=== data_bus_2to2_arbiter ===
data_bus_2to2_arbiter/m3.png
Scale: 8 px per um. Cells faint in the background.
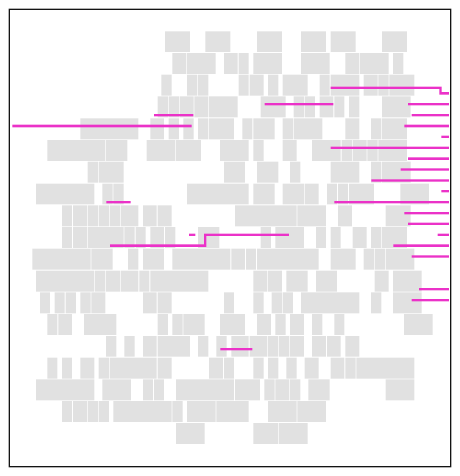
==> src/rtl/data_bus_2to2_arbiter.sv <==
// Round-robin arbiter and crossbar mux for a shared 2-to-2 data bus.
// A granted configuration is held for HOLD_CYCLES cycles, then the bus returns to IDLE for at least one cycle.
module data_bus_2to2_arbiter #(
    parameter int unsigned WIDTH       = 8,
    parameter int unsigned HOLD_CYCLES = 4
) (
    input  logic             clk,
    input  logic             rst_n,
    input  logic             req1,
    input  logic             dst1,
    input  logic [WIDTH-1:0] data1,
    input  logic             req2,
    input  logic             dst2,
    input  logic [WIDTH-1:0] data2,
    output logic             select,
    output logic             grant1,
    output logic             grant2,
    output logic [WIDTH-1:0] dataOut1,
    output logic [WIDTH-1:0] dataOut2,
    output logic             valid1,
    output logic             valid2,
    output logic             busy
);

    localparam int unsigned CW = 8;

    typedef enum logic {
        IDLE = 1'b0,
        XFER = 1'b1
    } state_t;

    state_t         state, state_nx;
    logic [CW-1:0]  cnt, cnt_nx;
    logic           ptr, ptr_nx;
    logic           sel_nx, g1_nx, g2_nx, v1_nx, v2_nx;
    logic           win1, win2;

    // Next-state and registered-output decode
    always_comb begin
        state_nx = state;
        cnt_nx   = cnt;
        ptr_nx   = ptr;
        sel_nx   = select;
        g1_nx    = grant1;
        g2_nx    = grant2;
        v1_nx    = valid1;
        v2_nx    = valid2;
        win1     = 1'b0;
        win2     = 1'b0;
        case (state)
            IDLE: begin
                if (req1 || req2) begin
                    win1 = req1;
                    win2 = req2;
                    // Same destination: pointer picks the winner and then moves to the loser
                    if (req1 && req2 && (dst1 == dst2)) begin
                        win1   = ~ptr;
                        win2   = ptr;
                        ptr_nx = ~ptr;
                    end
                    sel_nx   = win1 ? dst1 : ~dst2;
                    g1_nx    = win1;
                    g2_nx    = win2;
                    v1_nx    = (win1 && !dst1) || (win2 && !dst2);
                    v2_nx    = (win1 && dst1) || (win2 && dst2);
                    cnt_nx   = CW'(HOLD_CYCLES - 1);
                    state_nx = XFER;
                end
            end
            XFER: begin
                if (cnt == '0) begin
                    state_nx = IDLE;
                    sel_nx   = 1'b0;
                    g1_nx    = 1'b0;
                    g2_nx    = 1'b0;
                    v1_nx    = 1'b0;
                    v2_nx    = 1'b0;
                end else begin
                    cnt_nx = cnt - CW'(1);
                end
            end
            default: state_nx = IDLE;
        endcase
    end

    // State and output registers, synchronous active-low reset
    always_ff @(posedge clk) begin
        if (!rst_n) begin
            state  <= IDLE;
            cnt    <= '0;
            ptr    <= 1'b0;
            select <= 1'b0;
            grant1 <= 1'b0;
            grant2 <= 1'b0;
            valid1 <= 1'b0;
            valid2 <= 1'b0;
        end else begin
            state  <= state_nx;
            cnt    <= cnt_nx;
            ptr    <= ptr_nx;
            select <= sel_nx;
            grant1 <= g1_nx;
            grant2 <= g2_nx;
            valid1 <= v1_nx;
            valid2 <= v2_nx;
        end
    end

    assign busy = (state == XFER);

    // Bus mux: live data steered by registered select, blanked when not valid
    assign dataOut1 = valid1 ? (select ? data2 : data1) : '0;
    assign dataOut2 = valid2 ? (select ? data1 : data2) : '0;

endmodule
==> config.mk <==
export PLATFORM = sky130hd
export DESIGN_NAME = data_bus_2to2_arbiter
export DESIGN_NICKNAME = d
export VERILOG_FILES = /design/src/rtl/data_bus_2to2_arbiter.sv
export SDC_FILE = /design/constraint.sdc
export NUM_CORES = 1
export LEC_CHECK = 0
export ABC_AREA = 1
export CORE_AREA = 2 2 53 55
export CTS_CLUSTER_SIZE = 10
export DETAILED_ROUTE_END_ITERATION = 7
export DIE_AREA = 0 0 55 57
export GPL_ROUTABILITY_DRIVEN = 0
export PLACE_DENSITY_LB_ADDON = 0.2
export SLEW_MARGIN = 20
export SYNTH_ARGS = -nofsm -noshare
export SYNTH_HDL_FRONTEND = slang
export SYNTH_SLANG_ARGS = --single-unit
==> constraint.sdc <==
create_clock -name clk -period 1.6 [get_ports clk]
set_input_delay 0.16 -clock clk [delete_from_list [all_inputs] [get_ports clk]]
set_output_delay 0.16 -clock clk [all_outputs]
set_load 0.01 [all_outputs]
==> datasheet_impl.txt <==
Characteristics after synthesis and place and route

Parameter                              Value

Floorplanning
  Placement row count .................. 19

Pwr
  Net switching power of the design .................. 0.000459 W
  P_seq .................. 0.000460 W
  Power density cells .................. 787 nW/um^2
  Clk. pwr .................. 0.000234 W

Worst hold path
  Tightest Hold Check Type .................. flop to flop

Setup path
  R2r endpoint .................. cnt[1]
  Required time of the worst setup path .................. 1.44 ns
  Slack of the worst reg-to-reg path .................. 0.16 ns

STA
  Transition at the pin with the smallest max-transition slack .................. 0.250 ns
  Shortest period the worst path allows .................. 1.51 ns
  Peak Freq .................. 660 MHz

GRT
  Global-route wire length before repair .................. 4.66 mm

Yosys
  Synthesized Nets .................. 185
  Xor and xnor area share after synthesis .................. 0

Routing
  Tally of nets with antenna violations remaining after routing .................. 0

Placement
  Detailed placement HPWL .................. 2.24 mm
  Count of buffers inserted at the top-level ports .................. 43

Outcome
  Run status .................. completed
About data_bus_2to2_arbiter/m3.png:
- share of all routed wire: 6.2%
- nets with wire on the layer: 24
- longest straight run: 22.1 um
- main direction: horizontal
- wire length on this layer: 175 um
met3 GRT Util: 0.0628
wire length after detailed routing: 2.82 mm
vias after detailed routing: 1236

## Yosys cell counts (2+ instances only)
library cell | count | area [sq um]
inv_1 | 13 | 48.8
o21ai_0 | 21 | 105
inv_2 | 2 | 7.51
nand2_4 | 2 | 22.5
a21oi_1 | 9 | 45.0
nand2_1 | 26 | 97.6
nand4_1 | 2 | 12.5
dfxtp_1 | 15 | 300
nand3b_1 | 2 | 15.0
nor2_1 | 45 | 169
nand3_1 | 11 | 55.1
## worst max-delay path: stages, from the launching register on
cell and delay (ns):
dfxtp_2 0.35, buf_4 0.17, clkdlybuf4s50_1 0.55
## per-layer routing
| metal | share of wire | track usage | up-vias |
|---|---|---|---|
| li1 | - | - | 637 |
| met1 | 0.43 | 0.219 | 567 |
| met2 | 0.50 | 0.354 | 30 |
| met3 | 0.062 | 0.0628 | 2 |
| met4 | 0.0046 | 0.0314 | 0 |
| met5 | 0 | 0 | - |
## layout make-up
type | count | share of cell area
multi-input combinational | 128 | 0.408
clock inverter | 1 | 0.00493
sequential | 15 | 0.200
timing repair buffer | 50 | 0.304
tap | 31 | 0.0255
inverter | 17 | 0.0428
clock buffer | 3 | 0.0148

=== bcd_7seg_scan ===
### src/rtl/seg7_pkg.sv
// Shared seven-segment definitions: segment patterns for every code,
// the blank pattern and the code-to-pattern lookup used by the encoder.
// Bit order of every pattern is {g,f,e,d,c,b,a}, active-high.
package seg7_pkg;

    typedef logic [6:0] seg_t;

    localparam seg_t SEG_BLANK = 7'b0000000;

    // Decimal digits
    localparam seg_t SEG_0 = 7'b0111111;
    localparam seg_t SEG_1 = 7'b0000110;
    localparam seg_t SEG_2 = 7'b1011011;
    localparam seg_t SEG_3 = 7'b1001111;
    localparam seg_t SEG_4 = 7'b1100110;
    localparam seg_t SEG_5 = 7'b1101101;
    localparam seg_t SEG_6 = 7'b1111100;
    localparam seg_t SEG_7 = 7'b0100111;
    localparam seg_t SEG_8 = 7'b1111111;
    localparam seg_t SEG_9 = 7'b1100111;

    // Hex letters A, b, C, d, E, F
    localparam seg_t SEG_A = 7'b1110111;
    localparam seg_t SEG_B = 7'b1111100;
    localparam seg_t SEG_C = 7'b0111001;
    localparam seg_t SEG_D = 7'b1011110;
    localparam seg_t SEG_E = 7'b1111001;
    localparam seg_t SEG_F = 7'b1110001;

    // Codes 10..15 render as letters only when hex_en is set, otherwise dark.
    function automatic seg_t seg_lookup(input logic [3:0] code, input logic hex_en);
        seg_t s;
        case (code)
            4'd0:    s = SEG_0;
            4'd1:    s = SEG_1;
            4'd2:    s = SEG_2;
            4'd3:    s = SEG_3;
            4'd4:    s = SEG_4;
            4'd5:    s = SEG_5;
            4'd6:    s = SEG_6;
            4'd7:    s = SEG_7;
            4'd8:    s = SEG_8;
            4'd9:    s = SEG_9;
            4'd10:   s = hex_en ? SEG_A : SEG_BLANK;
            4'd11:   s = hex_en ? SEG_B : SEG_BLANK;
            4'd12:   s = hex_en ? SEG_C : SEG_BLANK;
            4'd13:   s = hex_en ? SEG_D : SEG_BLANK;
            4'd14:   s = hex_en ? SEG_E : SEG_BLANK;
            default: s = hex_en ? SEG_F : SEG_BLANK;
        endcase
        return s;
    endfunction

endpackage

### src/rtl/bcd7_encode.sv
// Combinational code-to-segment decoder for a single digit.
module bcd7_encode
    import seg7_pkg::*;
(
    input  logic [3:0] code_i,
    input  logic       hex_en_i,
    output seg_t       seg_o
);

    // Pure table lookup; blanking and polarity are handled by the caller.
    always_comb begin
        seg_o = seg_lookup(code_i, hex_en_i);
    end

endmodule

### src/rtl/bcd_7seg_scan.sv
// Multiplexed seven-segment scanner. A prescaler paces a digit index that
// walks across the display; updates are double-buffered so a new value only
// becomes visible at a frame boundary and never tears mid-scan.
module bcd_7seg_scan
    import seg7_pkg::*;
#(
    parameter int NUM_DIGITS  = 4,
    parameter int REFRESH_DIV = 1000,
    parameter int HEX_MODE    = 0,
    parameter int ACTIVE_LOW  = 0
) (
    input  logic                    clk,
    input  logic                    reset,
    input  logic                    load,
    output logic                    ready,
    input  logic [4*NUM_DIGITS-1:0] value,
    input  logic [NUM_DIGITS-1:0]   dp_in,
    input  logic                    blank_lz,
    output logic [6:0]              seg,
    output logic                    dp,
    output logic [NUM_DIGITS-1:0]   an
);

    localparam int IDX_W   = $clog2(NUM_DIGITS);
    localparam int PRESC_W = $clog2(REFRESH_DIV);
    localparam logic [PRESC_W-1:0] PRESC_LAST = PRESC_W'(REFRESH_DIV - 1);
    localparam logic [IDX_W-1:0]   IDX_LAST   = IDX_W'(NUM_DIGITS - 1);
    localparam logic               POL        = (ACTIVE_LOW != 0);

    logic [PRESC_W-1:0] presc_q, presc_d;
    logic [IDX_W-1:0]   idx_q, idx_d;
    logic               tick, frame;

    logic                    pending_q;
    logic [4*NUM_DIGITS-1:0] pend_value_q, disp_value_q;
    logic [NUM_DIGITS-1:0]   pend_dp_q, disp_dp_q;
    logic                    pend_blz_q, disp_blz_q;

    logic [NUM_DIGITS-1:0] lz_blank;
    logic [3:0]            cur_nibble;
    logic                  cur_dp, cur_blank;
    seg_t                  enc_seg;
    seg_t                  seg_q, seg_d;
    logic                  dp_q, dp_d;
    logic [NUM_DIGITS-1:0] an_q, an_d;

    // Leading-zero mask: digit gi is dark when it and every more significant
    // nibble are zero. Digit 0 always shows, so a zero value reads "0".
    genvar gi;
    generate
        for (gi = 0; gi < NUM_DIGITS; gi++) begin : g_lz
            if (gi == 0) begin : g_first
                assign lz_blank[gi] = 1'b0;
            end else begin : g_upper
                assign lz_blank[gi] = disp_blz_q &&
                                      (disp_value_q[4*NUM_DIGITS-1:4*gi] == '0);
            end
        end
    endgenerate

    // Scan timing: tick at the prescaler terminal count, frame when the tick
    // wraps the index back to digit 0.
    always_comb begin
        tick    = (presc_q == PRESC_LAST);
        frame   = tick && (idx_q == IDX_LAST);
        presc_d = tick ? '0 : presc_q + 1'b1;
        idx_d   = idx_q;
        if (tick) begin
            idx_d = (idx_q == IDX_LAST) ? '0 : idx_q + 1'b1;
        end
    end

    // Select the currently scanned digit's nibble, decimal point and blanking.
    always_comb begin
        cur_nibble = 4'd0;
        cur_dp     = 1'b0;
        cur_blank  = 1'b0;
        an_d       = '0;
        for (int i = 0; i < NUM_DIGITS; i++) begin
            if (idx_q == IDX_W'(i)) begin
                cur_nibble = disp_value_q[4*i +: 4];
                cur_dp     = disp_dp_q[i];
                cur_blank  = lz_blank[i];
                an_d[i]    = 1'b1;
            end
        end
        seg_d = cur_blank ? SEG_BLANK : enc_seg;
        dp_d  = cur_dp;
    end

    bcd7_encode u_encode (
        .code_i   (cur_nibble),
        .hex_en_i (HEX_MODE != 0),
        .seg_o    (enc_seg)
    );

    // Prescaler and digit index.
    always_ff @(posedge clk or posedge reset) begin
        if (reset) begin
            presc_q <= '0;
            idx_q   <= '0;
        end else begin
            presc_q <= presc_d;
            idx_q   <= idx_d;
        end
    end

    // Update handshake: accept into pending only while idle, then promote
    // pending to the display at the next frame boundary.
    always_ff @(posedge clk or posedge reset) begin
        if (reset) begin
            pending_q    <= 1'b0;
            pend_value_q <= '0;
            pend_dp_q    <= '0;
            pend_blz_q   <= 1'b0;
            disp_value_q <= '0;
            disp_dp_q    <= '0;
            disp_blz_q   <= 1'b0;
        end else if (load && !pending_q) begin
            pending_q    <= 1'b1;
            pend_value_q <= value;
            pend_dp_q    <= dp_in;
            pend_blz_q   <= blank_lz;
        end else if (frame && pending_q) begin
            pending_q    <= 1'b0;
            disp_value_q <= pend_value_q;
            disp_dp_q    <= pend_dp_q;
            disp_blz_q   <= pend_blz_q;
        end
    end

    // Registered pin drivers so the display sees glitch-free levels.
    always_ff @(posedge clk or posedge reset) begin
        if (reset) begin
            seg_q <= SEG_BLANK;
            dp_q  <= 1'b0;
            an_q  <= '0;
        end else begin
            seg_q <= seg_d;
            dp_q  <= dp_d;
            an_q  <= an_d;
        end
    end

    assign ready = ~pending_q;
    assign seg   = seg_q ^ {7{POL}};
    assign dp    = dp_q ^ POL;
    assign an    = an_q ^ {NUM_DIGITS{POL}};

endmodule

### config.mk
export PLATFORM = sky130hd
export DESIGN_NAME = bcd_7seg_scan
export DESIGN_NICKNAME = d
export VERILOG_FILES = /design/src/rtl/seg7_pkg.sv /design/src/rtl/bcd7_encode.sv /design/src/rtl/bcd_7seg_scan.sv
export SDC_FILE = /design/constraint.sdc
export NUM_CORES = 1
export LEC_CHECK = 0
export CAP_MARGIN = 20
export CORE_UTILIZATION = 25
export CTS_CLUSTER_SIZE = 16
export DETAILED_ROUTE_END_ITERATION = 8
export SLEW_MARGIN = 40
export SYNTH_ARGS = -nofsm -noshare
export SYNTH_HDL_FRONTEND = slang
export SYNTH_HIERARCHICAL = 1
export SYNTH_SLANG_ARGS = --single-unit
### constraint.sdc
create_clock -name clk -period 3.25 [get_ports clk]
set_input_delay 0.975 -clock clk [delete_from_list [all_inputs] [get_ports clk]]
set_output_delay 0.975 -clock clk [all_outputs]
set_load 0.01 [all_outputs]
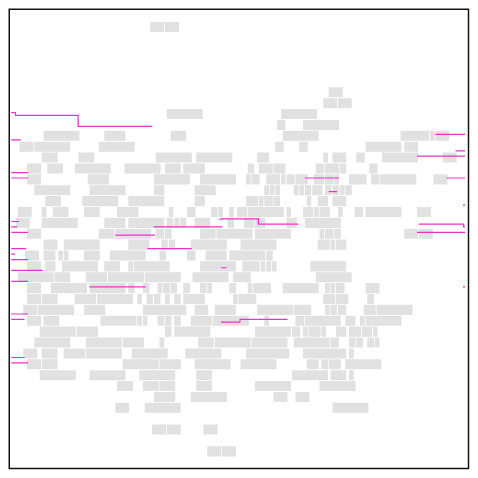
bcd_7seg_scan/m3.png
Scale: 4 px per um. Cells faint in the background.
- main direction: horizontal
- nets with wire on the layer: 27
- longest straight run: 18.4 um
met3 GRT Util: 0.0371
vias after detailed routing: 2003
wire length after detailed routing: 6.01 mm

==> datasheet_impl.txt <==
Characteristics after synthesis and place and route

Parameter                              Value

Yosys
  Prevailing post-synth register cell .................. dfrtp_1
  Synth Warn # .................. 6
  Number of distinct library cells after synthesis .................. 43
  Synthesized flop and latch total .................. 67
  Xor and xnor area share after synthesis .................. 0.0139
  Largest non-sequential cell family by area .................. multiplexers

Outcome
  Run status .................. completed

Setup path
  Type of element launching the critical path .................. flop
  CP Class .................. flop to flop
  Worst reg2reg path depth .................. 11

GRT
  Maximum number of pins on one net before global-route repair .................. 68

Clocking
  Buffers from clock root to sink, at most .................. 2
  Number of buffers created by CTS .................. 9

Routing
  Met2 wire length .................. 2.69 mm
  Sum of routed wire segments on met1 .................. 3.02 mm
  Number of remaining DRC errors .................. 0

Floorplanning
  Placement row count .................. 40

Worst hold path
  Cells on Worst Hold Path .................. 1
  Worst Hold Endpoint .................. presc_q[0]

Layout
  Layout non-clock buf frac .................. 0.107
  Signed area change from the synthesized netlist to the final layout .................. 28.0%
  Number of antenna diodes .................. 0
  Number of signal-net buffers in the layout .................. 44
  Sequential cell area .................. 1680 sq um

STA
  Final setup violation count .................. 0

Placement
  GPL Wtd Cong .................. 0.751

Pwr
  Power density cells .................. 510 nW/um^2
## registers in the layout (all words and copies together) (netlist names)
register,count
disp_value_q,16
pend_value_q,16
presc_q,10
seg,7
an,4
disp_dp_q,4
pend_dp_q,4
idx_q,2
disp_blz_q,1
dp,1
pend_blz_q,1
pending_q,1
## Yosys cell counts, types with 2 or more instances
cell | instances | area (sq um)
dfrtp_1 | 67 | 1680
mux2_2 | 24 | 270
nand2_1 | 20 | 75.1
o21ai_0 | 20 | 100
mux2_4 | 19 | 285
nor2_1 | 14 | 52.6
nor2b_1 | 10 | 62.6
nand3_1 | 9 | 45.0
a21oi_1 | 7 | 35.0
buf_6 | 6 | 67.6
ha_1 | 5 | 62.6
inv_1 | 5 | 18.8
xor2_1 | 4 | 35.0
and3_1 | 3 | 18.8
inv_2 | 3 | 11.3
nand2b_1 | 3 | 18.8
o221ai_1 | 3 | 26.3
a221o_1 | 2 | 20.0
and2_1 | 2 | 12.5
buf_1 | 2 | 7.51
buf_12 | 2 | 40.0
clkbuf_1 | 2 | 7.51
mux2i_1 | 2 | 20.0
nor4_1 | 2 | 12.5
or2b_1 | 2 | 15.0

=== router_dest_port ===
router_dest_port/pinout.png
Scale: 3 px per um. Pins as bars across the die edge, other pins in grey.
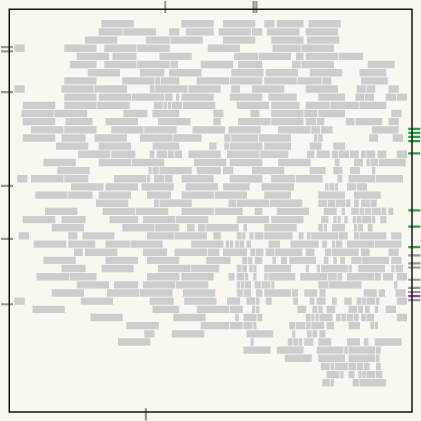
router_dest_port/clock_nets.png
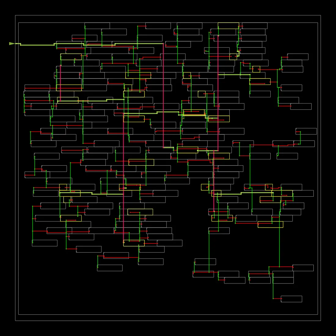
### config.mk
export PLATFORM = sky130hd
export DESIGN_NAME = router_dest_port
export DESIGN_NICKNAME = d
export VERILOG_FILES = /design/src/rtl/router_dest_port.sv
export SDC_FILE = /design/constraint.sdc
export NUM_CORES = 1
export LEC_CHECK = 0
export ABC_CLOCK_PERIOD_IN_PS = 6100
export CAP_MARGIN = 20
export CORE_MARGIN = 1
export CORE_UTILIZATION = 45
export CTS_CLUSTER_SIZE = 30
export DETAILED_ROUTE_END_ITERATION = 10
export HOLD_SLACK_MARGIN = 0.03
export PLACE_DENSITY_LB_ADDON = 0.3
export SLEW_MARGIN = 0
export SYNTH_ARGS = -nofsm -noshare
export SYNTH_HDL_FRONTEND = slang
export SYNTH_SLANG_ARGS = --single-unit
export TNS_END_PERCENT = 5
### constraint.sdc
create_clock -name clock -period 6.1 [get_ports clock]
set_input_delay 1.22 -clock clock [delete_from_list [all_inputs] [get_ports clock]]
set_output_delay 1.22 -clock clock [all_outputs]
set_load 0.005 [all_outputs]
### src/rtl/router_dest_port.sv
// Destination-side output port: buffers {lfd, byte} entries, delivers them over vld_out/read_enb,
// tracks packet framing for pkt_done, and self-flushes when the destination stalls too long.
module router_dest_port #(
    parameter int DATA_WIDTH = 8,
    parameter int DEPTH      = 16,
    parameter int TIMEOUT    = 30
) (
    input  logic                  clock,
    input  logic                  reset,
    input  logic                  write_enb,
    input  logic                  lfd_in,
    input  logic [DATA_WIDTH-1:0] data_in,
    input  logic                  read_enb,
    output logic [DATA_WIDTH-1:0] data_out,
    output logic                  vld_out,
    output logic                  full,
    output logic                  empty,
    output logic                  soft_reset,
    output logic                  pkt_done
);
    localparam int AW = $clog2(DEPTH);
    localparam int TW = $clog2(TIMEOUT + 1);
    localparam int RW = DATA_WIDTH - 1;

    typedef enum logic {RD_IDLE, RD_BODY} rd_state_t;

    logic [DATA_WIDTH:0]   mem [DEPTH];
    logic [AW-1:0]         wr_ptr, rd_ptr;
    logic [AW:0]           count;
    logic [TW-1:0]         timer;
    rd_state_t             state, state_nxt;
    logic [RW-1:0]         remaining, rem_nxt;
    logic                  done_nxt;

    logic                  stall, fire, do_read, do_write;
    logic [DATA_WIDTH:0]   rd_entry;
    logic [DATA_WIDTH-3:0] hdr_len;

    assign empty    = (count == '0);
    assign full     = (count == (AW+1)'(DEPTH));
    assign vld_out  = !empty;

    // Flush fires on the edge that closes the TIMEOUT-th consecutive stalled cycle.
    assign stall    = vld_out && !read_enb;
    assign fire     = stall && (timer == TW'(TIMEOUT - 1));
    assign do_read  = read_enb && !empty;
    assign do_write = write_enb && !full && !fire;

    assign rd_entry = mem[rd_ptr];
    assign hdr_len  = rd_entry[DATA_WIDTH-1:2];

    always_ff @(posedge clock) begin
        if (do_write) mem[wr_ptr] <= {lfd_in, data_in};
    end

    always_ff @(posedge clock or posedge reset) begin
        if (reset) begin
            wr_ptr     <= '0;
            rd_ptr     <= '0;
            count      <= '0;
            timer      <= '0;
            data_out   <= '0;
            soft_reset <= 1'b0;
        end else begin
            soft_reset <= fire;
            if (fire) begin
                wr_ptr   <= '0;
                rd_ptr   <= '0;
                count    <= '0;
                timer    <= '0;
                data_out <= '0;
            end else begin
                if (do_write) wr_ptr <= wr_ptr + 1'b1;
                if (do_read) begin
                    rd_ptr   <= rd_ptr + 1'b1;
                    data_out <= rd_entry[DATA_WIDTH-1:0];
                end
                case ({do_write, do_read})
                    2'b10:   count <= count + 1'b1;
                    2'b01:   count <= count - 1'b1;
                    default: count <= count;
                endcase
                if (!stall)                        timer <= '0;
                else if (timer != TW'(TIMEOUT))    timer <= timer + 1'b1;
            end
        end
    end

    always_ff @(posedge clock or posedge reset) begin
        if (reset) begin
            state     <= RD_IDLE;
            remaining <= '0;
            pkt_done  <= 1'b0;
        end else begin
            state     <= state_nxt;
            remaining <= rem_nxt;
            pkt_done  <= done_nxt;
        end
    end

    // A header read always (re)starts framing: L payload bytes plus one parity byte remain.
    always_comb begin
        state_nxt = state;
        rem_nxt   = remaining;
        done_nxt  = 1'b0;
        if (do_read) begin
            if (rd_entry[DATA_WIDTH]) begin
                state_nxt = RD_BODY;
                rem_nxt   = {1'b0, hdr_len} + RW'(1);
            end else if (state == RD_BODY) begin
                rem_nxt = remaining - RW'(1);
                if (remaining == RW'(1)) begin
                    done_nxt  = 1'b1;
                    state_nxt = RD_IDLE;
                end
            end
        end
        if (fire) begin
            state_nxt = RD_IDLE;
            rem_nxt   = '0;
            done_nxt  = 1'b0;
        end
    end
endmodule

==> datasheet_impl.txt <==
Characteristics after synthesis and place and route

Parameter                              Value

Outcome
  Run status .................. completed

Placement
  Dpl cell area .................. 8230 sq um

Yosys
  Synth Warn # .................. 0
  Synthesized Nets .................. 496
  Number of distinct library cells after synthesis .................. 64
  Async SR Flop Fraction .................. 0.200
  Cell count in the Yosys report .................. 470
  Share of Yosys cell area claimed by the top area cell type .................. 0.553
  Number of cells produced by synthesis .................. 470

STA
  Peak Freq .................. 252 MHz

Layout
  Fraction of layout cells with a size suffix above 1 .................. 0.172
  Most frequent standard cell in the layout excluding fill and tap cells .................. edfxtp_1
  Largest registers .................. mem: 144 flops, data_out: 8 flops, remaining: 7 flops

Setup path
  Critical path startpoint .................. write_enb
  Cell chain of the critical path .................. clkdlybuf4s50_1 > inv_1 > a21oi_1 > nor2_1 > xor2_1 > ha_1 > or3_1 > a31oi_2 > nor4_1 > a41oi_1 > o211ai_1

Clocking
  Buffers inserted during post-CTS setup optimization .................. 0
  CTS resizes .................. 0

Worst hold path
  Tightest Hold Check Type .................. flop to flop

Pwr
  Power density cells .................. 481 nW/um^2
Notes on router_dest_port/pinout.png above:
- `data_out`: green (pins 8; direction output; edge right)
- `full`: purple (pins 1; direction output; edge right)
- all pins by edge: 16 right, 6 left, 3 top, 1 bottom
count of buffers inserted at the top-level ports: 25
die span in y: 134 um
die span in x: 134 um

Notes on router_dest_port/clock_nets.png above:
# clock sinks: 180
number of clock buffer instances in the layout: 17
clock latency at the later pin of the worst-skew pair: 0.43 ns

## power by group
| group | switching (W) | internal, W |
|---|---|---|
| Sequential | 0.000229 | 0.00152 |
| Clock | 0.000481 | 0.000740 |
| Combinational | 0.000681 | 0.000630 |
## layout make-up
class,instances,share of cell area
multi-input combinational,250,0.261
tap,220,0.0309
sequential,180,0.586
clock buffer,17,0.0477
clock inverter,15,0.0270
timing repair buffer,39,0.0403
inverter,16,0.00674
## logic make-up (layout without fill, tap and decap cells)
kind of cell             count (synthesis)  in the layout  share of synthesized area
AND/OR/NAND/NOR                        116            116                     0.0812
adder cells (fa/ha/maj)                 13             13                     0.0208
multiplexers                            43             43                      0.122
XOR/XNOR                                16             16                     0.0179
buffers and inverters                   40             87                     0.0336
AND-OR/OR-AND                           62             62                     0.0560
flip-flops                             180            180                      0.669
## stage by stage
step	power [W]	hold slack, ns	util	worst slack [ns]	std cells
final	0.00428	0.504	0.532	2.13	737
after global routing	0.00451	0.521	0.532	1.89	737
after CTS	0.00431	0.510	0.531	2.18	735
after detailed placement	0.00309	0.495	0.491	1.75	703
after global placement	0.00305	0.488	0.491	1.94	703
after floorplan	0.00276	0.489	-	2.88	470

=== vstride_agen ===
vstride_agen/pinout.png
Scale: 2 px per um. Pins as bars across the die edge, other pins in grey.
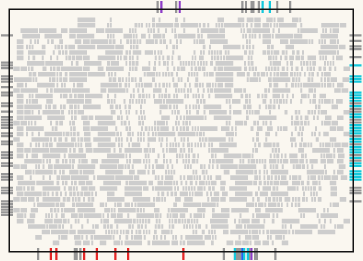
$ cat src/rtl/vstride_agen.sv
// Strided vector address generator: fetches a stride register, then streams
// base + i*(stride << size) with a valid/ready handshake.
module vstride_agen #(
  parameter int WIDTH       = 32,
  parameter int LOG2NUMREGS = 3,
  parameter int LOG2MVL     = 6
) (
  input  logic                   clk,
  input  logic                   reset,
  input  logic                   cmd_valid,
  output logic                   cmd_ready,
  input  logic [WIDTH-1:0]       cmd_base,
  input  logic [LOG2MVL:0]       cmd_vl,
  input  logic [1:0]             cmd_size,
  input  logic [LOG2NUMREGS-1:0] cmd_sreg,
  output logic [LOG2NUMREGS-1:0] stride_reg,
  output logic                   stride_en,
  input  logic [WIDTH-1:0]       stride_data,
  output logic                   addr_valid,
  input  logic                   addr_ready,
  output logic [WIDTH-1:0]       addr_out,
  output logic                   addr_last,
  input  logic                   flush,
  output logic                   done
);

  typedef enum logic [1:0] {IDLE, FETCH, RUN} state_t;

  localparam logic [LOG2MVL:0] CNT_ONE = 1;

  state_t           state_q, state_d;
  logic [WIDTH-1:0] base_q, base_d;
  logic [WIDTH-1:0] off_q, off_d;
  logic [WIDTH-1:0] stride_q, stride_d;
  logic [WIDTH-1:0] inc_q, inc_d;
  logic [LOG2MVL:0] vl_q, vl_d;
  logic [LOG2MVL:0] count_q, count_d;
  logic [1:0]       size_q, size_d;
  logic             done_q, done_d;
  logic             accept;
  logic             handshake;

  always_ff @(posedge clk or posedge reset) begin
    if (reset) begin
      state_q  <= IDLE;
      base_q   <= '0;
      off_q    <= '0;
      stride_q <= '0;
      inc_q    <= '0;
      vl_q     <= '0;
      count_q  <= '0;
      size_q   <= '0;
      done_q   <= 1'b0;
    end else begin
      state_q  <= state_d;
      base_q   <= base_d;
      off_q    <= off_d;
      stride_q <= stride_d;
      inc_q    <= inc_d;
      vl_q     <= vl_d;
      count_q  <= count_d;
      size_q   <= size_d;
      done_q   <= done_d;
    end
  end

  // Gating with reset keeps the handshake outputs quiet while reset is held.
  assign cmd_ready  = (state_q == IDLE) && !flush && !reset;
  assign stride_reg = cmd_sreg;
  assign stride_en  = cmd_ready && cmd_valid;
  assign addr_valid = (state_q == RUN);
  assign addr_last  = (state_q == RUN) && (count_q == (vl_q - CNT_ONE));
  assign addr_out   = base_q + off_q;
  assign done       = done_q;
  assign accept     = cmd_valid && cmd_ready;
  assign handshake  = addr_valid && addr_ready;

  always_comb begin
    state_d  = state_q;
    base_d   = base_q;
    off_d    = off_q;
    stride_d = stride_q;
    vl_d     = vl_q;
    count_d  = count_q;
    size_d   = size_q;
    done_d   = 1'b0;

    if (flush) begin
      state_d = IDLE;
    end else begin
      case (state_q)
        IDLE: begin
          if (accept) begin
            base_d  = cmd_base;
            off_d   = '0;
            vl_d    = cmd_vl;
            size_d  = (cmd_size == 2'd3) ? 2'd2 : cmd_size;
            count_d = '0;
            state_d = FETCH;
          end
        end
        FETCH: begin
          stride_d = stride_data;
          if (vl_q == '0) begin
            state_d = IDLE;
            done_d  = 1'b1;
          end else begin
            state_d = RUN;
          end
        end
        RUN: begin
          if (handshake) begin
            off_d   = off_q + inc_q;
            count_d = count_q + CNT_ONE;
            if (addr_last) begin
              state_d = IDLE;
              done_d  = 1'b1;
            end
          end
        end
        default: state_d = IDLE;
      endcase
    end

    // Modular shift handles negative two's-complement strides unchanged.
    inc_d = stride_d << size_d;
  end

endmodule

$ cat config.mk
export PLATFORM = sky130hd
export DESIGN_NAME = vstride_agen
export DESIGN_NICKNAME = d
export VERILOG_FILES = /design/src/rtl/vstride_agen.sv
export SDC_FILE = /design/constraint.sdc
export NUM_CORES = 1
export LEC_CHECK = 0
export ABC_AREA = 1
export ABC_CLOCK_PERIOD_IN_PS = 5200
export CORE_ASPECT_RATIO = 0.7
export CORE_UTILIZATION = 52
export CTS_CLUSTER_SIZE = 20
export DETAILED_ROUTE_END_ITERATION = 7
export HOLD_SLACK_MARGIN = 0.1
export PLACE_DENSITY = 0.75
export SYNTH_ARGS = -nofsm -noshare
export SYNTH_HDL_FRONTEND = slang
export SYNTH_SLANG_ARGS = --single-unit
$ cat constraint.sdc
create_clock -name clk -period 5.2 [get_ports clk]
set_clock_uncertainty 0.15 [all_clocks]
set_input_delay 0.52 -clock clk [delete_from_list [all_inputs] [get_ports clk]]
set_output_delay 0.52 -clock clk [all_outputs]
set_load 0.005 [all_outputs]
==> datasheet_impl.txt <==
Characteristics after synthesis and place and route

Parameter                              Value

STA
  Transition at the pin with the smallest max-transition slack .................. 0.847 ns
  Peak Freq .................. 256 MHz

Yosys
  Simple-gate share of the synthesized area .................. 0.322
  Synthesized chip area reported by yosys .................. 10400 sq um
  Commonest cells in the synthesized netlist .................. 570 x nand2_1, 168 x inv_1, 147 x dfrtp_1
  Synthesized Nets .................. 1659
  Adder Area Share .................. 0.0866
  Number of cells produced by synthesis .................. 1507
  Post-Synthesis Cell Area .................. 10400 sq um

Layout
  Layout non-clock buf frac .................. 0.0963
  # nets final .................. 1766
  Sequential cell area .................. 3680 sq um

Pwr
  Power density cells .................. 487 nW/um^2
  Clock network power share .................. 0.207
  Fraction of power consumed by sequential logic .................. 0.303

Setup path
  Path length in cells of the critical path .................. 12

Placement
  Setup Slack @ Placement .................. 1.71 ns
  Dpl cell area .................. 11800 sq um

Worst hold path
  Startpoint of the most critical hold path .................. base_q[15]

Outcome
  Run status .................. completed

Clocking
  Number of buffers created by CTS .................. 17
Notes on vstride_agen/pinout.png above:
- `cmd_vl`: red (pins 7; direction input; edge bottom)
- `stride_reg`: purple (pins 3; direction output; edge 2 top, 1 bottom)
- `addr_out`: cyan (pins 32; direction output; edge 27 right, 3 bottom, 2 top)
- `stride_en`: blue (pins 1; direction output; edge bottom)
die span in x: 171 um
die span in y: 121 um
count of buffers inserted at the top-level ports: 114

[power by group through the flow]
stage	Clock, W	Combinational, W	Sequential [W]
5_1_grt	0.00131	0.00334	0.00186
2_1_floorplan	0	0.00205	0.00171
6_report	0.00125	0.00296	0.00183
4_1_cts	0.00126	0.00293	0.00182
3_5_place_dp	0	0.00290	0.00184
3_3_place_gp	0	0.00284	0.00183
[metal layers]
| layer | vias up | routed length (um) |
|---|---|---|
| li1 | 5055 | - |
| met1 | 4557 | 14500 |
| met2 | 312 | 11800 |
| met3 | 41 | 1840 |
| met4 | 0 | 457 |
| met5 | - | 0 |
[state kept, by name, summed over array words and instances (netlist names)]
signal	cells
stride_q	32
base_q	32
inc_q	32
state_q	2
count_q	7
off_q	32
size_q	2
done	1
vl_q	7
[metrics by stage]
step	instances	power [W]
after floorplan	1507	0.00376
after global placement	1859	0.00467
after detailed placement	1859	0.00474
after CTS	1891	0.00602
after global routing	1891	0.00651
final	1891	0.00603

=== processor_scheduler ===
$ cat src/rtl/processor_scheduler.sv
// rtl/processor_scheduler.sv - round-robin scheduler sharing one processor between two requesters
// Holds processor inputs in registers for the whole operation and returns the result on a valid/ready channel.
module processor_scheduler #(
    parameter int DW       = 32,
    parameter int FW       = 16,
    parameter int SW       = 8,
    parameter int PROC_LAT = 1
) (
    input  logic          clk,
    input  logic          rst,
    input  logic          req0_valid,
    input  logic [DW-1:0] req0_data,
    input  logic [FW-1:0] req0_flags,
    output logic          req0_ready,
    input  logic          req1_valid,
    input  logic [DW-1:0] req1_data,
    input  logic [FW-1:0] req1_flags,
    output logic          req1_ready,
    output logic [DW-1:0] proc_data_in,
    output logic [DW-1:0] proc_i_data,
    output logic          proc_data_select,
    output logic [FW-1:0] proc_status_flags,
    input  logic [DW-1:0] proc_data_out,
    input  logic [SW-1:0] proc_status,
    output logic          rsp_valid,
    input  logic          rsp_ready,
    output logic          rsp_id,
    output logic [DW-1:0] rsp_data,
    output logic [SW-1:0] rsp_status,
    output logic          busy
);

    localparam int LCW = (PROC_LAT > 1) ? $clog2(PROC_LAT) : 1;

    typedef enum logic [1:0] {
        S_IDLE = 2'd0,
        S_EXEC = 2'd1,
        S_RESP = 2'd2
    } state_t;

    state_t           r_state;
    state_t           w_state_nxt;
    logic             r_rr_ptr;
    logic [LCW-1:0]   r_lat_cnt;
    logic [DW-1:0]    r_proc_data_in;
    logic [DW-1:0]    r_proc_i_data;
    logic             r_proc_sel;
    logic [FW-1:0]    r_proc_flags;
    logic             r_rsp_id;
    logic [DW-1:0]    r_rsp_data;
    logic [SW-1:0]    r_rsp_status;

    logic [1:0]       w_req_valid;
    logic             w_grant_valid;
    logic             w_grant_id;
    logic             w_accept;
    logic             w_rsp_hs;
    logic             w_lat_done;

    assign w_req_valid = {req1_valid, req0_valid};

    // Preferred requester first, otherwise fall back to the other one.
    always_comb begin
        w_grant_valid = 1'b0;
        w_grant_id    = r_rr_ptr;
        if (w_req_valid[r_rr_ptr]) begin
            w_grant_valid = 1'b1;
            w_grant_id    = r_rr_ptr;
        end else if (w_req_valid[~r_rr_ptr]) begin
            w_grant_valid = 1'b1;
            w_grant_id    = ~r_rr_ptr;
        end
    end

    assign w_accept   = (r_state == S_IDLE) && w_grant_valid && !rst;
    assign w_rsp_hs   = (r_state == S_RESP) && rsp_ready;
    assign w_lat_done = (r_state == S_EXEC) && (r_lat_cnt == '0);

    always_comb begin
        w_state_nxt = r_state;
        case (r_state)
            S_IDLE:  if (w_accept)   w_state_nxt = S_EXEC;
            S_EXEC:  if (w_lat_done) w_state_nxt = S_RESP;
            S_RESP:  if (rsp_ready)  w_state_nxt = S_IDLE;
            default:                 w_state_nxt = S_IDLE;
        endcase
    end

    always_ff @(posedge clk or posedge rst) begin
        if (rst) begin
            r_state <= S_IDLE;
        end else begin
            r_state <= w_state_nxt;
        end
    end

    always_ff @(posedge clk or posedge rst) begin
        if (rst) begin
            r_rr_ptr       <= 1'b0;
            r_lat_cnt      <= '0;
            r_proc_data_in <= '0;
            r_proc_i_data  <= '0;
            r_proc_sel     <= 1'b0;
            r_proc_flags   <= '0;
            r_rsp_id       <= 1'b0;
            r_rsp_data     <= '0;
            r_rsp_status   <= '0;
        end else begin
            if (w_accept) begin
                r_rr_ptr       <= ~w_grant_id;
                r_lat_cnt      <= LCW'(PROC_LAT - 1);
                r_proc_sel     <= w_grant_id;
                r_proc_data_in <= w_grant_id ? '0 : req0_data;
                r_proc_i_data  <= w_grant_id ? req1_data : '0;
                r_proc_flags   <= w_grant_id ? req1_flags : req0_flags;
            end
            if (r_state == S_EXEC) begin
                if (w_lat_done) begin
                    r_rsp_id     <= r_proc_sel;
                    r_rsp_data   <= proc_data_out;
                    r_rsp_status <= proc_status;
                end else begin
                    r_lat_cnt <= r_lat_cnt - LCW'(1);
                end
            end
            // Processor inputs idle at zero between operations.
            if (w_rsp_hs) begin
                r_proc_data_in <= '0;
                r_proc_i_data  <= '0;
                r_proc_sel     <= 1'b0;
                r_proc_flags   <= '0;
            end
        end
    end

    assign req0_ready        = w_accept && !w_grant_id;
    assign req1_ready        = w_accept && w_grant_id;
    assign proc_data_in      = r_proc_data_in;
    assign proc_i_data       = r_proc_i_data;
    assign proc_data_select  = r_proc_sel;
    assign proc_status_flags = r_proc_flags;
    assign rsp_valid         = (r_state == S_RESP);
    assign rsp_id            = r_rsp_id;
    assign rsp_data          = r_rsp_data;
    assign rsp_status        = r_rsp_status;
    assign busy              = (r_state != S_IDLE);

endmodule

$ cat config.mk
export PLATFORM = sky130hd
export DESIGN_NAME = processor_scheduler
export DESIGN_NICKNAME = d
export VERILOG_FILES = /design/src/rtl/processor_scheduler.sv
export SDC_FILE = /design/constraint.sdc
export NUM_CORES = 1
export LEC_CHECK = 0
export CAP_MARGIN = 20
export CORE_AREA = 2 2 112 136
export DETAILED_ROUTE_END_ITERATION = 16
export DIE_AREA = 0 0 114 138
export PLACE_DENSITY = 0.82
export SYNTH_ARGS = -nofsm -noshare
export SYNTH_HDL_FRONTEND = slang
export SYNTH_SLANG_ARGS = --single-unit
$ cat constraint.sdc
create_clock -name clk -period 3.7 [get_ports clk]
set_clock_uncertainty 0.05 [all_clocks]
set_input_delay 0.37 -clock clk [delete_from_list [all_inputs] [get_ports clk]]
set_output_delay 0.37 -clock clk [all_outputs]
set_load 0.01 [all_outputs]
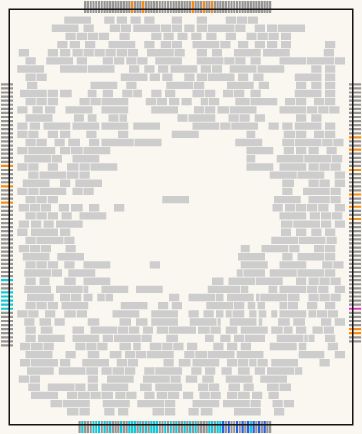
processor_scheduler/pinout.png
Scale: 3 px per um. Pins as bars across the die edge, other pins in grey.
- `proc_status_flags`: orange (pins 16; direction output; edge 8 right, 5 top, 3 left)
- `req1_ready`: magenta (pins 1; direction output; edge right)
- `rsp_data`: cyan (pins 32; direction output; edge 26 bottom, 6 left)
- `proc_status`: blue (pins 8; direction input; edge bottom)
- all pins by edge: 70 bottom, 68 top, 65 left, 64 right
count of buffers inserted at the top-level ports: 266
die span in x: 114 um

==> datasheet_impl.txt <==
Characteristics after synthesis and place and route

Parameter                              Value

Yosys
  Top cells by area .................. dfrtp_1 64%, a32o_1 13%, mux2_2 9.3%, o211a_1 3.2%, a221o_2 3.0%
  Number of cells produced by synthesis .................. 318
  Post-Synthesis Cell Area .................. 4950 sq um
  Share of Yosys cell area claimed by the top area cell type .................. 0.637
  Most common cell in the netlist .................. dfrtp_1
  Number of distinct library cells after synthesis .................. 26
  Cell type with the largest total area .................. dfrtp_1
  Synth Seq Share .................. 0.637
  Synthesized chip area reported by yosys .................. 4950 sq um

Job
  Number of max-capacitance violations reported .................. 0

Routing
  Starting DRC count in detailed routing .................. 276
  Wire length after detailed routing .................. 15.1 mm

Clocking
  Hold-fix buffers at CTS .................. 0

Outcome
  Run status .................. completed

STA
  Setup repair after global routing missed its margin .................. no

Placement
  Setup Slack @ Placement .................. 0.580 ns
  GPL Wtd Cong .................. 0.760

Pwr
  Switching fraction of total power .................. 0.297
  Net switching power of the design .................. 0.00186 W

GRT
  All-Layer GR Usage .................. 0.192
[how the worst max path moves through the flow]
stage                        to  slack (ns)  cells past startpoint
3_3_place_gp   proc_data_in[23]        0.69                      4
4_1_cts         proc_data_in[7]        0.99                      4
2_1_floorplan   proc_data_in[0]        1.73                      1
6_report             req0_ready        1.07                      4
3_5_place_dp    proc_i_data[31]        0.58                      4
5_1_grt              req0_ready        0.95                      4
[sequential cells by signal, summed over array words and instances, names as in the netlist]
| name | count |
|---|---|
| proc_data_in | 32 |
| proc_i_data | 32 |
| rsp_data | 32 |
| proc_status_flags | 16 |
| rsp_status | 8 |
| r_state | 2 |
| proc_data_select | 1 |
| r_lat_cnt | 1 |
| r_rr_ptr | 1 |
| rsp_id | 1 |
[area by class of cell]
class / count / area (sq um)
repair buffers: 275 / 2760
clock buffers: 18 / 439
flip-flops and latches: 126 / 3150
inverters: 2 / 11.3
clock inverters: 14 / 158
fillers: 1229 / 6250
multi-input cells: 156 / 1600
well taps: 178 / 223

=== multicycle_control ===
multicycle_control/pinout.png
Scale: 8 px per um. Pins as bars across the die edge, other pins in grey.
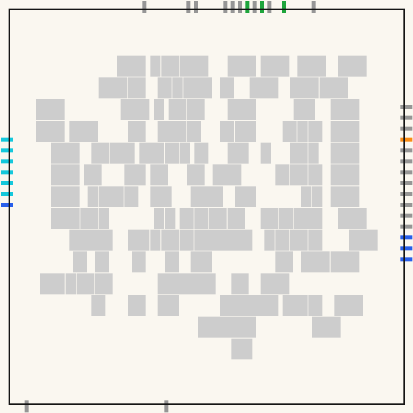
multicycle_control/route_heat.png
Scale: 6 px per um. 10 x 10 tiles, from dark purple (low) to yellow (high), scaled to the fullest tile. Values are wire area over tile area, all layers added.
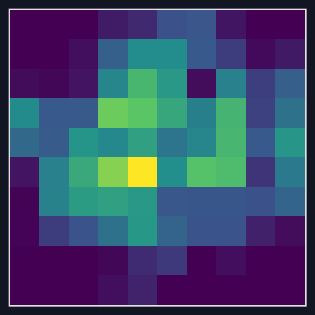
multicycle_control/m3.png
Scale: 10 px per um. Cells faint in the background.
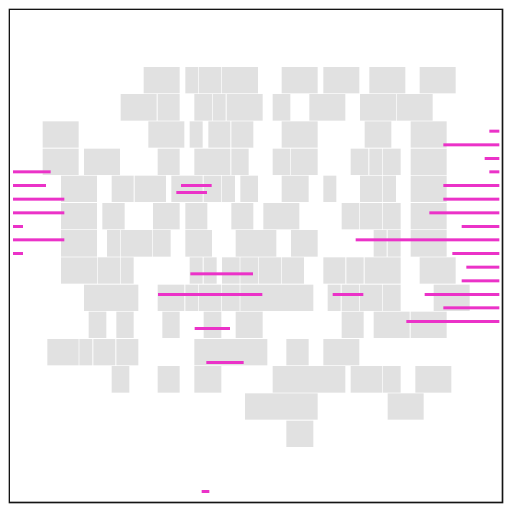
--- src/rtl/multicycle_control.sv ---
// Multicycle MIPS-style controller: Moore FSM with outputs decoded from the state.
// Optional overflow trap enabled by defining MULTICYCLE_CONTROL_OVF_TRAP_EN.
module multicycle_control (
  input  logic       clk,
  input  logic       reset,
  input  logic [5:0] Op,
  input  logic [5:0] Funct,
  input  logic       Overflow,
  output logic       IorD,
  output logic       RegDst,
  output logic       MemtoReg,
  output logic       IRWrite,
  output logic       WE3,
  output logic       ALUSrcA,
  output logic       Branch,
  output logic       PCWrite,
  output logic       MemWrite,
  output logic       Trap,
  output logic [1:0] ALUSrcB,
  output logic [1:0] PCSrc,
  output logic [2:0] ALUControl,
  output logic [3:0] State
);

  typedef enum logic [3:0] {
    S_FETCH    = 4'd0,
    S_DECODE   = 4'd1,
    S_MEMADR   = 4'd2,
    S_MEMREAD  = 4'd3,
    S_MEMWB    = 4'd4,
    S_MEMWRITE = 4'd5,
    S_EXECUTE  = 4'd6,
    S_ALUWB    = 4'd7,
    S_BRANCH   = 4'd8,
    S_ADDIEXEC = 4'd9,
    S_ADDIWB   = 4'd10,
    S_JUMP     = 4'd11,
    S_TRAP     = 4'd12
  } state_t;

  localparam logic [5:0] OP_RTYPE = 6'b000000;
  localparam logic [5:0] OP_LW    = 6'b100011;
  localparam logic [5:0] OP_SW    = 6'b101011;
  localparam logic [5:0] OP_BEQ   = 6'b000100;
  localparam logic [5:0] OP_ADDI  = 6'b001000;
  localparam logic [5:0] OP_J     = 6'b000010;

  localparam logic [2:0] ALU_ADD = 3'b010;
  localparam logic [2:0] ALU_SUB = 3'b110;
  localparam logic [2:0] ALU_AND = 3'b000;
  localparam logic [2:0] ALU_OR  = 3'b001;
  localparam logic [2:0] ALU_SLT = 3'b111;

  state_t     r_state;
  state_t     w_dec_state;
  logic       w_funct_ok;
  logic       w_funct_addsub;
  logic [2:0] w_funct_alu;
  logic       w_ovf_trap;

`ifdef MULTICYCLE_CONTROL_OVF_TRAP_EN
  assign w_ovf_trap = Overflow;
`else
  logic w_unused_ovf;
  assign w_unused_ovf = Overflow;
  assign w_ovf_trap   = 1'b0;
`endif

  // Funct decode for R-type execution; unknown Funct falls back to add
  always_comb begin
    w_funct_ok     = 1'b1;
    w_funct_addsub = 1'b0;
    w_funct_alu    = ALU_ADD;
    case (Funct)
      6'b100000: begin w_funct_alu = ALU_ADD; w_funct_addsub = 1'b1; end
      6'b100010: begin w_funct_alu = ALU_SUB; w_funct_addsub = 1'b1; end
      6'b100100: w_funct_alu = ALU_AND;
      6'b100101: w_funct_alu = ALU_OR;
      6'b101010: w_funct_alu = ALU_SLT;
      default: begin
        w_funct_alu = ALU_ADD;
        w_funct_ok  = 1'b0;
      end
    endcase
  end

  // State register with synchronous active-low reset
  always_ff @(posedge clk) begin
    if (!reset) begin
      r_state <= S_FETCH;
    end else begin
      case (r_state)
        S_FETCH:  r_state <= S_DECODE;
        S_DECODE: begin
          case (Op)
            OP_LW, OP_SW: r_state <= S_MEMADR;
            OP_RTYPE:     r_state <= S_EXECUTE;
            OP_BEQ:       r_state <= S_BRANCH;
            OP_ADDI:      r_state <= S_ADDIEXEC;
            OP_J:         r_state <= S_JUMP;
            default:      r_state <= S_FETCH;
          endcase
        end
        S_MEMADR:   r_state <= (Op == OP_SW) ? S_MEMWRITE : S_MEMREAD;
        S_MEMREAD:  r_state <= S_MEMWB;
        S_MEMWB:    r_state <= S_FETCH;
        S_MEMWRITE: r_state <= S_FETCH;
        S_EXECUTE: begin
          if (!w_funct_ok)
            r_state <= S_FETCH;
          else if (w_ovf_trap && w_funct_addsub)
            r_state <= S_TRAP;
          else
            r_state <= S_ALUWB;
        end
        S_ALUWB:    r_state <= S_FETCH;
        S_BRANCH:   r_state <= S_FETCH;
        S_ADDIEXEC: r_state <= w_ovf_trap ? S_TRAP : S_ADDIWB;
        S_ADDIWB:   r_state <= S_FETCH;
        S_JUMP:     r_state <= S_FETCH;
`ifdef MULTICYCLE_CONTROL_OVF_TRAP_EN
        S_TRAP:     r_state <= S_TRAP;
`endif
        default:    r_state <= S_FETCH;
      endcase
    end
  end

  // While reset is held the datapath sees the FETCH decode with enables masked
  assign w_dec_state = reset ? r_state : S_FETCH;

  logic       w_iord, w_regdst, w_memtoreg, w_irwrite, w_we3, w_alusrca;
  logic       w_branch, w_pcwrite, w_memwrite, w_trap;
  logic [1:0] w_alusrcb, w_pcsrc;
  logic [2:0] w_aluctl;

  // Moore output decode
  always_comb begin
    w_iord     = 1'b0;
    w_regdst   = 1'b0;
    w_memtoreg = 1'b0;
    w_irwrite  = 1'b0;
    w_we3      = 1'b0;
    w_alusrca  = 1'b0;
    w_branch   = 1'b0;
    w_pcwrite  = 1'b0;
    w_memwrite = 1'b0;
    w_trap     = 1'b0;
    w_alusrcb  = 2'b00;
    w_pcsrc    = 2'b00;
    w_aluctl   = 3'b000;
    case (w_dec_state)
      S_FETCH: begin
        w_alusrcb = 2'b01;
        w_aluctl  = ALU_ADD;
        w_irwrite = 1'b1;
        w_pcwrite = 1'b1;
      end
      S_DECODE: begin
        w_alusrcb = 2'b11;
        w_aluctl  = ALU_ADD;
      end
      S_MEMADR: begin
        w_alusrca = 1'b1;
        w_alusrcb = 2'b10;
        w_aluctl  = ALU_ADD;
      end
      S_MEMREAD: w_iord = 1'b1;
      S_MEMWB: begin
        w_memtoreg = 1'b1;
        w_we3      = 1'b1;
      end
      S_MEMWRITE: begin
        w_iord     = 1'b1;
        w_memwrite = 1'b1;
      end
      S_EXECUTE: begin
        w_alusrca = 1'b1;
        w_aluctl  = w_funct_alu;
      end
      S_ALUWB: begin
        w_regdst = 1'b1;
        w_we3    = 1'b1;
      end
      S_BRANCH: begin
        w_alusrca = 1'b1;
        w_aluctl  = ALU_SUB;
        w_pcsrc   = 2'b01;
        w_branch  = 1'b1;
      end
      S_ADDIEXEC: begin
        w_alusrca = 1'b1;
        w_alusrcb = 2'b10;
        w_aluctl  = ALU_ADD;
      end
      S_ADDIWB: w_we3 = 1'b1;
      S_JUMP: begin
        w_pcsrc   = 2'b10;
        w_pcwrite = 1'b1;
      end
`ifdef MULTICYCLE_CONTROL_OVF_TRAP_EN
      S_TRAP: w_trap = 1'b1;
`endif
      default: w_trap = 1'b0;
    endcase
  end

  assign IorD       = w_iord;
  assign RegDst     = w_regdst;
  assign MemtoReg   = w_memtoreg;
  assign ALUSrcA    = w_alusrca;
  assign ALUSrcB    = w_alusrcb;
  assign PCSrc      = w_pcsrc;
  assign ALUControl = w_aluctl;
  assign IRWrite    = w_irwrite  & reset;
  assign WE3        = w_we3      & reset;
  assign Branch     = w_branch   & reset;
  assign PCWrite    = w_pcwrite  & reset;
  assign MemWrite   = w_memwrite & reset;
  assign Trap       = w_trap     & reset;
  assign State      = r_state;

endmodule

--- config.mk ---
export PLATFORM = sky130hd
export DESIGN_NAME = multicycle_control
export DESIGN_NICKNAME = d
export VERILOG_FILES = /design/src/rtl/multicycle_control.sv
export SDC_FILE = /design/constraint.sdc
export NUM_CORES = 1
export LEC_CHECK = 0
export CORE_MARGIN = 3
export CORE_UTILIZATION = 30
export CTS_CLUSTER_SIZE = 10
export DETAILED_ROUTE_END_ITERATION = 6
export MAX_ROUTING_LAYER = met4
export PLACE_DENSITY = 0.77
export SYNTH_ARGS = -nofsm -noshare
export SYNTH_HDL_FRONTEND = slang
export SYNTH_SLANG_ARGS = --single-unit
--- constraint.sdc ---
create_clock -name clk -period 3.71 [get_ports clk]
set_clock_uncertainty 0.15 [all_clocks]
set_input_delay 0.742 -clock clk [delete_from_list [all_inputs] [get_ports clk]]
set_output_delay 0.742 -clock clk [all_outputs]
set_load 0.01 [all_outputs]
==> datasheet_impl.txt <==
Characteristics after synthesis and place and route

Parameter                              Value

Setup path
  CP Class .................. primary input to primary output
  Arr. time, crit path .................. 2.38 ns
  Critical path endpoint category .................. primary output

Layout
  Signed area change from the synthesized netlist to the final layout .................. 64.2%
  Flip-flop count of the largest register after layout .................. 4

Routing
  Top layer in use .................. met4

Pwr
  Logic gate share of total power .................. 0.349
  Clk. pwr .................. 0.0000536 W
  Net switching power of the design .................. 0.0000467 W
  P_seq .................. 0.0000498 W

Yosys
  Cell type with the largest total area .................. dfxtp_1
  Largest non-sequential cell family by area .................. simple AND/OR/NAND/NOR gates
  Number of cells produced by synthesis .................. 86
  Synthesized flop and latch total .................. 4

Clocking
  Buffers from clock root to sink, at most .................. 2
  Maximum level of the CTS H-tree .................. 1

Job
  Count of warning messages emitted by the tools .................. 27

Outcome
  Run status .................. completed

GRT
  Global routing's busiest layer .................. met2
About multicycle_control/pinout.png:
- `IRWrite`: orange (pins 1; direction output; edge right)
- `State`: blue (pins 4; direction output; edge 3 right, 1 left)
- `Op`: cyan (pins 6; direction input; edge left)
- `ALUControl`: green (pins 3; direction output; edge top)
- all pins by edge: 15 right, 12 top, 7 left, 2 bottom
count of buffers inserted at the top-level ports: 33
die span in y: 49.2 um

About multicycle_control/route_heat.png:
- densest ninth of the die: centre
- mean over tiles: 0.12
- tiles over half the peak: 19%
- fullest tile: 0.45
- nearly empty tiles: 25%
All-Layer GR Usage: 0.151
vias after detailed routing: 762

About multicycle_control/m3.png:
- wire length on this layer: 129 um
- nets with wire on the layer: 29
wire length after detailed routing: 1.75 mm
met3 GRT Util: 0.0336

## cell type report
class	instances	area, sq um	area share
clock buffer	3	22.5	0.0245
inverter	2	7.51	0.00817
multi-input combinational	74	440	0.480
sequential	4	80.1	0.0872
tap	24	30.0	0.0327
timing repair buffer	34	338	0.368
## worst max-delay path: stages
cell,delay (ns)
clkdlybuf4s50_1,0.44
nor2b_1,0.32
nand3_1,0.13
a21oi_1,0.15
o21ai_0,0.09
clkdlybuf4s50_1,0.49
## cells in the final DEF, fill, tap and decap left out, drive strengths merged, types with 2 or more instances in the layout
master	count
a21oi	5
a31oi	3
clkbuf	3
clkdlybuf4s50	33
dfxtp	4
inv	2
mux2i	2
nand2	4
nand2b	7
nand3	6
nand4	2
nor2	9
nor2b	4
nor3	8
nor4	3
o21a	2
o21ai	4
or3	2
xnor2	2
## path summary, 6_finish.rpt
check | start | to | slack [ns] | cells after the start
setup / recovery | Funct[5] | ALUControl[1] | 0.44 | 6
hold / removal | State[3] | State[0] | 0.49 | 1
setup reg to reg | State[1] | State[1] | 1.85 | 4
hold reg to reg | State[3] | State[0] | 0.49 | 1

=== spi_share_arb ===
spi_share_arb/m4.png
Scale: 3 px per um. Supply wires on this layer in grey. Cells faint in the background.
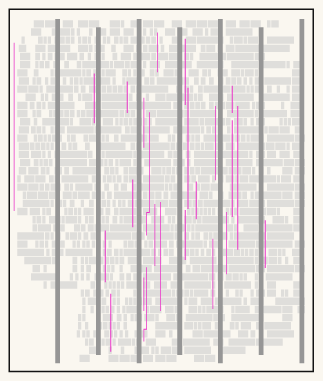
$ cat config.mk
export PLATFORM = sky130hd
export DESIGN_NAME = spi_share_arb
export DESIGN_NICKNAME = d
export VERILOG_FILES = /design/src/rtl/spi_share_arb.sv
export SDC_FILE = /design/constraint.sdc
export NUM_CORES = 1
export LEC_CHECK = 0
export ABC_AREA = 1
export CAP_MARGIN = 20
export CORE_ASPECT_RATIO = 1.2
export CORE_MARGIN = 2
export CORE_UTILIZATION = 56
export CTS_BUF_LIST = sky130_fd_sc_hd__clkbuf_4 sky130_fd_sc_hd__clkbuf_8
export DETAILED_ROUTE_END_ITERATION = 10
export GPL_TIMING_DRIVEN = 0
export PLACE_DENSITY = 0.92
export SETUP_SLACK_MARGIN = 0.1
export SLEW_MARGIN = 0
export SYNTH_ARGS = -nofsm -noshare
export SYNTH_HDL_FRONTEND = slang
export SYNTH_SLANG_ARGS = --single-unit
$ cat constraint.sdc
create_clock -name clk -period 5.7 [get_ports clk]
set_input_delay 0.57 -clock clk [delete_from_list [all_inputs] [get_ports clk]]
set_output_delay 0.57 -clock clk [all_outputs]
set_load 0.005 [all_outputs]
$ cat src/rtl/spi_share_arb.sv
// spi_share_arb: round-robin arbiter plus a single serial engine that shares
// one sclk/sdo/sdi shift bus between N word requesters. Each slave has its
// own lock (latch strobe) line.
//
// Optional build macro SPI_ARB_READBACK_CHECK_EN: keeps the word each channel
// sent on its previous completed transfer and compares it with the word
// received on the current one (slaves echo their previously latched word).
// Without the macro err is tied low and no comparison storage exists.
//
// Handshake: req[k] is a level. The requester raises it and holds it, with
// data[k] stable, until done[k] pulses for one cycle. data[k] is captured in
// LOAD, so later changes only affect the next transfer. A req still high
// after done is simply arbitrated again; dropping req mid-transfer does not
// cancel that transfer.
module spi_share_arb #(
  parameter int N       = 4,
  parameter int WIDTH   = 16,
  parameter int CLK_DIV = 18
) (
  input  logic                   clk,
  input  logic                   aclr_n,
  input  logic                   sclr,
  input  logic [N-1:0]           req,
  input  logic [N*WIDTH-1:0]     data,
  output logic [N-1:0]           done,
  output logic [N*WIDTH-1:0]     data_old,
  output logic                   busy,
  output logic [$clog2(N)-1:0]   ch,
  output logic [N-1:0]           err,
  output logic                   sclk,
  output logic                   sdo,
  input  logic                   sdi,
  output logic [N-1:0]           lock
);

  localparam int CW    = $clog2(N);
  localparam int CNT_W = (2 * CLK_DIV > 1) ? $clog2(2 * CLK_DIV) : 1;
  localparam int BIT_W = $clog2(WIDTH);

  typedef enum logic [2:0] {IDLE, LOAD, SHIFT, LATCH, GAP} state_e;

  state_e             state_q, state_d;
  logic [CW-1:0]      ch_q, ch_d;
  logic [CW-1:0]      last_q, last_d;
  logic [CW-1:0]      cand, pick;
  logic               pick_vld;
  logic [CNT_W-1:0]   div_q, div_d;
  logic [BIT_W-1:0]   bit_q, bit_d;
  logic [WIDTH-1:0]   tx_q, tx_d;
  logic [WIDTH-1:0]   rx_q, rx_d;
  logic [N*WIDTH-1:0] dold_q, dold_d;
  logic               xfer_done;

  // Round-robin pick: first requesting channel at or above last_served+1, wrapping.
  always_comb begin
    cand     = '0;
    pick     = '0;
    pick_vld = 1'b0;
    for (int i = 1; i <= N; i++) begin
      cand = CW'((int'(last_q) + i) % N);
      if (!pick_vld && req[cand]) begin
        pick     = cand;
        pick_vld = 1'b1;
      end
    end
  end

  // Next-state and bus outputs; all lines default low.
  always_comb begin
    state_d   = state_q;
    ch_d      = ch_q;
    last_d    = last_q;
    div_d     = div_q;
    bit_d     = bit_q;
    tx_d      = tx_q;
    rx_d      = rx_q;
    dold_d    = dold_q;
    sclk      = 1'b0;
    sdo       = 1'b0;
    lock      = '0;
    done      = '0;
    xfer_done = 1'b0;
    case (state_q)
      IDLE: begin
        if (pick_vld) begin
          ch_d    = pick;
          state_d = LOAD;
        end
      end
      LOAD: begin
        tx_d    = data[ch_q*WIDTH +: WIDTH];
        bit_d   = BIT_W'(WIDTH - 1);
        div_d   = '0;
        state_d = SHIFT;
      end
      SHIFT: begin
        // Low half drives the bit, high half holds it while the slave samples.
        sclk = (div_q >= CNT_W'(CLK_DIV));
        sdo  = tx_q[WIDTH-1];
        if (div_q == CNT_W'(CLK_DIV)) begin
          rx_d = {rx_q[WIDTH-2:0], sdi};
        end
        if (div_q == CNT_W'(2 * CLK_DIV - 1)) begin
          div_d = '0;
          tx_d  = {tx_q[WIDTH-2:0], 1'b0};
          if (bit_q == '0) begin
            state_d = LATCH;
          end else begin
            bit_d = bit_q - BIT_W'(1);
          end
        end else begin
          div_d = div_q + CNT_W'(1);
        end
      end
      LATCH: begin
        lock[ch_q] = 1'b1;
        if (div_q == CNT_W'(CLK_DIV - 1)) begin
          div_d   = '0;
          state_d = GAP;
        end else begin
          div_d = div_q + CNT_W'(1);
        end
      end
      GAP: begin
        if (div_q == CNT_W'(CLK_DIV - 1)) begin
          done[ch_q]                  = 1'b1;
          xfer_done                   = 1'b1;
          dold_d[ch_q*WIDTH +: WIDTH] = rx_q;
          last_d                      = ch_q;
          div_d                       = '0;
          state_d                     = IDLE;
        end else begin
          div_d = div_q + CNT_W'(1);
        end
      end
      default: state_d = IDLE;
    endcase
  end

  // State registers; sclr aborts like reset but keeps the last received words.
  always_ff @(posedge clk or negedge aclr_n) begin
    if (!aclr_n) begin
      state_q <= IDLE;
      ch_q    <= '0;
      last_q  <= CW'(N - 1);
      div_q   <= '0;
      bit_q   <= '0;
      tx_q    <= '0;
      rx_q    <= '0;
      dold_q  <= '0;
    end else if (sclr) begin
      state_q <= IDLE;
      ch_q    <= '0;
      last_q  <= CW'(N - 1);
      div_q   <= '0;
      bit_q   <= '0;
      tx_q    <= '0;
      rx_q    <= '0;
    end else begin
      state_q <= state_d;
      ch_q    <= ch_d;
      last_q  <= last_d;
      div_q   <= div_d;
      bit_q   <= bit_d;
      tx_q    <= tx_d;
      rx_q    <= rx_d;
      dold_q  <= dold_d;
    end
  end

  assign busy     = (state_q != IDLE);
  assign ch       = ch_q;
  assign data_old = dold_q;

`ifdef SPI_ARB_READBACK_CHECK_EN
  logic [WIDTH-1:0]   sent_q;
  logic [N*WIDTH-1:0] prev_q;
  logic [N-1:0]       prev_vld_q;
  logic [N-1:0]       err_q;

  // Echo check: the received word must equal what this channel sent last time.
  always_ff @(posedge clk or negedge aclr_n) begin
    if (!aclr_n) begin
      sent_q     <= '0;
      prev_q     <= '0;
      prev_vld_q <= '0;
      err_q      <= '0;
    end else if (sclr) begin
      prev_vld_q <= '0;
      err_q      <= '0;
    end else begin
      if (state_q == LOAD) begin
        sent_q <= data[ch_q*WIDTH +: WIDTH];
      end
      if (xfer_done) begin
        err_q[ch_q]                 <= prev_vld_q[ch_q] &&
                                       (rx_q != prev_q[ch_q*WIDTH +: WIDTH]);
        prev_q[ch_q*WIDTH +: WIDTH] <= sent_q;
        prev_vld_q[ch_q]            <= 1'b1;
      end
    end
  end

  assign err = err_q;
`else
  assign err = '0;
`endif

endmodule

==> datasheet_impl.txt <==
Characteristics after synthesis and place and route

Parameter                              Value

Outcome
  Run status .................. completed

Placement
  Dpl cell area .................. 7980 sq um

Setup path
  R2R Path Start .................. ch[0]
  CP Capture Point .................. lock[0]

GRT
  Met3 GRT Util .................. 0.0653
  Global routing's busiest layer .................. met2
  Grt met1 use .................. 0.337
  Routing usage on met2 .................. 0.500
  Initial antenna violation count .................. 0

Yosys
  Number of cells produced by synthesis .................. 801
  Synth Warn # .................. 0
  Post-Synthesis Cell Area .................. 6300 sq um
  Top cells by area .................. dfrtp_1 44%, nand2_1 12%, o21ai_0 6.5%, nor2_1 5.8%, nand3_1 5.6%

STA
  Worst hold slack .................. 0.162 ns
  Final setup violation count .................. 0

Layout
  Number of antenna diodes .................. 0
  Non-clk invs .................. 51
  Area used by multi-input combinational logic .................. 2980 sq um

Routing
  Tally of nets with antenna violations remaining after routing .................. 0
  Number of remaining DRC errors .................. 0

Pwr
  Power density cells .................. 287 nW/um^2

Clocking
  Clock input transition at the sequential cells of the worst setup and hold paths .................. 0.07 ns
  Buffers from clock root to sink, at most .................. 2

Floorplanning
  Placement row count .................. 42
  Number of ports placed on the die boundary .................. 153
  Chip Area .................. 12100 sq um
## Picture notes: spi_share_arb/m4.png
- wire length on this layer: 560 um
- longest straight run: 55.8 um
- nets with wire on the layer: 20
- main direction: vertical
vias after detailed routing: 6187
wire length after detailed routing: 17.1 mm

==> state kept, by name (all words and copies together) (netlist names) <==
name	flops
last_q	2
bit_q	4
rx_q	16
tx_q	16
ch	2
state_q	3
data_old	64
div_q	6
==> metrics by stage <==
step	util	total power, W	setup TNS (ns)
after floorplan	-	0.00142	0
after global placement	0.724	0.00161	-9.26
after detailed placement	0.726	0.00164	0
after CTS	0.762	0.00239	0
after global routing	0.762	0.00253	0
final	0.762	0.00240	0
==> power by group <==
group | leakage, nW | total [W] | switching [W] | internal (W)
clock | 0.197 | 0.000754 | 0.000362 | 0.000393
combinational | 1.90 | 0.000697 | 0.000453 | 0.000244
sequential | 1.55 | 0.000947 | 0.0000620 | 0.000885
total | 3.65 | 0.00240 | 0.000877 | 0.00152
==> placed cells by master (no fill, tap or decap), types with 9 or more instances in the layout <==
master	n
nand3_1	70
a21oi_1	9
o21ai_1	37
buf_2	19
o21ai_2	40
dfrtp_1	111
nor2_1	98
clkbuf_1	11
o22ai_1	9
clkdlybuf4s50_1	146
nand2_1	198
ha_1	11
inv_1	47
buf_6	10
o21ai_0	82
clkbuf_8	17

=== ram_stream_reader ===
File: config.mk
export PLATFORM = sky130hd
export DESIGN_NAME = ram_stream_reader
export DESIGN_NICKNAME = d
export VERILOG_FILES = /design/src/rtl/ram_stream_reader.sv
export SDC_FILE = /design/constraint.sdc
export NUM_CORES = 1
export LEC_CHECK = 0
export CORE_MARGIN = 1
export CORE_UTILIZATION = 30
export DETAILED_ROUTE_END_ITERATION = 12
export GPL_ROUTABILITY_DRIVEN = 0
export GPL_TIMING_DRIVEN = 0
export SLEW_MARGIN = 40
export SYNTH_ARGS = -nofsm -noshare
export SYNTH_HDL_FRONTEND = slang
export SYNTH_SLANG_ARGS = --single-unit
File: constraint.sdc
create_clock -name clk -period 3.6 [get_ports clk]
set_input_delay 0.72 -clock clk [delete_from_list [all_inputs] [get_ports clk]]
set_output_delay 0.72 -clock clk [all_outputs]
set_load 0.05 [all_outputs]
File: src/rtl/ram_stream_reader.sv
// Streams a (base, count) block out of the B port of a dual-port RAM as valid/ready words.
// Reads are issued only when the 2-entry output buffer is guaranteed to have room for them.
module ram_stream_reader #(
    parameter int DEPTH = 10,
    parameter int WIDTH = 32
) (
    input  logic             clk,
    input  logic             reset,
    input  logic             start,
    input  logic [DEPTH-1:0] base,
    input  logic [DEPTH:0]   count,
    output logic [DEPTH-1:0] ram_address,
    output logic             ram_oe,
    output logic             ram_we,
    output logic [WIDTH-1:0] ram_din,
    input  logic [WIDTH-1:0] ram_dout,
    output logic [WIDTH-1:0] m_data,
    output logic             m_valid,
    input  logic             m_ready,
    output logic             m_last,
    output logic             busy,
    output logic             done
);

    typedef enum logic [1:0] {IDLE, RUN, DRAIN, DONE} state_t;

    localparam logic [DEPTH-1:0] ADDR_ONE = {{(DEPTH-1){1'b0}}, 1'b1};
    localparam logic [DEPTH:0]   CNT_ONE  = {{DEPTH{1'b0}}, 1'b1};

    state_t           state_reg, state_next;
    logic [DEPTH-1:0] addr_reg;
    logic [DEPTH:0]   issue_cnt_reg;
    logic [DEPTH:0]   count_reg;
    logic [DEPTH:0]   pop_cnt_reg;
    logic             rd_valid_reg;
    logic [1:0]       fill_reg;
    logic             wr_ptr_reg, rd_ptr_reg;
    logic [WIDTH-1:0] entry_data [2];
    logic             push, pop, issue;
    logic [2:0]       level_after_pop;

    assign push    = rd_valid_reg;
    assign pop     = m_valid & m_ready;
    assign m_valid = (fill_reg != 2'd0);
    assign m_data  = entry_data[rd_ptr_reg];
    assign m_last  = m_valid && ((pop_cnt_reg + CNT_ONE) == count_reg);

    // Words that will occupy the buffer once this cycle's push and pop settle; a read
    // issued now lands there two edges later, so it only fits if this is below 2.
    assign level_after_pop = {1'b0, fill_reg} + {2'b00, rd_valid_reg} - {2'b00, pop};
    assign issue = (state_reg == RUN) && (issue_cnt_reg != '0) && (level_after_pop < 3'd2);

    assign ram_address = addr_reg;
    assign ram_we      = 1'b0;
    assign ram_din     = '0;

    always_ff @(posedge clk) begin
        if (reset) begin
            state_reg <= IDLE;
        end else begin
            state_reg <= state_next;
        end
    end

    always_comb begin
        state_next = state_reg;
        case (state_reg)
            IDLE:    if (start) state_next = (count == '0) ? DONE : RUN;
            RUN:     if (issue && (issue_cnt_reg == CNT_ONE)) state_next = DRAIN;
            DRAIN:   if (pop && m_last) state_next = DONE;
            DONE:    state_next = IDLE;
            default: state_next = IDLE;
        endcase
    end

    // ram_oe depends on this cycle's pop so a returning m_ready reissues without a bubble.
    always_comb begin
        ram_oe = issue;
        busy   = (state_reg != IDLE);
        done   = (state_reg == DONE);
    end

    always_ff @(posedge clk) begin
        if (reset) begin
            addr_reg      <= '0;
            issue_cnt_reg <= '0;
            count_reg     <= '0;
            pop_cnt_reg   <= '0;
            rd_valid_reg  <= 1'b0;
        end else begin
            rd_valid_reg <= issue;
            if (state_reg == IDLE && start) begin
                addr_reg      <= base;
                issue_cnt_reg <= count;
                count_reg     <= count;
                pop_cnt_reg   <= '0;
            end else begin
                if (issue) begin
                    addr_reg      <= addr_reg + ADDR_ONE;
                    issue_cnt_reg <= issue_cnt_reg - CNT_ONE;
                end
                if (pop) begin
                    pop_cnt_reg <= pop_cnt_reg + CNT_ONE;
                end
            end
        end
    end

    always_ff @(posedge clk) begin
        if (reset) begin
            fill_reg   <= 2'd0;
            wr_ptr_reg <= 1'b0;
            rd_ptr_reg <= 1'b0;
        end else begin
            fill_reg <= fill_reg + {1'b0, push} - {1'b0, pop};
            if (push) wr_ptr_reg <= ~wr_ptr_reg;
            if (pop)  rd_ptr_reg <= ~rd_ptr_reg;
        end
    end

    genvar gi;
    generate
        for (gi = 0; gi < 2; gi++) begin : g_entry
            logic [WIDTH-1:0] data_reg;
            always_ff @(posedge clk) begin
                if (reset) begin
                    data_reg <= '0;
                end else if (push && (wr_ptr_reg == 1'(gi))) begin
                    data_reg <= ram_dout;
                end
            end
            assign entry_data[gi] = data_reg;
        end
    endgenerate

endmodule

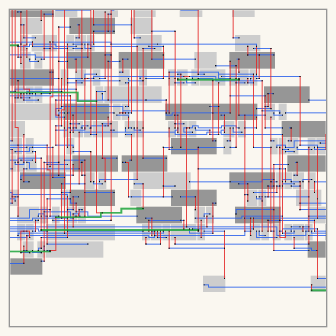
ram_stream_reader/closeup.png
Region (79, 79) to (129, 129) um. Cells in grey, sequential cells in the stronger grey; small squares are vias.
- M3: green
- M2: red
- M1: blue
- netlist names of flops here include: `g_entry.data_reg` (21)
- most frequent: nand2_1 (48), a21oi_1 (23), dfxtp_1 (21)
- sequential cells in the window: 21
- cells with their middle in the window: 118

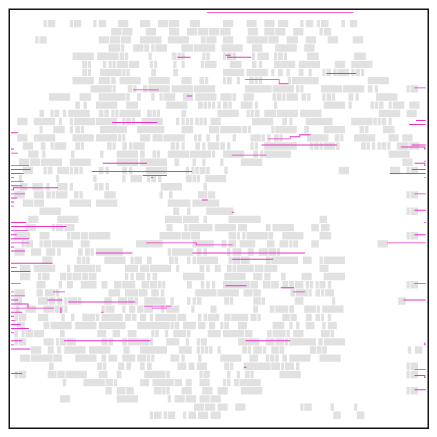
ram_stream_reader/m3.png
Scale: 3 px per um. Cells faint in the background.
- wire length on this layer: 686 um
- nets with wire on the layer: 82
- longest straight run: 48.5 um
- share of all routed wire: 4.5%
- main direction: horizontal
met3 GRT Util: 0.0331
wire length after detailed routing: 15.1 mm
vias after detailed routing: 5114

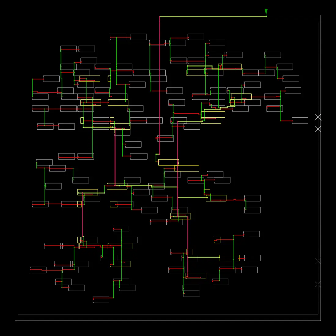
ram_stream_reader/clock_nets.png
total number of sequential cells: 114
number of buffers created by CTS: 17

==> datasheet_impl.txt <==
Characteristics after synthesis and place and route

Parameter                              Value

Yosys
  Async SR Flop Fraction .................. 0
  Simple-gate share of the synthesized area .................. 0.226
  Xor and xnor area share after synthesis .................. 0.0512

Outcome
  Violations in the final reports .................. DRC
  Run status .................. finished with violations

Clocking
  Buffers from clock root to sink, at most .................. 2
  Clock latency at the later pin of the worst-skew pair .................. 0.41 ns

Setup path
  Delay of the slowest cell on the worst path .................. 0.46 ns

Worst hold path
  Tightest Hold Check Type .................. flop to flop
  Worst Hold Endpoint .................. g_entry[1].data_reg[7]

Layout
  Area used by multi-input combinational logic .................. 3070 sq um
  Layout non-clock buf frac .................. 0.196
  Fraction of layout cells with a size suffix above 1 .................. 0.156
  Number of clock buffer instances in the layout .................. 21
  Final-layout clock-cell area share .................. 0.0737

Routing
  Starting DRC count in detailed routing .................. 216
  Number of remaining DRC errors .................. 4

Pwr
  Clock network power share .................. 0.308
  Net switching power of the design .................. 0.00202 W

Floorplanning
  Chip Area .................. 19400 sq um

STA
  Setup repair after global routing missed its margin .................. no
  Crit share post-route .................. 0.966
==> cell usage in the layout (no fill, tap or decap), types with 3 or more instances in the layout <==
master,count
nand2_1,175
dfxtp_1,113
clkdlybuf4s50_1,100
a21oi_1,82
buf_4,45
nor2_1,43
clkbuf_1,38
mux2_2,33
conb_1,33
xnor2_1,21
clkbuf_16,17
inv_1,14
nor3_1,13
o21ai_0,12
xor2_1,12
nand4_1,11
a211oi_1,10
ha_1,9
a311oi_1,8
nand3_1,7
or3_1,7
nor4_1,5
nor2b_1,4
nand2b_1,4
and2_1,3
buf_1,3
bufinv_16,3
clkinv_2,3
clkinvlp_4,3
==> cell families (layout without fill, tap and decap cells) <==
kind of cell	Yosys count	after routing
adder cells (fa/ha/maj)	13	13
buffers and inverters	90	236
other	1	33
multiplexers	33	33
XOR/XNOR	33	33
AND/OR/NAND/NOR	290	290
flip-flops	114	114
AND-OR/OR-AND	130	130
==> worst max-delay path: cells and delay by family (launching register included) <==
kind | cells | cell delay, ns
adder cells (fa/ha/maj) | 3 | 0.85
AND/OR/NAND/NOR | 4 | 0.76
buffers and inverters | 5 | 0.41
flip-flops | 1 | 0.32

=== i2s_tx_stream ===
### src/rtl/i2s_pkg.sv
// i2s_pkg: shared types and constants for the I2S playback serializer.
//   stereo_frame_t : packed {left, right} frame at the default sample width.
//   I2S_LEFT       : LRCLK level that selects the left channel.
//   tx_state_t     : serializer FSM states.
package i2s_pkg;

    localparam int SAMPLE_W_DEF = 16;

    // LRCLK level for the left channel slot.
    localparam logic I2S_LEFT = 1'b0;

    typedef struct packed {
        logic [SAMPLE_W_DEF-1:0] left;
        logic [SAMPLE_W_DEF-1:0] right;
    } stereo_frame_t;

    typedef enum logic [1:0] {
        IDLE = 2'd0,
        SYNC = 2'd1,
        RUN  = 2'd2
    } tx_state_t;

endpackage

### src/rtl/i2s_frame_fifo.sv
// i2s_frame_fifo: synchronous FIFO of stereo frames with registered pointers
// carrying a wrap bit, so full and empty need no extra state.
// Ports:
//   clk, rst_n     : clock, asynchronous active-low reset (flushes pointers)
//   i_push         : write request, ignored while full
//   i_wr_data      : frame to write
//   i_pop          : read request, ignored while empty
//   o_rd_data      : frame at the head (valid while !o_empty)
//   o_full/o_empty : status decoded from the registered pointers
//   o_level        : number of frames stored, 0..DEPTH
module i2s_frame_fifo
    import i2s_pkg::*;
#(
    parameter type frame_t = stereo_frame_t,
    parameter int  DEPTH   = 16,
    localparam int AW      = $clog2(DEPTH)
) (
    input  logic        clk,
    input  logic        rst_n,
    input  logic        i_push,
    input  frame_t      i_wr_data,
    input  logic        i_pop,
    output frame_t      o_rd_data,
    output logic        o_full,
    output logic        o_empty,
    output logic [AW:0] o_level
);

    logic [AW:0] r_wr_ptr;
    logic [AW:0] r_rd_ptr;
    frame_t      r_mem [DEPTH];

    logic w_push_ok;
    logic w_pop_ok;

    // Same index with opposite wrap bits means the writer is a full lap ahead.
    assign o_full    = (r_wr_ptr[AW] != r_rd_ptr[AW]) &&
                       (r_wr_ptr[AW-1:0] == r_rd_ptr[AW-1:0]);
    assign o_empty   = (r_wr_ptr == r_rd_ptr);
    assign o_level   = r_wr_ptr - r_rd_ptr;
    assign o_rd_data = r_mem[r_rd_ptr[AW-1:0]];

    assign w_push_ok = i_push && !o_full;
    assign w_pop_ok  = i_pop && !o_empty;

    always_ff @(posedge clk or negedge rst_n) begin
        if (!rst_n) begin
            r_wr_ptr <= '0;
            r_rd_ptr <= '0;
        end else begin
            if (w_push_ok) r_wr_ptr <= r_wr_ptr + 1'b1;
            if (w_pop_ok)  r_rd_ptr <= r_rd_ptr + 1'b1;
        end
    end

    // Storage needs no reset: the pointers decide what is readable.
    always_ff @(posedge clk) begin
        if (w_push_ok) r_mem[r_wr_ptr[AW-1:0]] <= i_wr_data;
    end

endmodule

### src/rtl/i2s_tx_stream.sv
// i2s_tx_stream: stereo PCM playback serializer. Frames arrive on a
// valid/ready stream, are buffered in i2s_frame_fifo, and are shifted out
// MSB-first in standard I2S format against the codec-mastered SCLK/LRCLK.
// The codec clocks are oversampled in the clk_clk domain, never used as clocks.
//
// Build option: define I2S_TX_HOLD_LAST_EN to replay the last popped frame on
// an underrun instead of sending silence.
//
// Ports:
//   clk_clk, reset_reset_n : system clock, asynchronous active-low reset
//   enable                 : playback enable, acted on at left boundaries only
//   in_valid/in_ready      : frame stream handshake; in_left/in_right payload
//   i2s_sclk, i2s_lrclk    : codec bit clock / word select (asynchronous)
//   i2s_din                : serial data to the codec
//   fifo_level             : frames stored
//   underrun_cnt           : saturating count of frames sent without data
//   underrun_clr           : synchronous clear of underrun_cnt
//   running                : high while the FSM is in RUN
//
// Handshake: a frame transfers on any clk_clk edge where in_valid && in_ready;
// in_ready is simply "FIFO not full" and does not depend on in_valid.
module i2s_tx_stream
    import i2s_pkg::*;
#(
    parameter int SAMPLE_W   = 16,
    parameter int FIFO_DEPTH = 16,
    parameter int CNT_W      = 16
) (
    input  logic                        clk_clk,
    input  logic                        reset_reset_n,
    input  logic                        enable,
    input  logic                        in_valid,
    output logic                        in_ready,
    input  logic [SAMPLE_W-1:0]         in_left,
    input  logic [SAMPLE_W-1:0]         in_right,
    input  logic                        i2s_sclk,
    input  logic                        i2s_lrclk,
    output logic                        i2s_din,
    output logic [$clog2(FIFO_DEPTH):0] fifo_level,
    output logic [CNT_W-1:0]            underrun_cnt,
    input  logic                        underrun_clr,
    output logic                        running
);

    typedef struct packed {
        logic [SAMPLE_W-1:0] left;
        logic [SAMPLE_W-1:0] right;
    } frame_t;

    // Synchronizers: [1] is the synchronized level, sclk [2] is its delay.
    logic [2:0] r_sclk_sync;
    logic [1:0] r_lr_sync;
    logic       r_lr_prev;

    tx_state_t           r_state;
    logic [SAMPLE_W-1:0] r_shreg;
    logic [SAMPLE_W-1:0] r_rhold;
    logic                r_din;
    logic [CNT_W-1:0]    r_underrun_cnt;

    logic   w_sfall;
    logic   w_lr;
    logic   w_boundary;
    logic   w_left_bnd;
    logic   w_right_bnd;
    logic   w_fetch;
    logic   w_underrun;
    logic   w_fifo_full;
    logic   w_fifo_empty;
    frame_t w_wr_frame;
    frame_t w_rd_frame;
    frame_t w_fill_frame;
    frame_t w_load_frame;

    assign w_sfall = r_sclk_sync[2] && !r_sclk_sync[1];
    assign w_lr    = r_lr_sync[1];

    // No boundary in IDLE: the first falling edge only learns the LRCLK level.
    assign w_boundary  = w_sfall && (r_state != IDLE) && (w_lr != r_lr_prev);
    assign w_left_bnd  = w_boundary && (w_lr == I2S_LEFT);
    assign w_right_bnd = w_boundary && (w_lr != I2S_LEFT);

    // A left boundary with enable high fetches a frame (SYNC->RUN or in RUN).
    assign w_fetch    = w_left_bnd && enable;
    assign w_underrun = w_fetch && w_fifo_empty;

    assign w_wr_frame.left  = in_left;
    assign w_wr_frame.right = in_right;

    i2s_frame_fifo #(
        .frame_t (frame_t),
        .DEPTH   (FIFO_DEPTH)
    ) u_fifo (
        .clk       (clk_clk),
        .rst_n     (reset_reset_n),
        .i_push    (in_valid && in_ready),
        .i_wr_data (w_wr_frame),
        .i_pop     (w_fetch),
        .o_rd_data (w_rd_frame),
        .o_full    (w_fifo_full),
        .o_empty   (w_fifo_empty),
        .o_level   (fifo_level)
    );

`ifdef I2S_TX_HOLD_LAST_EN
    // Last frame actually popped; stays zero until the first successful pop.
    frame_t r_last;

    always_ff @(posedge clk_clk or negedge reset_reset_n) begin
        if (!reset_reset_n) begin
            r_last <= '0;
        end else if (w_fetch && !w_fifo_empty) begin
            r_last <= w_rd_frame;
        end
    end

    assign w_fill_frame = r_last;
`else
    assign w_fill_frame = '0;
`endif

    // Registered-empty FIFO means underrun, even if a push lands this cycle.
    assign w_load_frame = w_fifo_empty ? w_fill_frame : w_rd_frame;

    always_ff @(posedge clk_clk or negedge reset_reset_n) begin
        if (!reset_reset_n) begin
            r_sclk_sync <= '0;
            r_lr_sync   <= '0;
        end else begin
            r_sclk_sync <= {r_sclk_sync[1:0], i2s_sclk};
            r_lr_sync   <= {r_lr_sync[0], i2s_lrclk};
        end
    end

    // Serializer FSM. Every SCLK fall drives out the current MSB; a boundary
    // replaces the shift with a load, giving the I2S one-bit delay.
    always_ff @(posedge clk_clk or negedge reset_reset_n) begin
        if (!reset_reset_n) begin
            r_state   <= IDLE;
            r_lr_prev <= 1'b0;
            r_shreg   <= '0;
            r_rhold   <= '0;
            r_din     <= 1'b0;
        end else begin
            if (w_sfall) begin
                r_din     <= r_shreg[SAMPLE_W-1];
                r_lr_prev <= w_lr;
                r_shreg   <= r_shreg << 1;
            end
            case (r_state)
                IDLE: begin
                    if (w_sfall) r_state <= SYNC;
                end
                SYNC: begin
                    // shreg stays zero here: it enters SYNC cleared.
                    if (w_fetch) begin
                        r_shreg <= w_load_frame.left;
                        r_rhold <= w_load_frame.right;
                        r_state <= RUN;
                    end
                end
                RUN: begin
                    if (w_left_bnd) begin
                        if (enable) begin
                            r_shreg <= w_load_frame.left;
                            r_rhold <= w_load_frame.right;
                        end else begin
                            r_shreg <= '0;
                            r_rhold <= '0;
                            r_state <= SYNC;
                        end
                    end else if (w_right_bnd) begin
                        r_shreg <= r_rhold;
                    end
                end
                default: r_state <= IDLE;
            endcase
        end
    end

    // Clear wins over a same-cycle increment; the count saturates at all-ones.
    always_ff @(posedge clk_clk or negedge reset_reset_n) begin
        if (!reset_reset_n) begin
            r_underrun_cnt <= '0;
        end else if (underrun_clr) begin
            r_underrun_cnt <= '0;
        end else if (w_underrun && (r_underrun_cnt != '1)) begin
            r_underrun_cnt <= r_underrun_cnt + 1'b1;
        end
    end

    assign in_ready     = !w_fifo_full;
    assign i2s_din      = r_din;
    assign underrun_cnt = r_underrun_cnt;
    assign running      = (r_state == RUN);

endmodule
### config.mk
export PLATFORM = sky130hd
export DESIGN_NAME = i2s_tx_stream
export DESIGN_NICKNAME = d
export VERILOG_FILES = /design/src/rtl/i2s_pkg.sv /design/src/rtl/i2s_frame_fifo.sv /design/src/rtl/i2s_tx_stream.sv
export SDC_FILE = /design/constraint.sdc
export NUM_CORES = 1
export LEC_CHECK = 0
export CORE_ASPECT_RATIO = 1.25
export CORE_MARGIN = 5
export CORE_UTILIZATION = 42
export CTS_CLUSTER_SIZE = 12
export DETAILED_ROUTE_END_ITERATION = 12
export MAX_ROUTING_LAYER = met4
export SYNTH_ARGS = -nofsm -noshare
export SYNTH_HDL_FRONTEND = slang
export SYNTH_SLANG_ARGS = --single-unit
### constraint.sdc
create_clock -name clk_clk -period 5.5 [get_ports clk_clk]
set_input_delay 0.825 -clock clk_clk [delete_from_list [all_inputs] [get_ports clk_clk]]
set_output_delay 0.825 -clock clk_clk [all_outputs]
set_load 0.02 [all_outputs]
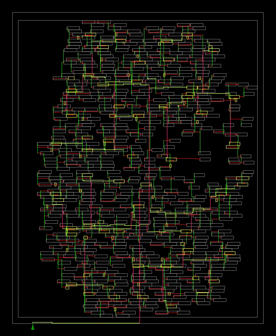
i2s_tx_stream/clock_nets.png
# clock sinks: 579
number of clock buffer instances in the layout: 98

==> datasheet_impl.txt <==
Characteristics after synthesis and place and route

Parameter                              Value

Clocking
  Hold-fix buffers at CTS .................. 0
  Buffers inserted during post-CTS setup optimization .................. 0

Worst hold path
  Tightest Hold Check Type .................. primary input to asynchronous set/reset pin

Yosys
  Cell count in the Yosys report .................. 1127
  Syn avg cell area .................. 20.3 sq um
  Synthesized flop and latch total .................. 579
  Post-Synthesis Cell Area .................. 22900 sq um

Setup path
  CP Class .................. flop to primary output
  Critical path endpoint category .................. primary output
  Worst reg2reg path depth .................. 7

Placement
  Number of placed instances with taps included .................. 1885

Pwr
  Net switching power of the design .................. 0.00356 W
  Clock network power share .................. 0.297
  P_seq .................. 0.00558 W
  Logic gate share of total power .................. 0.255

Routing
  Vias per cell .................. 5.49

Floorplanning
  Number of ports placed on the die boundary .................. 63

Layout
  Most frequent standard cell in the layout excluding fill and tap cells .................. edfxtp_1
  Most used cells in the layout excluding fill and tap cells .................. 512 x edfxtp_1, 147 x mux4_2, 76 x nand2_1, 64 x dfrtp_1, 61 x clkdlybuf4s50_1

Outcome
  Run status .................. completed

GRT
  Initial antenna violation count .................. 0
  Grt met1 use .................. 0.226
  Met3 GRT Util .................. 0.0316
  Global routing's busiest layer .................. met2

STA
  Setup tns final .................. 0 ns
  Slew Viols, Final .................. 0
  Fin Clk Skew .................. 0.0164 ns
-- worst max-delay path by stage --
stage                     slack (ns)  cells after the start                from                 end
after global routing            1.13                      6  u_fifo.r_rd_ptr[1]       fifo_level[3]
after CTS                       1.24                      6  u_fifo.r_rd_ptr[1]       fifo_level[3]
final                           1.34                      6  u_fifo.r_rd_ptr[1]       fifo_level[3]
after detailed placement        1.63                      7  u_fifo.r_rd_ptr[1]          r_shreg[9]
after global placement          1.77                      7  u_fifo.r_rd_ptr[1]          r_shreg[0]
after floorplan                 -0.1                      9  u_fifo.r_rd_ptr[2]  u_fifo.r_mem[1][0]
-- final cells by class --
class | count | area (sq um) | area share
Sequential cell | 579 | 17100 | 0.653
Inverter | 18 | 67.6 | 0.00259
Clock buffer | 98 | 1630 | 0.0624
Multi-Input combinational cell | 472 | 5510 | 0.211
Timing Repair Buffer | 89 | 833 | 0.0319
Tap cell | 727 | 910 | 0.0348
Clock inverter | 10 | 125 | 0.00479
-- worst max-delay path, stage by stage (launching register included) --
cell and delay [ns]:
dfrtp_4 0.79, inv_1 0.38, ha_1 0.41, a21o_1 0.16, a21oi_1 0.16, xnor2_1 0.16
clkdlybuf4s50_1 0.65

=== midi_uart_rx ===
midi_uart_rx/pinout.png
Scale: 6 px per um. Pins as bars across the die edge, other pins in grey.
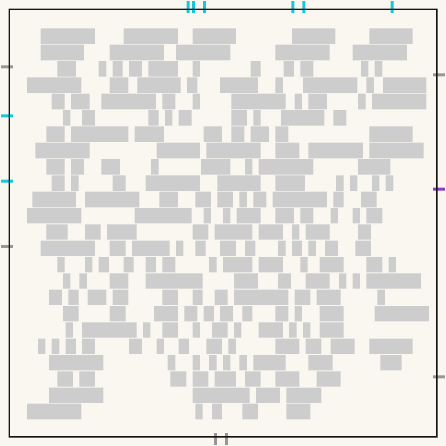
midi_uart_rx/class_map.png
Scale: 8 px per um.
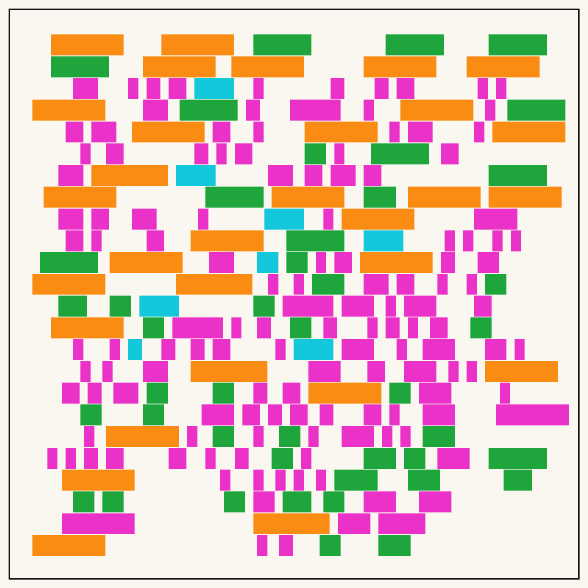
midi_uart_rx/route_heat.png
Scale: 4 px per um. 14 x 14 tiles, from dark purple (low) to yellow (high), scaled to the fullest tile. Values are wire area over tile area, all layers added.
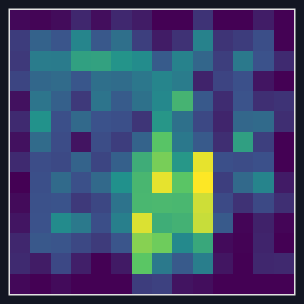
$ cat config.mk
export PLATFORM = sky130hd
export DESIGN_NAME = midi_uart_rx
export DESIGN_NICKNAME = d
export VERILOG_FILES = /design/src/rtl/midi_uart_rx.sv
export SDC_FILE = /design/constraint.sdc
export NUM_CORES = 1
export LEC_CHECK = 0
export ABC_AREA = 1
export CAP_MARGIN = 20
export CELL_PAD_IN_SITES_DETAIL_PLACEMENT = 1
export CELL_PAD_IN_SITES_GLOBAL_PLACEMENT = 2
export CORE_UTILIZATION = 31
export CTS_CLUSTER_SIZE = 8
export DETAILED_ROUTE_END_ITERATION = 6
export PLACE_DENSITY_LB_ADDON = 0.1
export SYNTH_ARGS = -nofsm -noshare
export SYNTH_HDL_FRONTEND = slang
export SYNTH_SLANG_ARGS = --single-unit
$ cat constraint.sdc
create_clock -name clk -period 1.33 [get_ports clk]
set_clock_uncertainty 0.1 [all_clocks]
set_input_delay 0.266 -clock clk [delete_from_list [all_inputs] [get_ports clk]]
set_output_delay 0.266 -clock clk [all_outputs]
set_load 0.05 [all_outputs]
$ cat src/rtl/midi_uart_rx.sv
`default_nettype none
// ============================================================================
//  Module   : midi_uart_rx
//  Purpose  : MIDI serial receiver (31250 baud, 8N1). Oversamples the rx
//             line on a clock-enable tick (OVERSAMPLE ticks per bit),
//             samples each bit at its middle and emits the received byte
//             with a one-cycle valid strobe. A low stop bit produces a
//             one-cycle frame_err strobe instead.
//  Ports    : clk       - system clock, rising edge
//             rst_n     - asynchronous active-low reset
//             tick      - oversampling enable, one clk wide
//             rx        - asynchronous serial input, idle high
//             data[7:0] - last correctly framed byte (LSB first on line)
//             valid     - one-clk strobe, data new on the same cycle
//             frame_err - one-clk strobe when the stop bit samples low
//             busy      - high whenever the receiver is not idle
//  Revision : 1.0 - initial release
// ============================================================================
module midi_uart_rx #(
  parameter int OVERSAMPLE = 16,
  parameter int CW         = 4
) (
  input  logic       clk,
  input  logic       rst_n,
  input  logic       tick,
  input  logic       rx,
  output logic [7:0] data,
  output logic       valid,
  output logic       frame_err,
  output logic       busy
);

  localparam logic [CW-1:0] c_HALF = CW'(OVERSAMPLE / 2 - 1);
  localparam logic [CW-1:0] c_LAST = CW'(OVERSAMPLE - 1);

  typedef enum logic [2:0] {
    S_IDLE      = 3'd0,
    S_START     = 3'd1,
    S_DATA      = 3'd2,
    S_STOP      = 3'd3,
    S_WAIT_HIGH = 3'd4
  } state_t;

  state_t         r_state, w_state_nxt;
  logic           r_rx_meta, r_rx_s;
  logic [CW-1:0]  r_cnt, w_cnt_nxt;
  logic [2:0]     r_bit, w_bit_nxt;
  logic [7:0]     r_shift, w_shift_nxt;
  logic [7:0]     r_data, w_data_nxt;
  logic           r_valid, w_valid_nxt;
  logic           r_ferr, w_ferr_nxt;

  // Two-flop synchroniser; reset to the idle (high) line level so a reset
  // release never looks like a start edge.
  always_ff @(posedge clk or negedge rst_n) begin
    if (!rst_n) begin
      r_rx_meta <= 1'b1;
      r_rx_s    <= 1'b1;
    end else begin
      r_rx_meta <= rx;
      r_rx_s    <= r_rx_meta;
    end
  end

  always_ff @(posedge clk or negedge rst_n) begin
    if (!rst_n) begin
      r_state <= S_IDLE;
      r_cnt   <= '0;
      r_bit   <= '0;
      r_shift <= '0;
      r_data  <= '0;
      r_valid <= 1'b0;
      r_ferr  <= 1'b0;
    end else begin
      r_state <= w_state_nxt;
      r_cnt   <= w_cnt_nxt;
      r_bit   <= w_bit_nxt;
      r_shift <= w_shift_nxt;
      r_data  <= w_data_nxt;
      r_valid <= w_valid_nxt;
      r_ferr  <= w_ferr_nxt;
    end
  end

  always_comb begin
    w_state_nxt = r_state;
    w_cnt_nxt   = r_cnt;
    w_bit_nxt   = r_bit;
    w_shift_nxt = r_shift;
    w_data_nxt  = r_data;
    w_valid_nxt = 1'b0;
    w_ferr_nxt  = 1'b0;

    case (r_state)
      S_IDLE: begin
        if (tick && !r_rx_s) begin
          w_state_nxt = S_START;
          w_cnt_nxt   = '0;
        end
      end

      S_START: begin
        if (tick) begin
          if (r_cnt == c_HALF) begin
            w_cnt_nxt = '0;
            if (!r_rx_s) begin
              // Still low at mid start bit: a genuine start. From here on
              // every sample is a full bit period later, i.e. mid-bit.
              w_state_nxt = S_DATA;
              w_bit_nxt   = '0;
            end else begin
              w_state_nxt = S_IDLE;
            end
          end else begin
            w_cnt_nxt = r_cnt + 1'b1;
          end
        end
      end

      S_DATA: begin
        if (tick) begin
          if (r_cnt == c_LAST) begin
            // LSB arrives first, so shift right and insert at the MSB.
            w_shift_nxt = {r_rx_s, r_shift[7:1]};
            w_cnt_nxt   = '0;
            if (r_bit == 3'd7) begin
              w_state_nxt = S_STOP;
            end else begin
              w_bit_nxt = r_bit + 1'b1;
            end
          end else begin
            w_cnt_nxt = r_cnt + 1'b1;
          end
        end
      end

      S_STOP: begin
        if (tick) begin
          if (r_cnt == c_LAST) begin
            w_cnt_nxt = '0;
            if (r_rx_s) begin
              w_data_nxt  = r_shift;
              w_valid_nxt = 1'b1;
              w_state_nxt = S_IDLE;
            end else begin
              w_ferr_nxt  = 1'b1;
              w_state_nxt = S_WAIT_HIGH;
            end
          end else begin
            w_cnt_nxt = r_cnt + 1'b1;
          end
        end
      end

      S_WAIT_HIGH: begin
        // Not tick-gated: leave as soon as the line is released so a held
        // break is never mistaken for a new start bit.
        if (r_rx_s) begin
          w_state_nxt = S_IDLE;
        end
      end

      default: begin
        w_state_nxt = S_IDLE;
        w_cnt_nxt   = '0;
        w_bit_nxt   = '0;
      end
    endcase
  end

  assign data      = r_data;
  assign valid     = r_valid;
  assign frame_err = r_ferr;
  assign busy      = (r_state != S_IDLE);

endmodule
`default_nettype wire

==> datasheet_impl.txt <==
Characteristics after synthesis and place and route

Parameter                              Value

Outcome
  Run status .................. finished with violations
  Violations in the final reports .................. setup timing

Yosys
  Synthesized chip area reported by yosys .................. 1480 sq um
  Number of enable flip-flop cells .................. 0
  Syn avg cell area .................. 8.89 sq um
  Synth Seq Share .................. 0.510
  Synth Warn # .................. 0
  Top cells by area .................. dfrtp_1 47%, nand2_1 14%, o21ai_2 4.7%, inv_1 4.1%, dfstp_2 3.6%

Layout
  Number of antenna diodes .................. 0

Pwr
  Clock network power share .................. 0.234
  Design internal power .................. 0.00204 W

STA
  Final setup violation count .................. 28
  Transition at the pin with the smallest max-transition slack .................. 0.283 ns
  Worst hold slack .................. 0.239 ns
  Final setup margin .................. -0.177 ns

Placement
  Number of placed instances with taps included .................. 250

Clocking
  Number of buffers created by CTS .................. 5

Setup path
  CP Class .................. flop to flop
  R2r endpoint .................. r_shift[4]

Routing
  Starting DRC count in detailed routing .................. 32
Notes on midi_uart_rx/pinout.png above:
- `frame_err`: purple (pins 1; direction output; edge right)
- `data`: cyan (pins 8; direction output; edge 6 top, 2 left)
- all pins by edge: 6 top, 4 left, 3 right, 2 bottom
die span in x: 71.0 um
count of buffers inserted at the top-level ports: 14
die span in y: 71.0 um

Notes on midi_uart_rx/class_map.png above:
- clock drivers and dummy loads: cyan (cells 8)
- registers: orange (cells 30)
- remaining buffers and delay cells: green (cells 44)
- remaining logic cells: magenta (cells 135)
sequential cell area share: 0.326
standard cell core area: 4470 sq um
placement row count: 24

Notes on midi_uart_rx/route_heat.png above:
- nearly empty tiles: 13%
- densest ninth of the die: centre
- tiles over half the peak: 14%
wire length per cell after detailed routing: 14.7 um
vias after detailed routing: 1290
wire length after detailed routing: 3.95 mm
All-Layer GR Usage: 0.178

power by group through the flow:
stage / clock network (W) / registers (W) / logic (W)
floorplan: 0 / 0.00113 / 0.000707
global placement: 0 / 0.00112 / 0.00108
detailed placement: 0 / 0.00112 / 0.00112
CTS: 0.000818 / 0.00111 / 0.00130
global route: 0.000868 / 0.00112 / 0.00162
finish: 0.000790 / 0.00111 / 0.00147
synthesized netlist by cell type, drive strengths merged, types with 2 or more instances:
library cell,instances
nand3,10
ha,3
buf,2
nor2,15
o21ai,20
inv,20
dfstp,2
nand3b,2
dfrtp,28
nand2,58
what timing repair did:
item | in CTS | in global routing
hold endpoints to repair | 0 | 0
setup endpoints to repair | 27 | 29
resized | 25 | 29
buffers inserted | 8 | 2
pin swaps | 11 | 7
cloned | 1 | 0
logic make-up (layout without fill, tap and decap cells):
| kind of cell | after synthesis | in the layout |
|---|---|---|
| adder cells (fa/ha/maj) | 3 | 3 |
| AND/OR/NAND/NOR | 86 | 87 |
| flip-flops | 30 | 30 |
| AND-OR/OR-AND | 23 | 23 |
| buffers and inverters | 22 | 72 |
| XOR/XNOR | 2 | 2 |

=== mem_port_arbiter ===
### src/rtl/mem_port_arbiter.sv
`default_nettype none
// ---------------------------------------------------------------------------
// mem_port_arbiter: shares one memory port between a fetch and a data requester
// using round-robin arbitration and a per-access wait timeout.  Rev 1.0
// ---------------------------------------------------------------------------
module mem_port_arbiter #(
  parameter int ADDR_W  = 32,
  parameter int DATA_W  = 32,
  parameter int TIMEOUT = 15
) (
  input  logic              clk,
  input  logic              rst_n,
  input  logic              if_req,
  input  logic [ADDR_W-1:0] if_addr,
  output logic              if_done,
  output logic              if_err,
  output logic [DATA_W-1:0] if_rdata,
  input  logic              d_req,
  input  logic              d_we,
  input  logic [ADDR_W-1:0] d_addr,
  input  logic [DATA_W-1:0] d_wdata,
  output logic              d_done,
  output logic              d_err,
  output logic [DATA_W-1:0] d_rdata,
  output logic              mem_en,
  output logic              mem_we,
  output logic [ADDR_W-1:0] mem_addr,
  output logic [DATA_W-1:0] mem_wdata,
  input  logic [DATA_W-1:0] mem_rdata,
  input  logic              mem_ready,
  output logic              busy
);

  typedef enum logic [1:0] {
    S_IDLE   = 2'd0,
    S_IF_ACC = 2'd1,
    S_D_ACC  = 2'd2
  } state_t;

  localparam logic       GNT_IF      = 1'b0;
  localparam logic       GNT_D       = 1'b1;
  localparam logic [3:0] TIMEOUT_CNT = 4'(TIMEOUT);

  state_t     state;
  logic       last_gnt;
  logic [3:0] wait_cnt;

  logic if_elig;
  logic d_elig;
  logic grant_if;
  logic grant_d;
  logic acc_end;

  // A port whose done pulse is showing cannot be re-granted in that cycle.
  always_comb begin
    if_elig  = if_req && !if_done;
    d_elig   = d_req && !d_done;
    grant_if = 1'b0;
    grant_d  = 1'b0;
    if (state == S_IDLE) begin
      if (if_elig && d_elig) begin
        grant_if = (last_gnt == GNT_D);
        grant_d  = (last_gnt == GNT_IF);
      end else begin
        grant_if = if_elig;
        grant_d  = d_elig;
      end
    end
    acc_end = mem_ready || (wait_cnt == TIMEOUT_CNT);
  end

  always_ff @(posedge clk) begin
    if (!rst_n) begin
      state     <= S_IDLE;
      last_gnt  <= GNT_D;
      wait_cnt  <= 4'd0;
      if_done   <= 1'b0;
      if_err    <= 1'b0;
      if_rdata  <= '0;
      d_done    <= 1'b0;
      d_err     <= 1'b0;
      d_rdata   <= '0;
      mem_en    <= 1'b0;
      mem_we    <= 1'b0;
      mem_addr  <= '0;
      mem_wdata <= '0;
      busy      <= 1'b0;
    end else begin
      if_done <= 1'b0;
      if_err  <= 1'b0;
      d_done  <= 1'b0;
      d_err   <= 1'b0;
      case (state)
        S_IDLE: begin
          if (grant_if) begin
            state     <= S_IF_ACC;
            last_gnt  <= GNT_IF;
            wait_cnt  <= 4'd0;
            mem_en    <= 1'b1;
            mem_we    <= 1'b0;
            mem_addr  <= if_addr;
            mem_wdata <= '0;
            busy      <= 1'b1;
          end else if (grant_d) begin
            state     <= S_D_ACC;
            last_gnt  <= GNT_D;
            wait_cnt  <= 4'd0;
            mem_en    <= 1'b1;
            mem_we    <= d_we;
            mem_addr  <= d_addr;
            mem_wdata <= d_wdata;
            busy      <= 1'b1;
          end
        end
        S_IF_ACC, S_D_ACC: begin
          // mem_ready takes priority over the timeout when both land together.
          if (acc_end) begin
            state  <= S_IDLE;
            mem_en <= 1'b0;
            mem_we <= 1'b0;
            busy   <= 1'b0;
            if (state == S_IF_ACC) begin
              if_done <= 1'b1;
              if_err  <= !mem_ready;
              if (mem_ready) begin
                if_rdata <= mem_rdata;
              end
            end else begin
              d_done <= 1'b1;
              d_err  <= !mem_ready;
              if (mem_ready && !mem_we) begin
                d_rdata <= mem_rdata;
              end
            end
          end else begin
            wait_cnt <= wait_cnt + 4'd1;
          end
        end
        default: begin
          state  <= S_IDLE;
          mem_en <= 1'b0;
          mem_we <= 1'b0;
          busy   <= 1'b0;
        end
      endcase
    end
  end

endmodule
`default_nettype wire

### config.mk
export PLATFORM = sky130hd
export DESIGN_NAME = mem_port_arbiter
export DESIGN_NICKNAME = d
export VERILOG_FILES = /design/src/rtl/mem_port_arbiter.sv
export SDC_FILE = /design/constraint.sdc
export NUM_CORES = 1
export LEC_CHECK = 0
export CORE_MARGIN = 1
export CORE_UTILIZATION = 30
export CTS_BUF_LIST = sky130_fd_sc_hd__clkbuf_4 sky130_fd_sc_hd__clkbuf_8
export DETAILED_ROUTE_END_ITERATION = 6
export SLEW_MARGIN = 20
export SYNTH_ARGS = -nofsm -noshare
export SYNTH_HDL_FRONTEND = slang
export SYNTH_SLANG_ARGS = --single-unit
export TNS_END_PERCENT = 1
### constraint.sdc
create_clock -name clk -period 2.2 [get_ports clk]
set_input_delay 0.22 -clock clk [delete_from_list [all_inputs] [get_ports clk]]
set_output_delay 0.22 -clock clk [all_outputs]
set_load 0.005 [all_outputs]
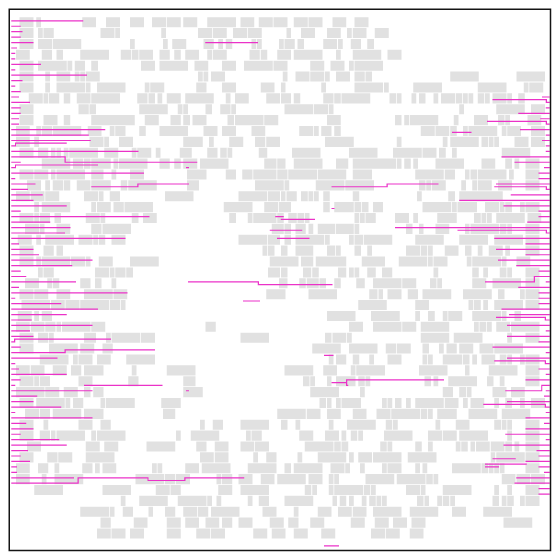
mem_port_arbiter/m3.png
Scale: 4 px per um. Cells faint in the background.
- nets with wire on the layer: 171
- main direction: horizontal
- share of all routed wire: 9.6%
met3 GRT Util: 0.0777
vias after detailed routing: 5382
wire length after detailed routing: 17.1 mm

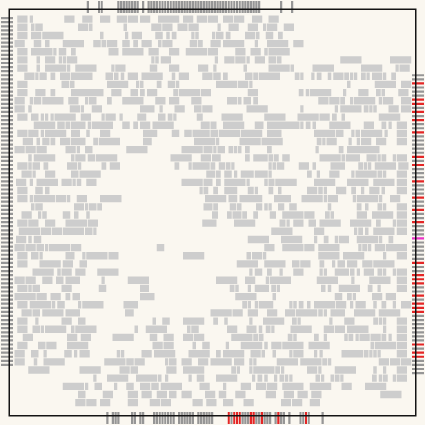
mem_port_arbiter/pinout.png
Scale: 3 px per um. Pins as bars across the die edge, other pins in grey.
- `mem_ready`: magenta (pins 1; direction input; edge right)
- `if_rdata`: red (pins 32; direction output; edge 23 right, 9 bottom)
die span in y: 135 um
die span in x: 135 um
count of buffers inserted at the top-level ports: 268

==> datasheet_impl.txt <==
Characteristics after synthesis and place and route

Parameter                              Value

Yosys
  Cell count in the Yosys report .................. 644
  Async SR Flop Fraction .................. 0

Clocking
  CTS root buffer .................. clkbuf_8

Setup path
  Critical path endpoint category .................. flop
  R2R Path Start .................. state[1]
  Arr. time, crit path .................. 2.21 ns
  Crit path buffers/inverters .................. 3

Worst hold path
  Tightest Hold Check Type .................. primary input to flop

Layout
  Non-clk invs .................. 5
  Signed area change from the synthesized netlist to the final layout .................. 63.6%
  Top cell category .................. buffers
  Most frequent standard cell in the layout excluding fill and tap cells .................. clkdlybuf4s50_1
  Layout non-clock buf frac .................. 0.333

Outcome
  Run status .................. completed

Pwr
  P_seq .................. 0.00286 W
  Top power consumer group .................. registers

Floorplanning
  Number of tap instances .................. 225

Placement
  Detailed placement HPWL .................. 11.6 mm

STA
  Fin Clk Skew .................. 0.00930 ns
-- registers in the layout, indices dropped and copies added (netlist names), 2 cells and up --
name	count
state	2
mem_wdata	32
wait_cnt	4
d_rdata	32
mem_addr	32
if_rdata	32
-- cell families (layout without fill, tap and decap cells) --
| kind of cell | count (synthesis) | after routing | synth area share |
|---|---|---|---|
| buffers and inverters | 56 | 321 | 0.0481 |
| AND/OR/NAND/NOR | 290 | 290 | 0.222 |
| adder cells (fa/ha/maj) | 3 | 3 | 0.00708 |
| AND-OR/OR-AND | 154 | 154 | 0.191 |
| flip-flops | 141 | 141 | 0.532 |
-- metrics by stage --
step / cell area, sq um / power (W) / util
2_1_floorplan: 5300 / 0.00351 / -
3_3_place_gp: 8260 / 0.00436 / 0.477
3_5_place_dp: 8260 / 0.00436 / 0.477
4_1_cts: 8680 / 0.00660 / 0.502
5_1_grt: 8680 / 0.00685 / 0.502
6_report: 8680 / 0.00651 / 0.502
-- routing by layer --
layer | vias up | routed length (um) | GRT usage
li1 | 2688 | - | -
met1 | 2487 | 7290 | 0.224
met2 | 195 | 7940 | 0.316
met3 | 12 | 1640 | 0.0777
met4 | 0 | 196 | 0.0568
met5 | - | 0 | 0

=== exec_tick_sched ===
exec_tick_sched/m4.png
Scale: 3 px per um. Supply wires on this layer in grey. Cells faint in the background.
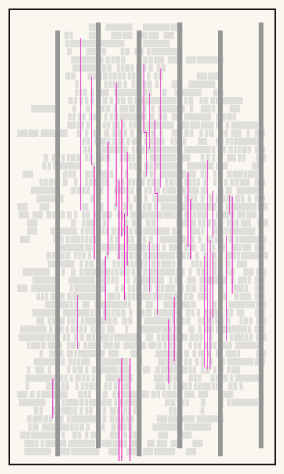
exec_tick_sched/closeup.png
Region (38, 88) to (88, 138) um. Cells in grey, sequential cells in the stronger grey; small squares are vias.
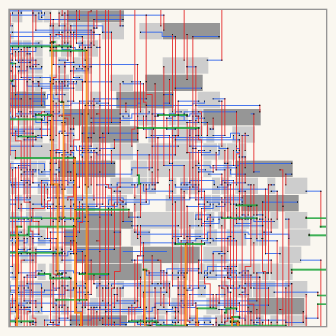
$ cat config.mk
export PLATFORM = sky130hd
export DESIGN_NAME = exec_tick_sched
export DESIGN_NICKNAME = d
export VERILOG_FILES = /design/src/rtl/exec_tick_sched.sv
export SDC_FILE = /design/constraint.sdc
export NUM_CORES = 1
export LEC_CHECK = 0
export ABC_AREA = 1
export CORE_ASPECT_RATIO = 1.75
export CORE_MARGIN = 2
export CORE_UTILIZATION = 50
export CTS_BUF_LIST = sky130_fd_sc_hd__clkbuf_16
export CTS_CLUSTER_SIZE = 20
export DETAILED_ROUTE_END_ITERATION = 10
export PLACE_DENSITY = 0.87
export SLEW_MARGIN = 20
export SYNTH_ARGS = -nofsm -noshare
export SYNTH_HDL_FRONTEND = slang
export SYNTH_SLANG_ARGS = --single-unit
$ cat constraint.sdc
create_clock -name clk -period 2.7 [get_ports clk]
set_input_delay 0.54 -clock clk [delete_from_list [all_inputs] [get_ports clk]]
set_output_delay 0.54 -clock clk [all_outputs]
set_load 0.02 [all_outputs]
$ cat src/rtl/exec_tick_sched.sv
// Run/step/halt controller producing a one-cycle execution enable every div_reg clocks,
// with saturating tick and busy-tick performance counters.
module exec_tick_sched #(
    parameter int DIV_W       = 8,
    parameter int CNT_W       = 32,
    parameter int DEFAULT_DIV = 4
) (
    input  logic             clk,
    input  logic             rst,
    input  logic [DIV_W-1:0] cfg_div,
    input  logic             cfg_we,
    input  logic             start,
    input  logic             step,
    input  logic             halt,
    input  logic             proc_busy,
    input  logic             proc_done,
    output logic             tick,
    output logic             running,
    output logic             done,
    output logic [CNT_W-1:0] tick_count,
    output logic [CNT_W-1:0] busy_count
);

    typedef enum logic [2:0] {
        S_IDLE,
        S_RUN,
        S_STEP,
        S_HALTED,
        S_DONE
    } state_t;

    localparam logic [DIV_W-1:0] ONE_D = DIV_W'(1);
    localparam logic [CNT_W-1:0] ONE_C = CNT_W'(1);

    state_t           state_q, state_d;
    logic [DIV_W-1:0] div_q, div_d;
    logic [DIV_W-1:0] pre_q, pre_d;
    logic             tick_q, tick_d;
    logic [CNT_W-1:0] tcnt_q, tcnt_d;
    logic [CNT_W-1:0] bcnt_q, bcnt_d;
    logic             clr;
    logic             wrap;

    assign wrap = (pre_q == (div_q - ONE_D));

    always_comb begin
        state_d = state_q;
        div_d   = div_q;
        pre_d   = '0;
        tick_d  = 1'b0;
        clr     = 1'b0;

        // Divide ratio is frozen while ticks are being generated.
        if (cfg_we && state_q != S_RUN && state_q != S_STEP)
            div_d = (cfg_div == '0) ? ONE_D : cfg_div;

        case (state_q)
            S_IDLE, S_DONE: begin
                if (start) begin
                    state_d = S_RUN;
                    clr     = 1'b1;
                end else if (step) begin
                    state_d = S_STEP;
                    clr     = 1'b1;
                end
            end
            S_HALTED: begin
                if (proc_done)  state_d = S_DONE;
                else if (halt)  state_d = S_HALTED;
                else if (start) state_d = S_RUN;
                else if (step)  state_d = S_STEP;
            end
            S_RUN, S_STEP: begin
                if (proc_done) begin
                    state_d = S_DONE;
                end else if (halt) begin
                    state_d = S_HALTED;
                end else if (wrap) begin
                    tick_d = 1'b1;
                    if (state_q == S_STEP) state_d = S_HALTED;
                end else begin
                    pre_d = pre_q + ONE_D;
                end
            end
            default: state_d = S_IDLE;
        endcase

        tcnt_d = tcnt_q;
        bcnt_d = bcnt_q;
        if (clr) begin
            tcnt_d = '0;
            bcnt_d = '0;
        end else if (tick_d) begin
            if (tcnt_q != '1)              tcnt_d = tcnt_q + ONE_C;
            if (proc_busy && bcnt_q != '1) bcnt_d = bcnt_q + ONE_C;
        end
    end

    always_ff @(posedge clk or posedge rst) begin
        if (rst) begin
            state_q <= S_IDLE;
            div_q   <= DIV_W'(DEFAULT_DIV);
            pre_q   <= '0;
            tick_q  <= 1'b0;
            tcnt_q  <= '0;
            bcnt_q  <= '0;
        end else begin
            state_q <= state_d;
            div_q   <= div_d;
            pre_q   <= pre_d;
            tick_q  <= tick_d;
            tcnt_q  <= tcnt_d;
            bcnt_q  <= bcnt_d;
        end
    end

    assign tick       = tick_q;
    assign running    = (state_q == S_RUN) || (state_q == S_STEP);
    assign done       = (state_q == S_DONE);
    assign tick_count = tcnt_q;
    assign busy_count = bcnt_q;

endmodule

==> datasheet_impl.txt <==
Characteristics after synthesis and place and route

Parameter                              Value

Outcome
  Run status .................. completed

Yosys
  Prevailing post-synth register cell .................. dfrtp_1
  Cell type with the largest total area .................. dfrtp_1
  Simple-gate share of the synthesized area .................. 0.491

STA
  Setup repair after global routing missed its margin .................. no
  Slew Viols, Final .................. 0

Clocking
  Maximum level of the CTS H-tree .................. 3
  Buffers inserted during post-CTS setup optimization .................. 0

GRT
  Vias in the first global route .................. 6344
  Aggregate global routing overflow .................. 0

Worst hold path
  Startpoint of the most critical hold path .................. div_q[2]
  Worst Hold Endpoint .................. div_q[2]

Floorplanning
  Chip Area .................. 13300 sq um
  Number of ports placed on the die boundary .................. 83
  Effective utilization at floorplan .................. 0.513
  Standard cell core area .................. 12100 sq um

Placement
  Number of placed instances with taps included .................. 1160

Routing
  Wire length per cell after detailed routing .................. 15.1 um

Layout
  Number of fill cells in the layout .................. 1155

Setup path
  Crit path buffers/inverters .................. 2
  Delay of the slowest cell on the worst path .................. 0.63 ns

Pwr
  Leakage power total .................. 3.23 nW

Job
  Count of warning messages emitted by the tools .................. 26
Notes on exec_tick_sched/m4.png above:
- wire length on this layer: 991 um
- longest straight run: 69.4 um
- main direction: vertical
wire length after detailed routing: 17.8 mm
vias after detailed routing: 6478

Notes on exec_tick_sched/closeup.png above:
- M3: green
- M4: orange
- M1: blue
- M2: red
- netlist names of flops here include: `busy_count` (10), `tick_count` (8)
- most frequent: nand2_1 (63), nand3_1 (36), nor2_1 (34)
- cells with their middle in the window: 215
- sequential cells in the window: 18

==> flip-flops by register name, indices dropped and copies added (netlist names) <==
| register | cells |
|---|---|
| state_q | 3 |
| busy_count | 32 |
| div_q | 8 |
| tick | 1 |
| pre_q | 8 |
| tick_count | 32 |
==> power by group through the flow <==
stage | clock network (W) | logic, W | registers, W
2_1_floorplan | 0 | 0.00149 | 0.00209
3_3_place_gp | 0 | 0.00244 | 0.00196
3_5_place_dp | 0 | 0.00248 | 0.00197
4_1_cts | 0.00131 | 0.00249 | 0.00195
5_1_grt | 0.00138 | 0.00275 | 0.00201
6_report | 0.00130 | 0.00249 | 0.00196
==> per-layer routing <==
metal / part of all wire / vias to the layer above / wire, um
li1: - / 3125 / -
met1: 0.36 / 3027 / 6360
met2: 0.53 / 252 / 9450
met3: 0.054 / 74 / 967
met4: 0.056 / 0 / 991
met5: 0 / - / 0
==> stage by stage <==
stage	setup slack (ns)	hold slack (ns)	area (sq um)	total power [W]
CTS	0.294	0.505	7450	0.00576
global route	0.225	0.518	7450	0.00613
detailed placement	0.426	0.494	7140	0.00445
finish	0.302	0.498	7450	0.00576
floorplan	0.744	0.456	6200	0.00358
global placement	0.477	0.484	7140	0.00439


==> screenshots <==
M3 wires.
shot_01.png
Scale: 3 px per um. Cells faint in the background.
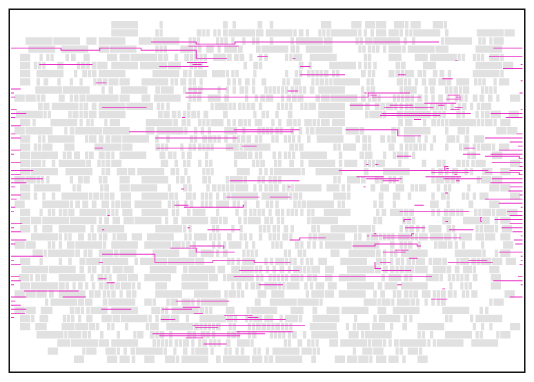
shot_02.png
Scale: 4 px per um. Cells faint in the background.
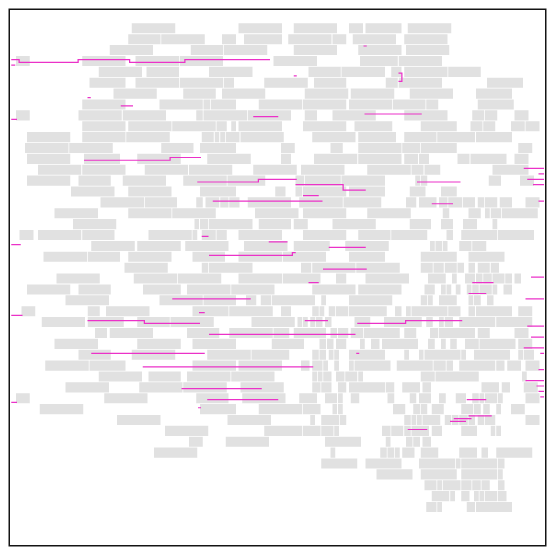
shot_03.png
Scale: 1.5 px per um. Cells faint in the background.
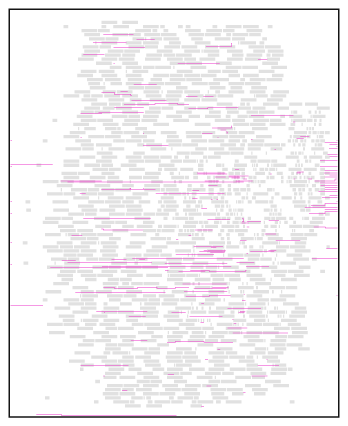
shot_04.png
Scale: 3 px per um. Cells faint in the background.
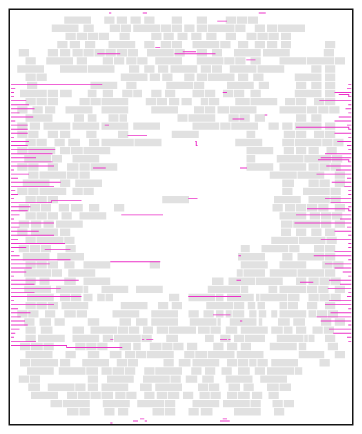
shot_05.png
Scale: 4 px per um. Cells faint in the background.
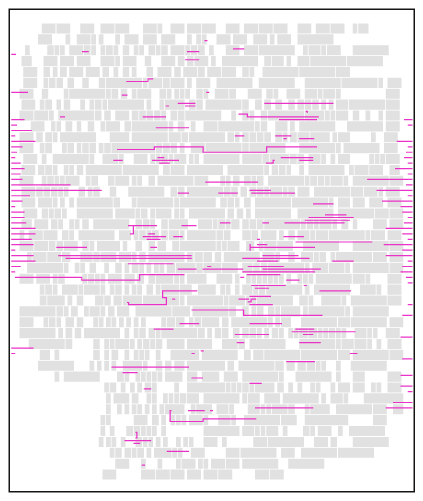
shot_06.png
Scale: 4 px per um. Cells faint in the background.
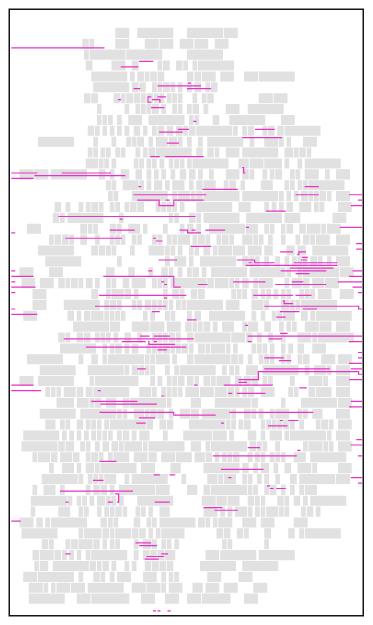
- processor_scheduler = shot_04.png
- vstride_agen = shot_01.png
- spi_share_arb = shot_05.png
- i2s_tx_stream = shot_03.png
- exec_tick_sched = shot_06.png
- router_dest_port = shot_02.png
Of these, largest die: shot_03.png


==> layout pictures side by side <==
Clock nets.
picture 1
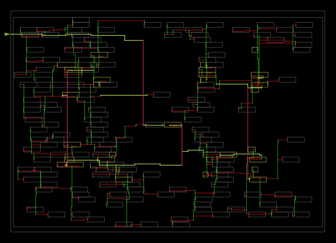
picture 2
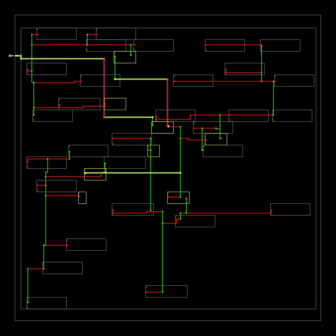
picture 3
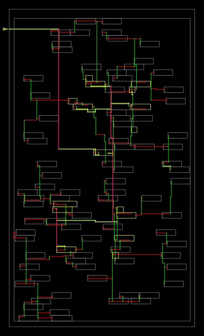
picture 4
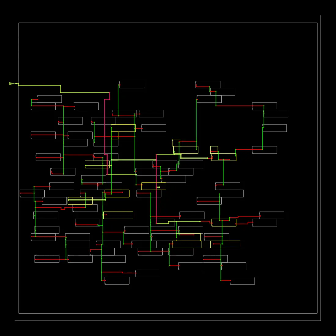
picture 5
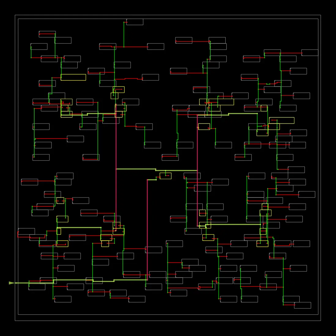
picture 6
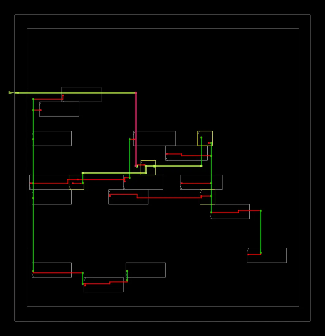
exec_tick_sched -> picture 3
bcd_7seg_scan -> picture 4
vstride_agen -> picture 1
mem_port_arbiter -> picture 5
midi_uart_rx -> picture 2
data_bus_2to2_arbiter -> picture 6
Of these, fewest sequential cells: picture 6
Of these, fewest clock buffers: picture 6

Power figures rest on the tool's default switching activity, not on a simulated workload.
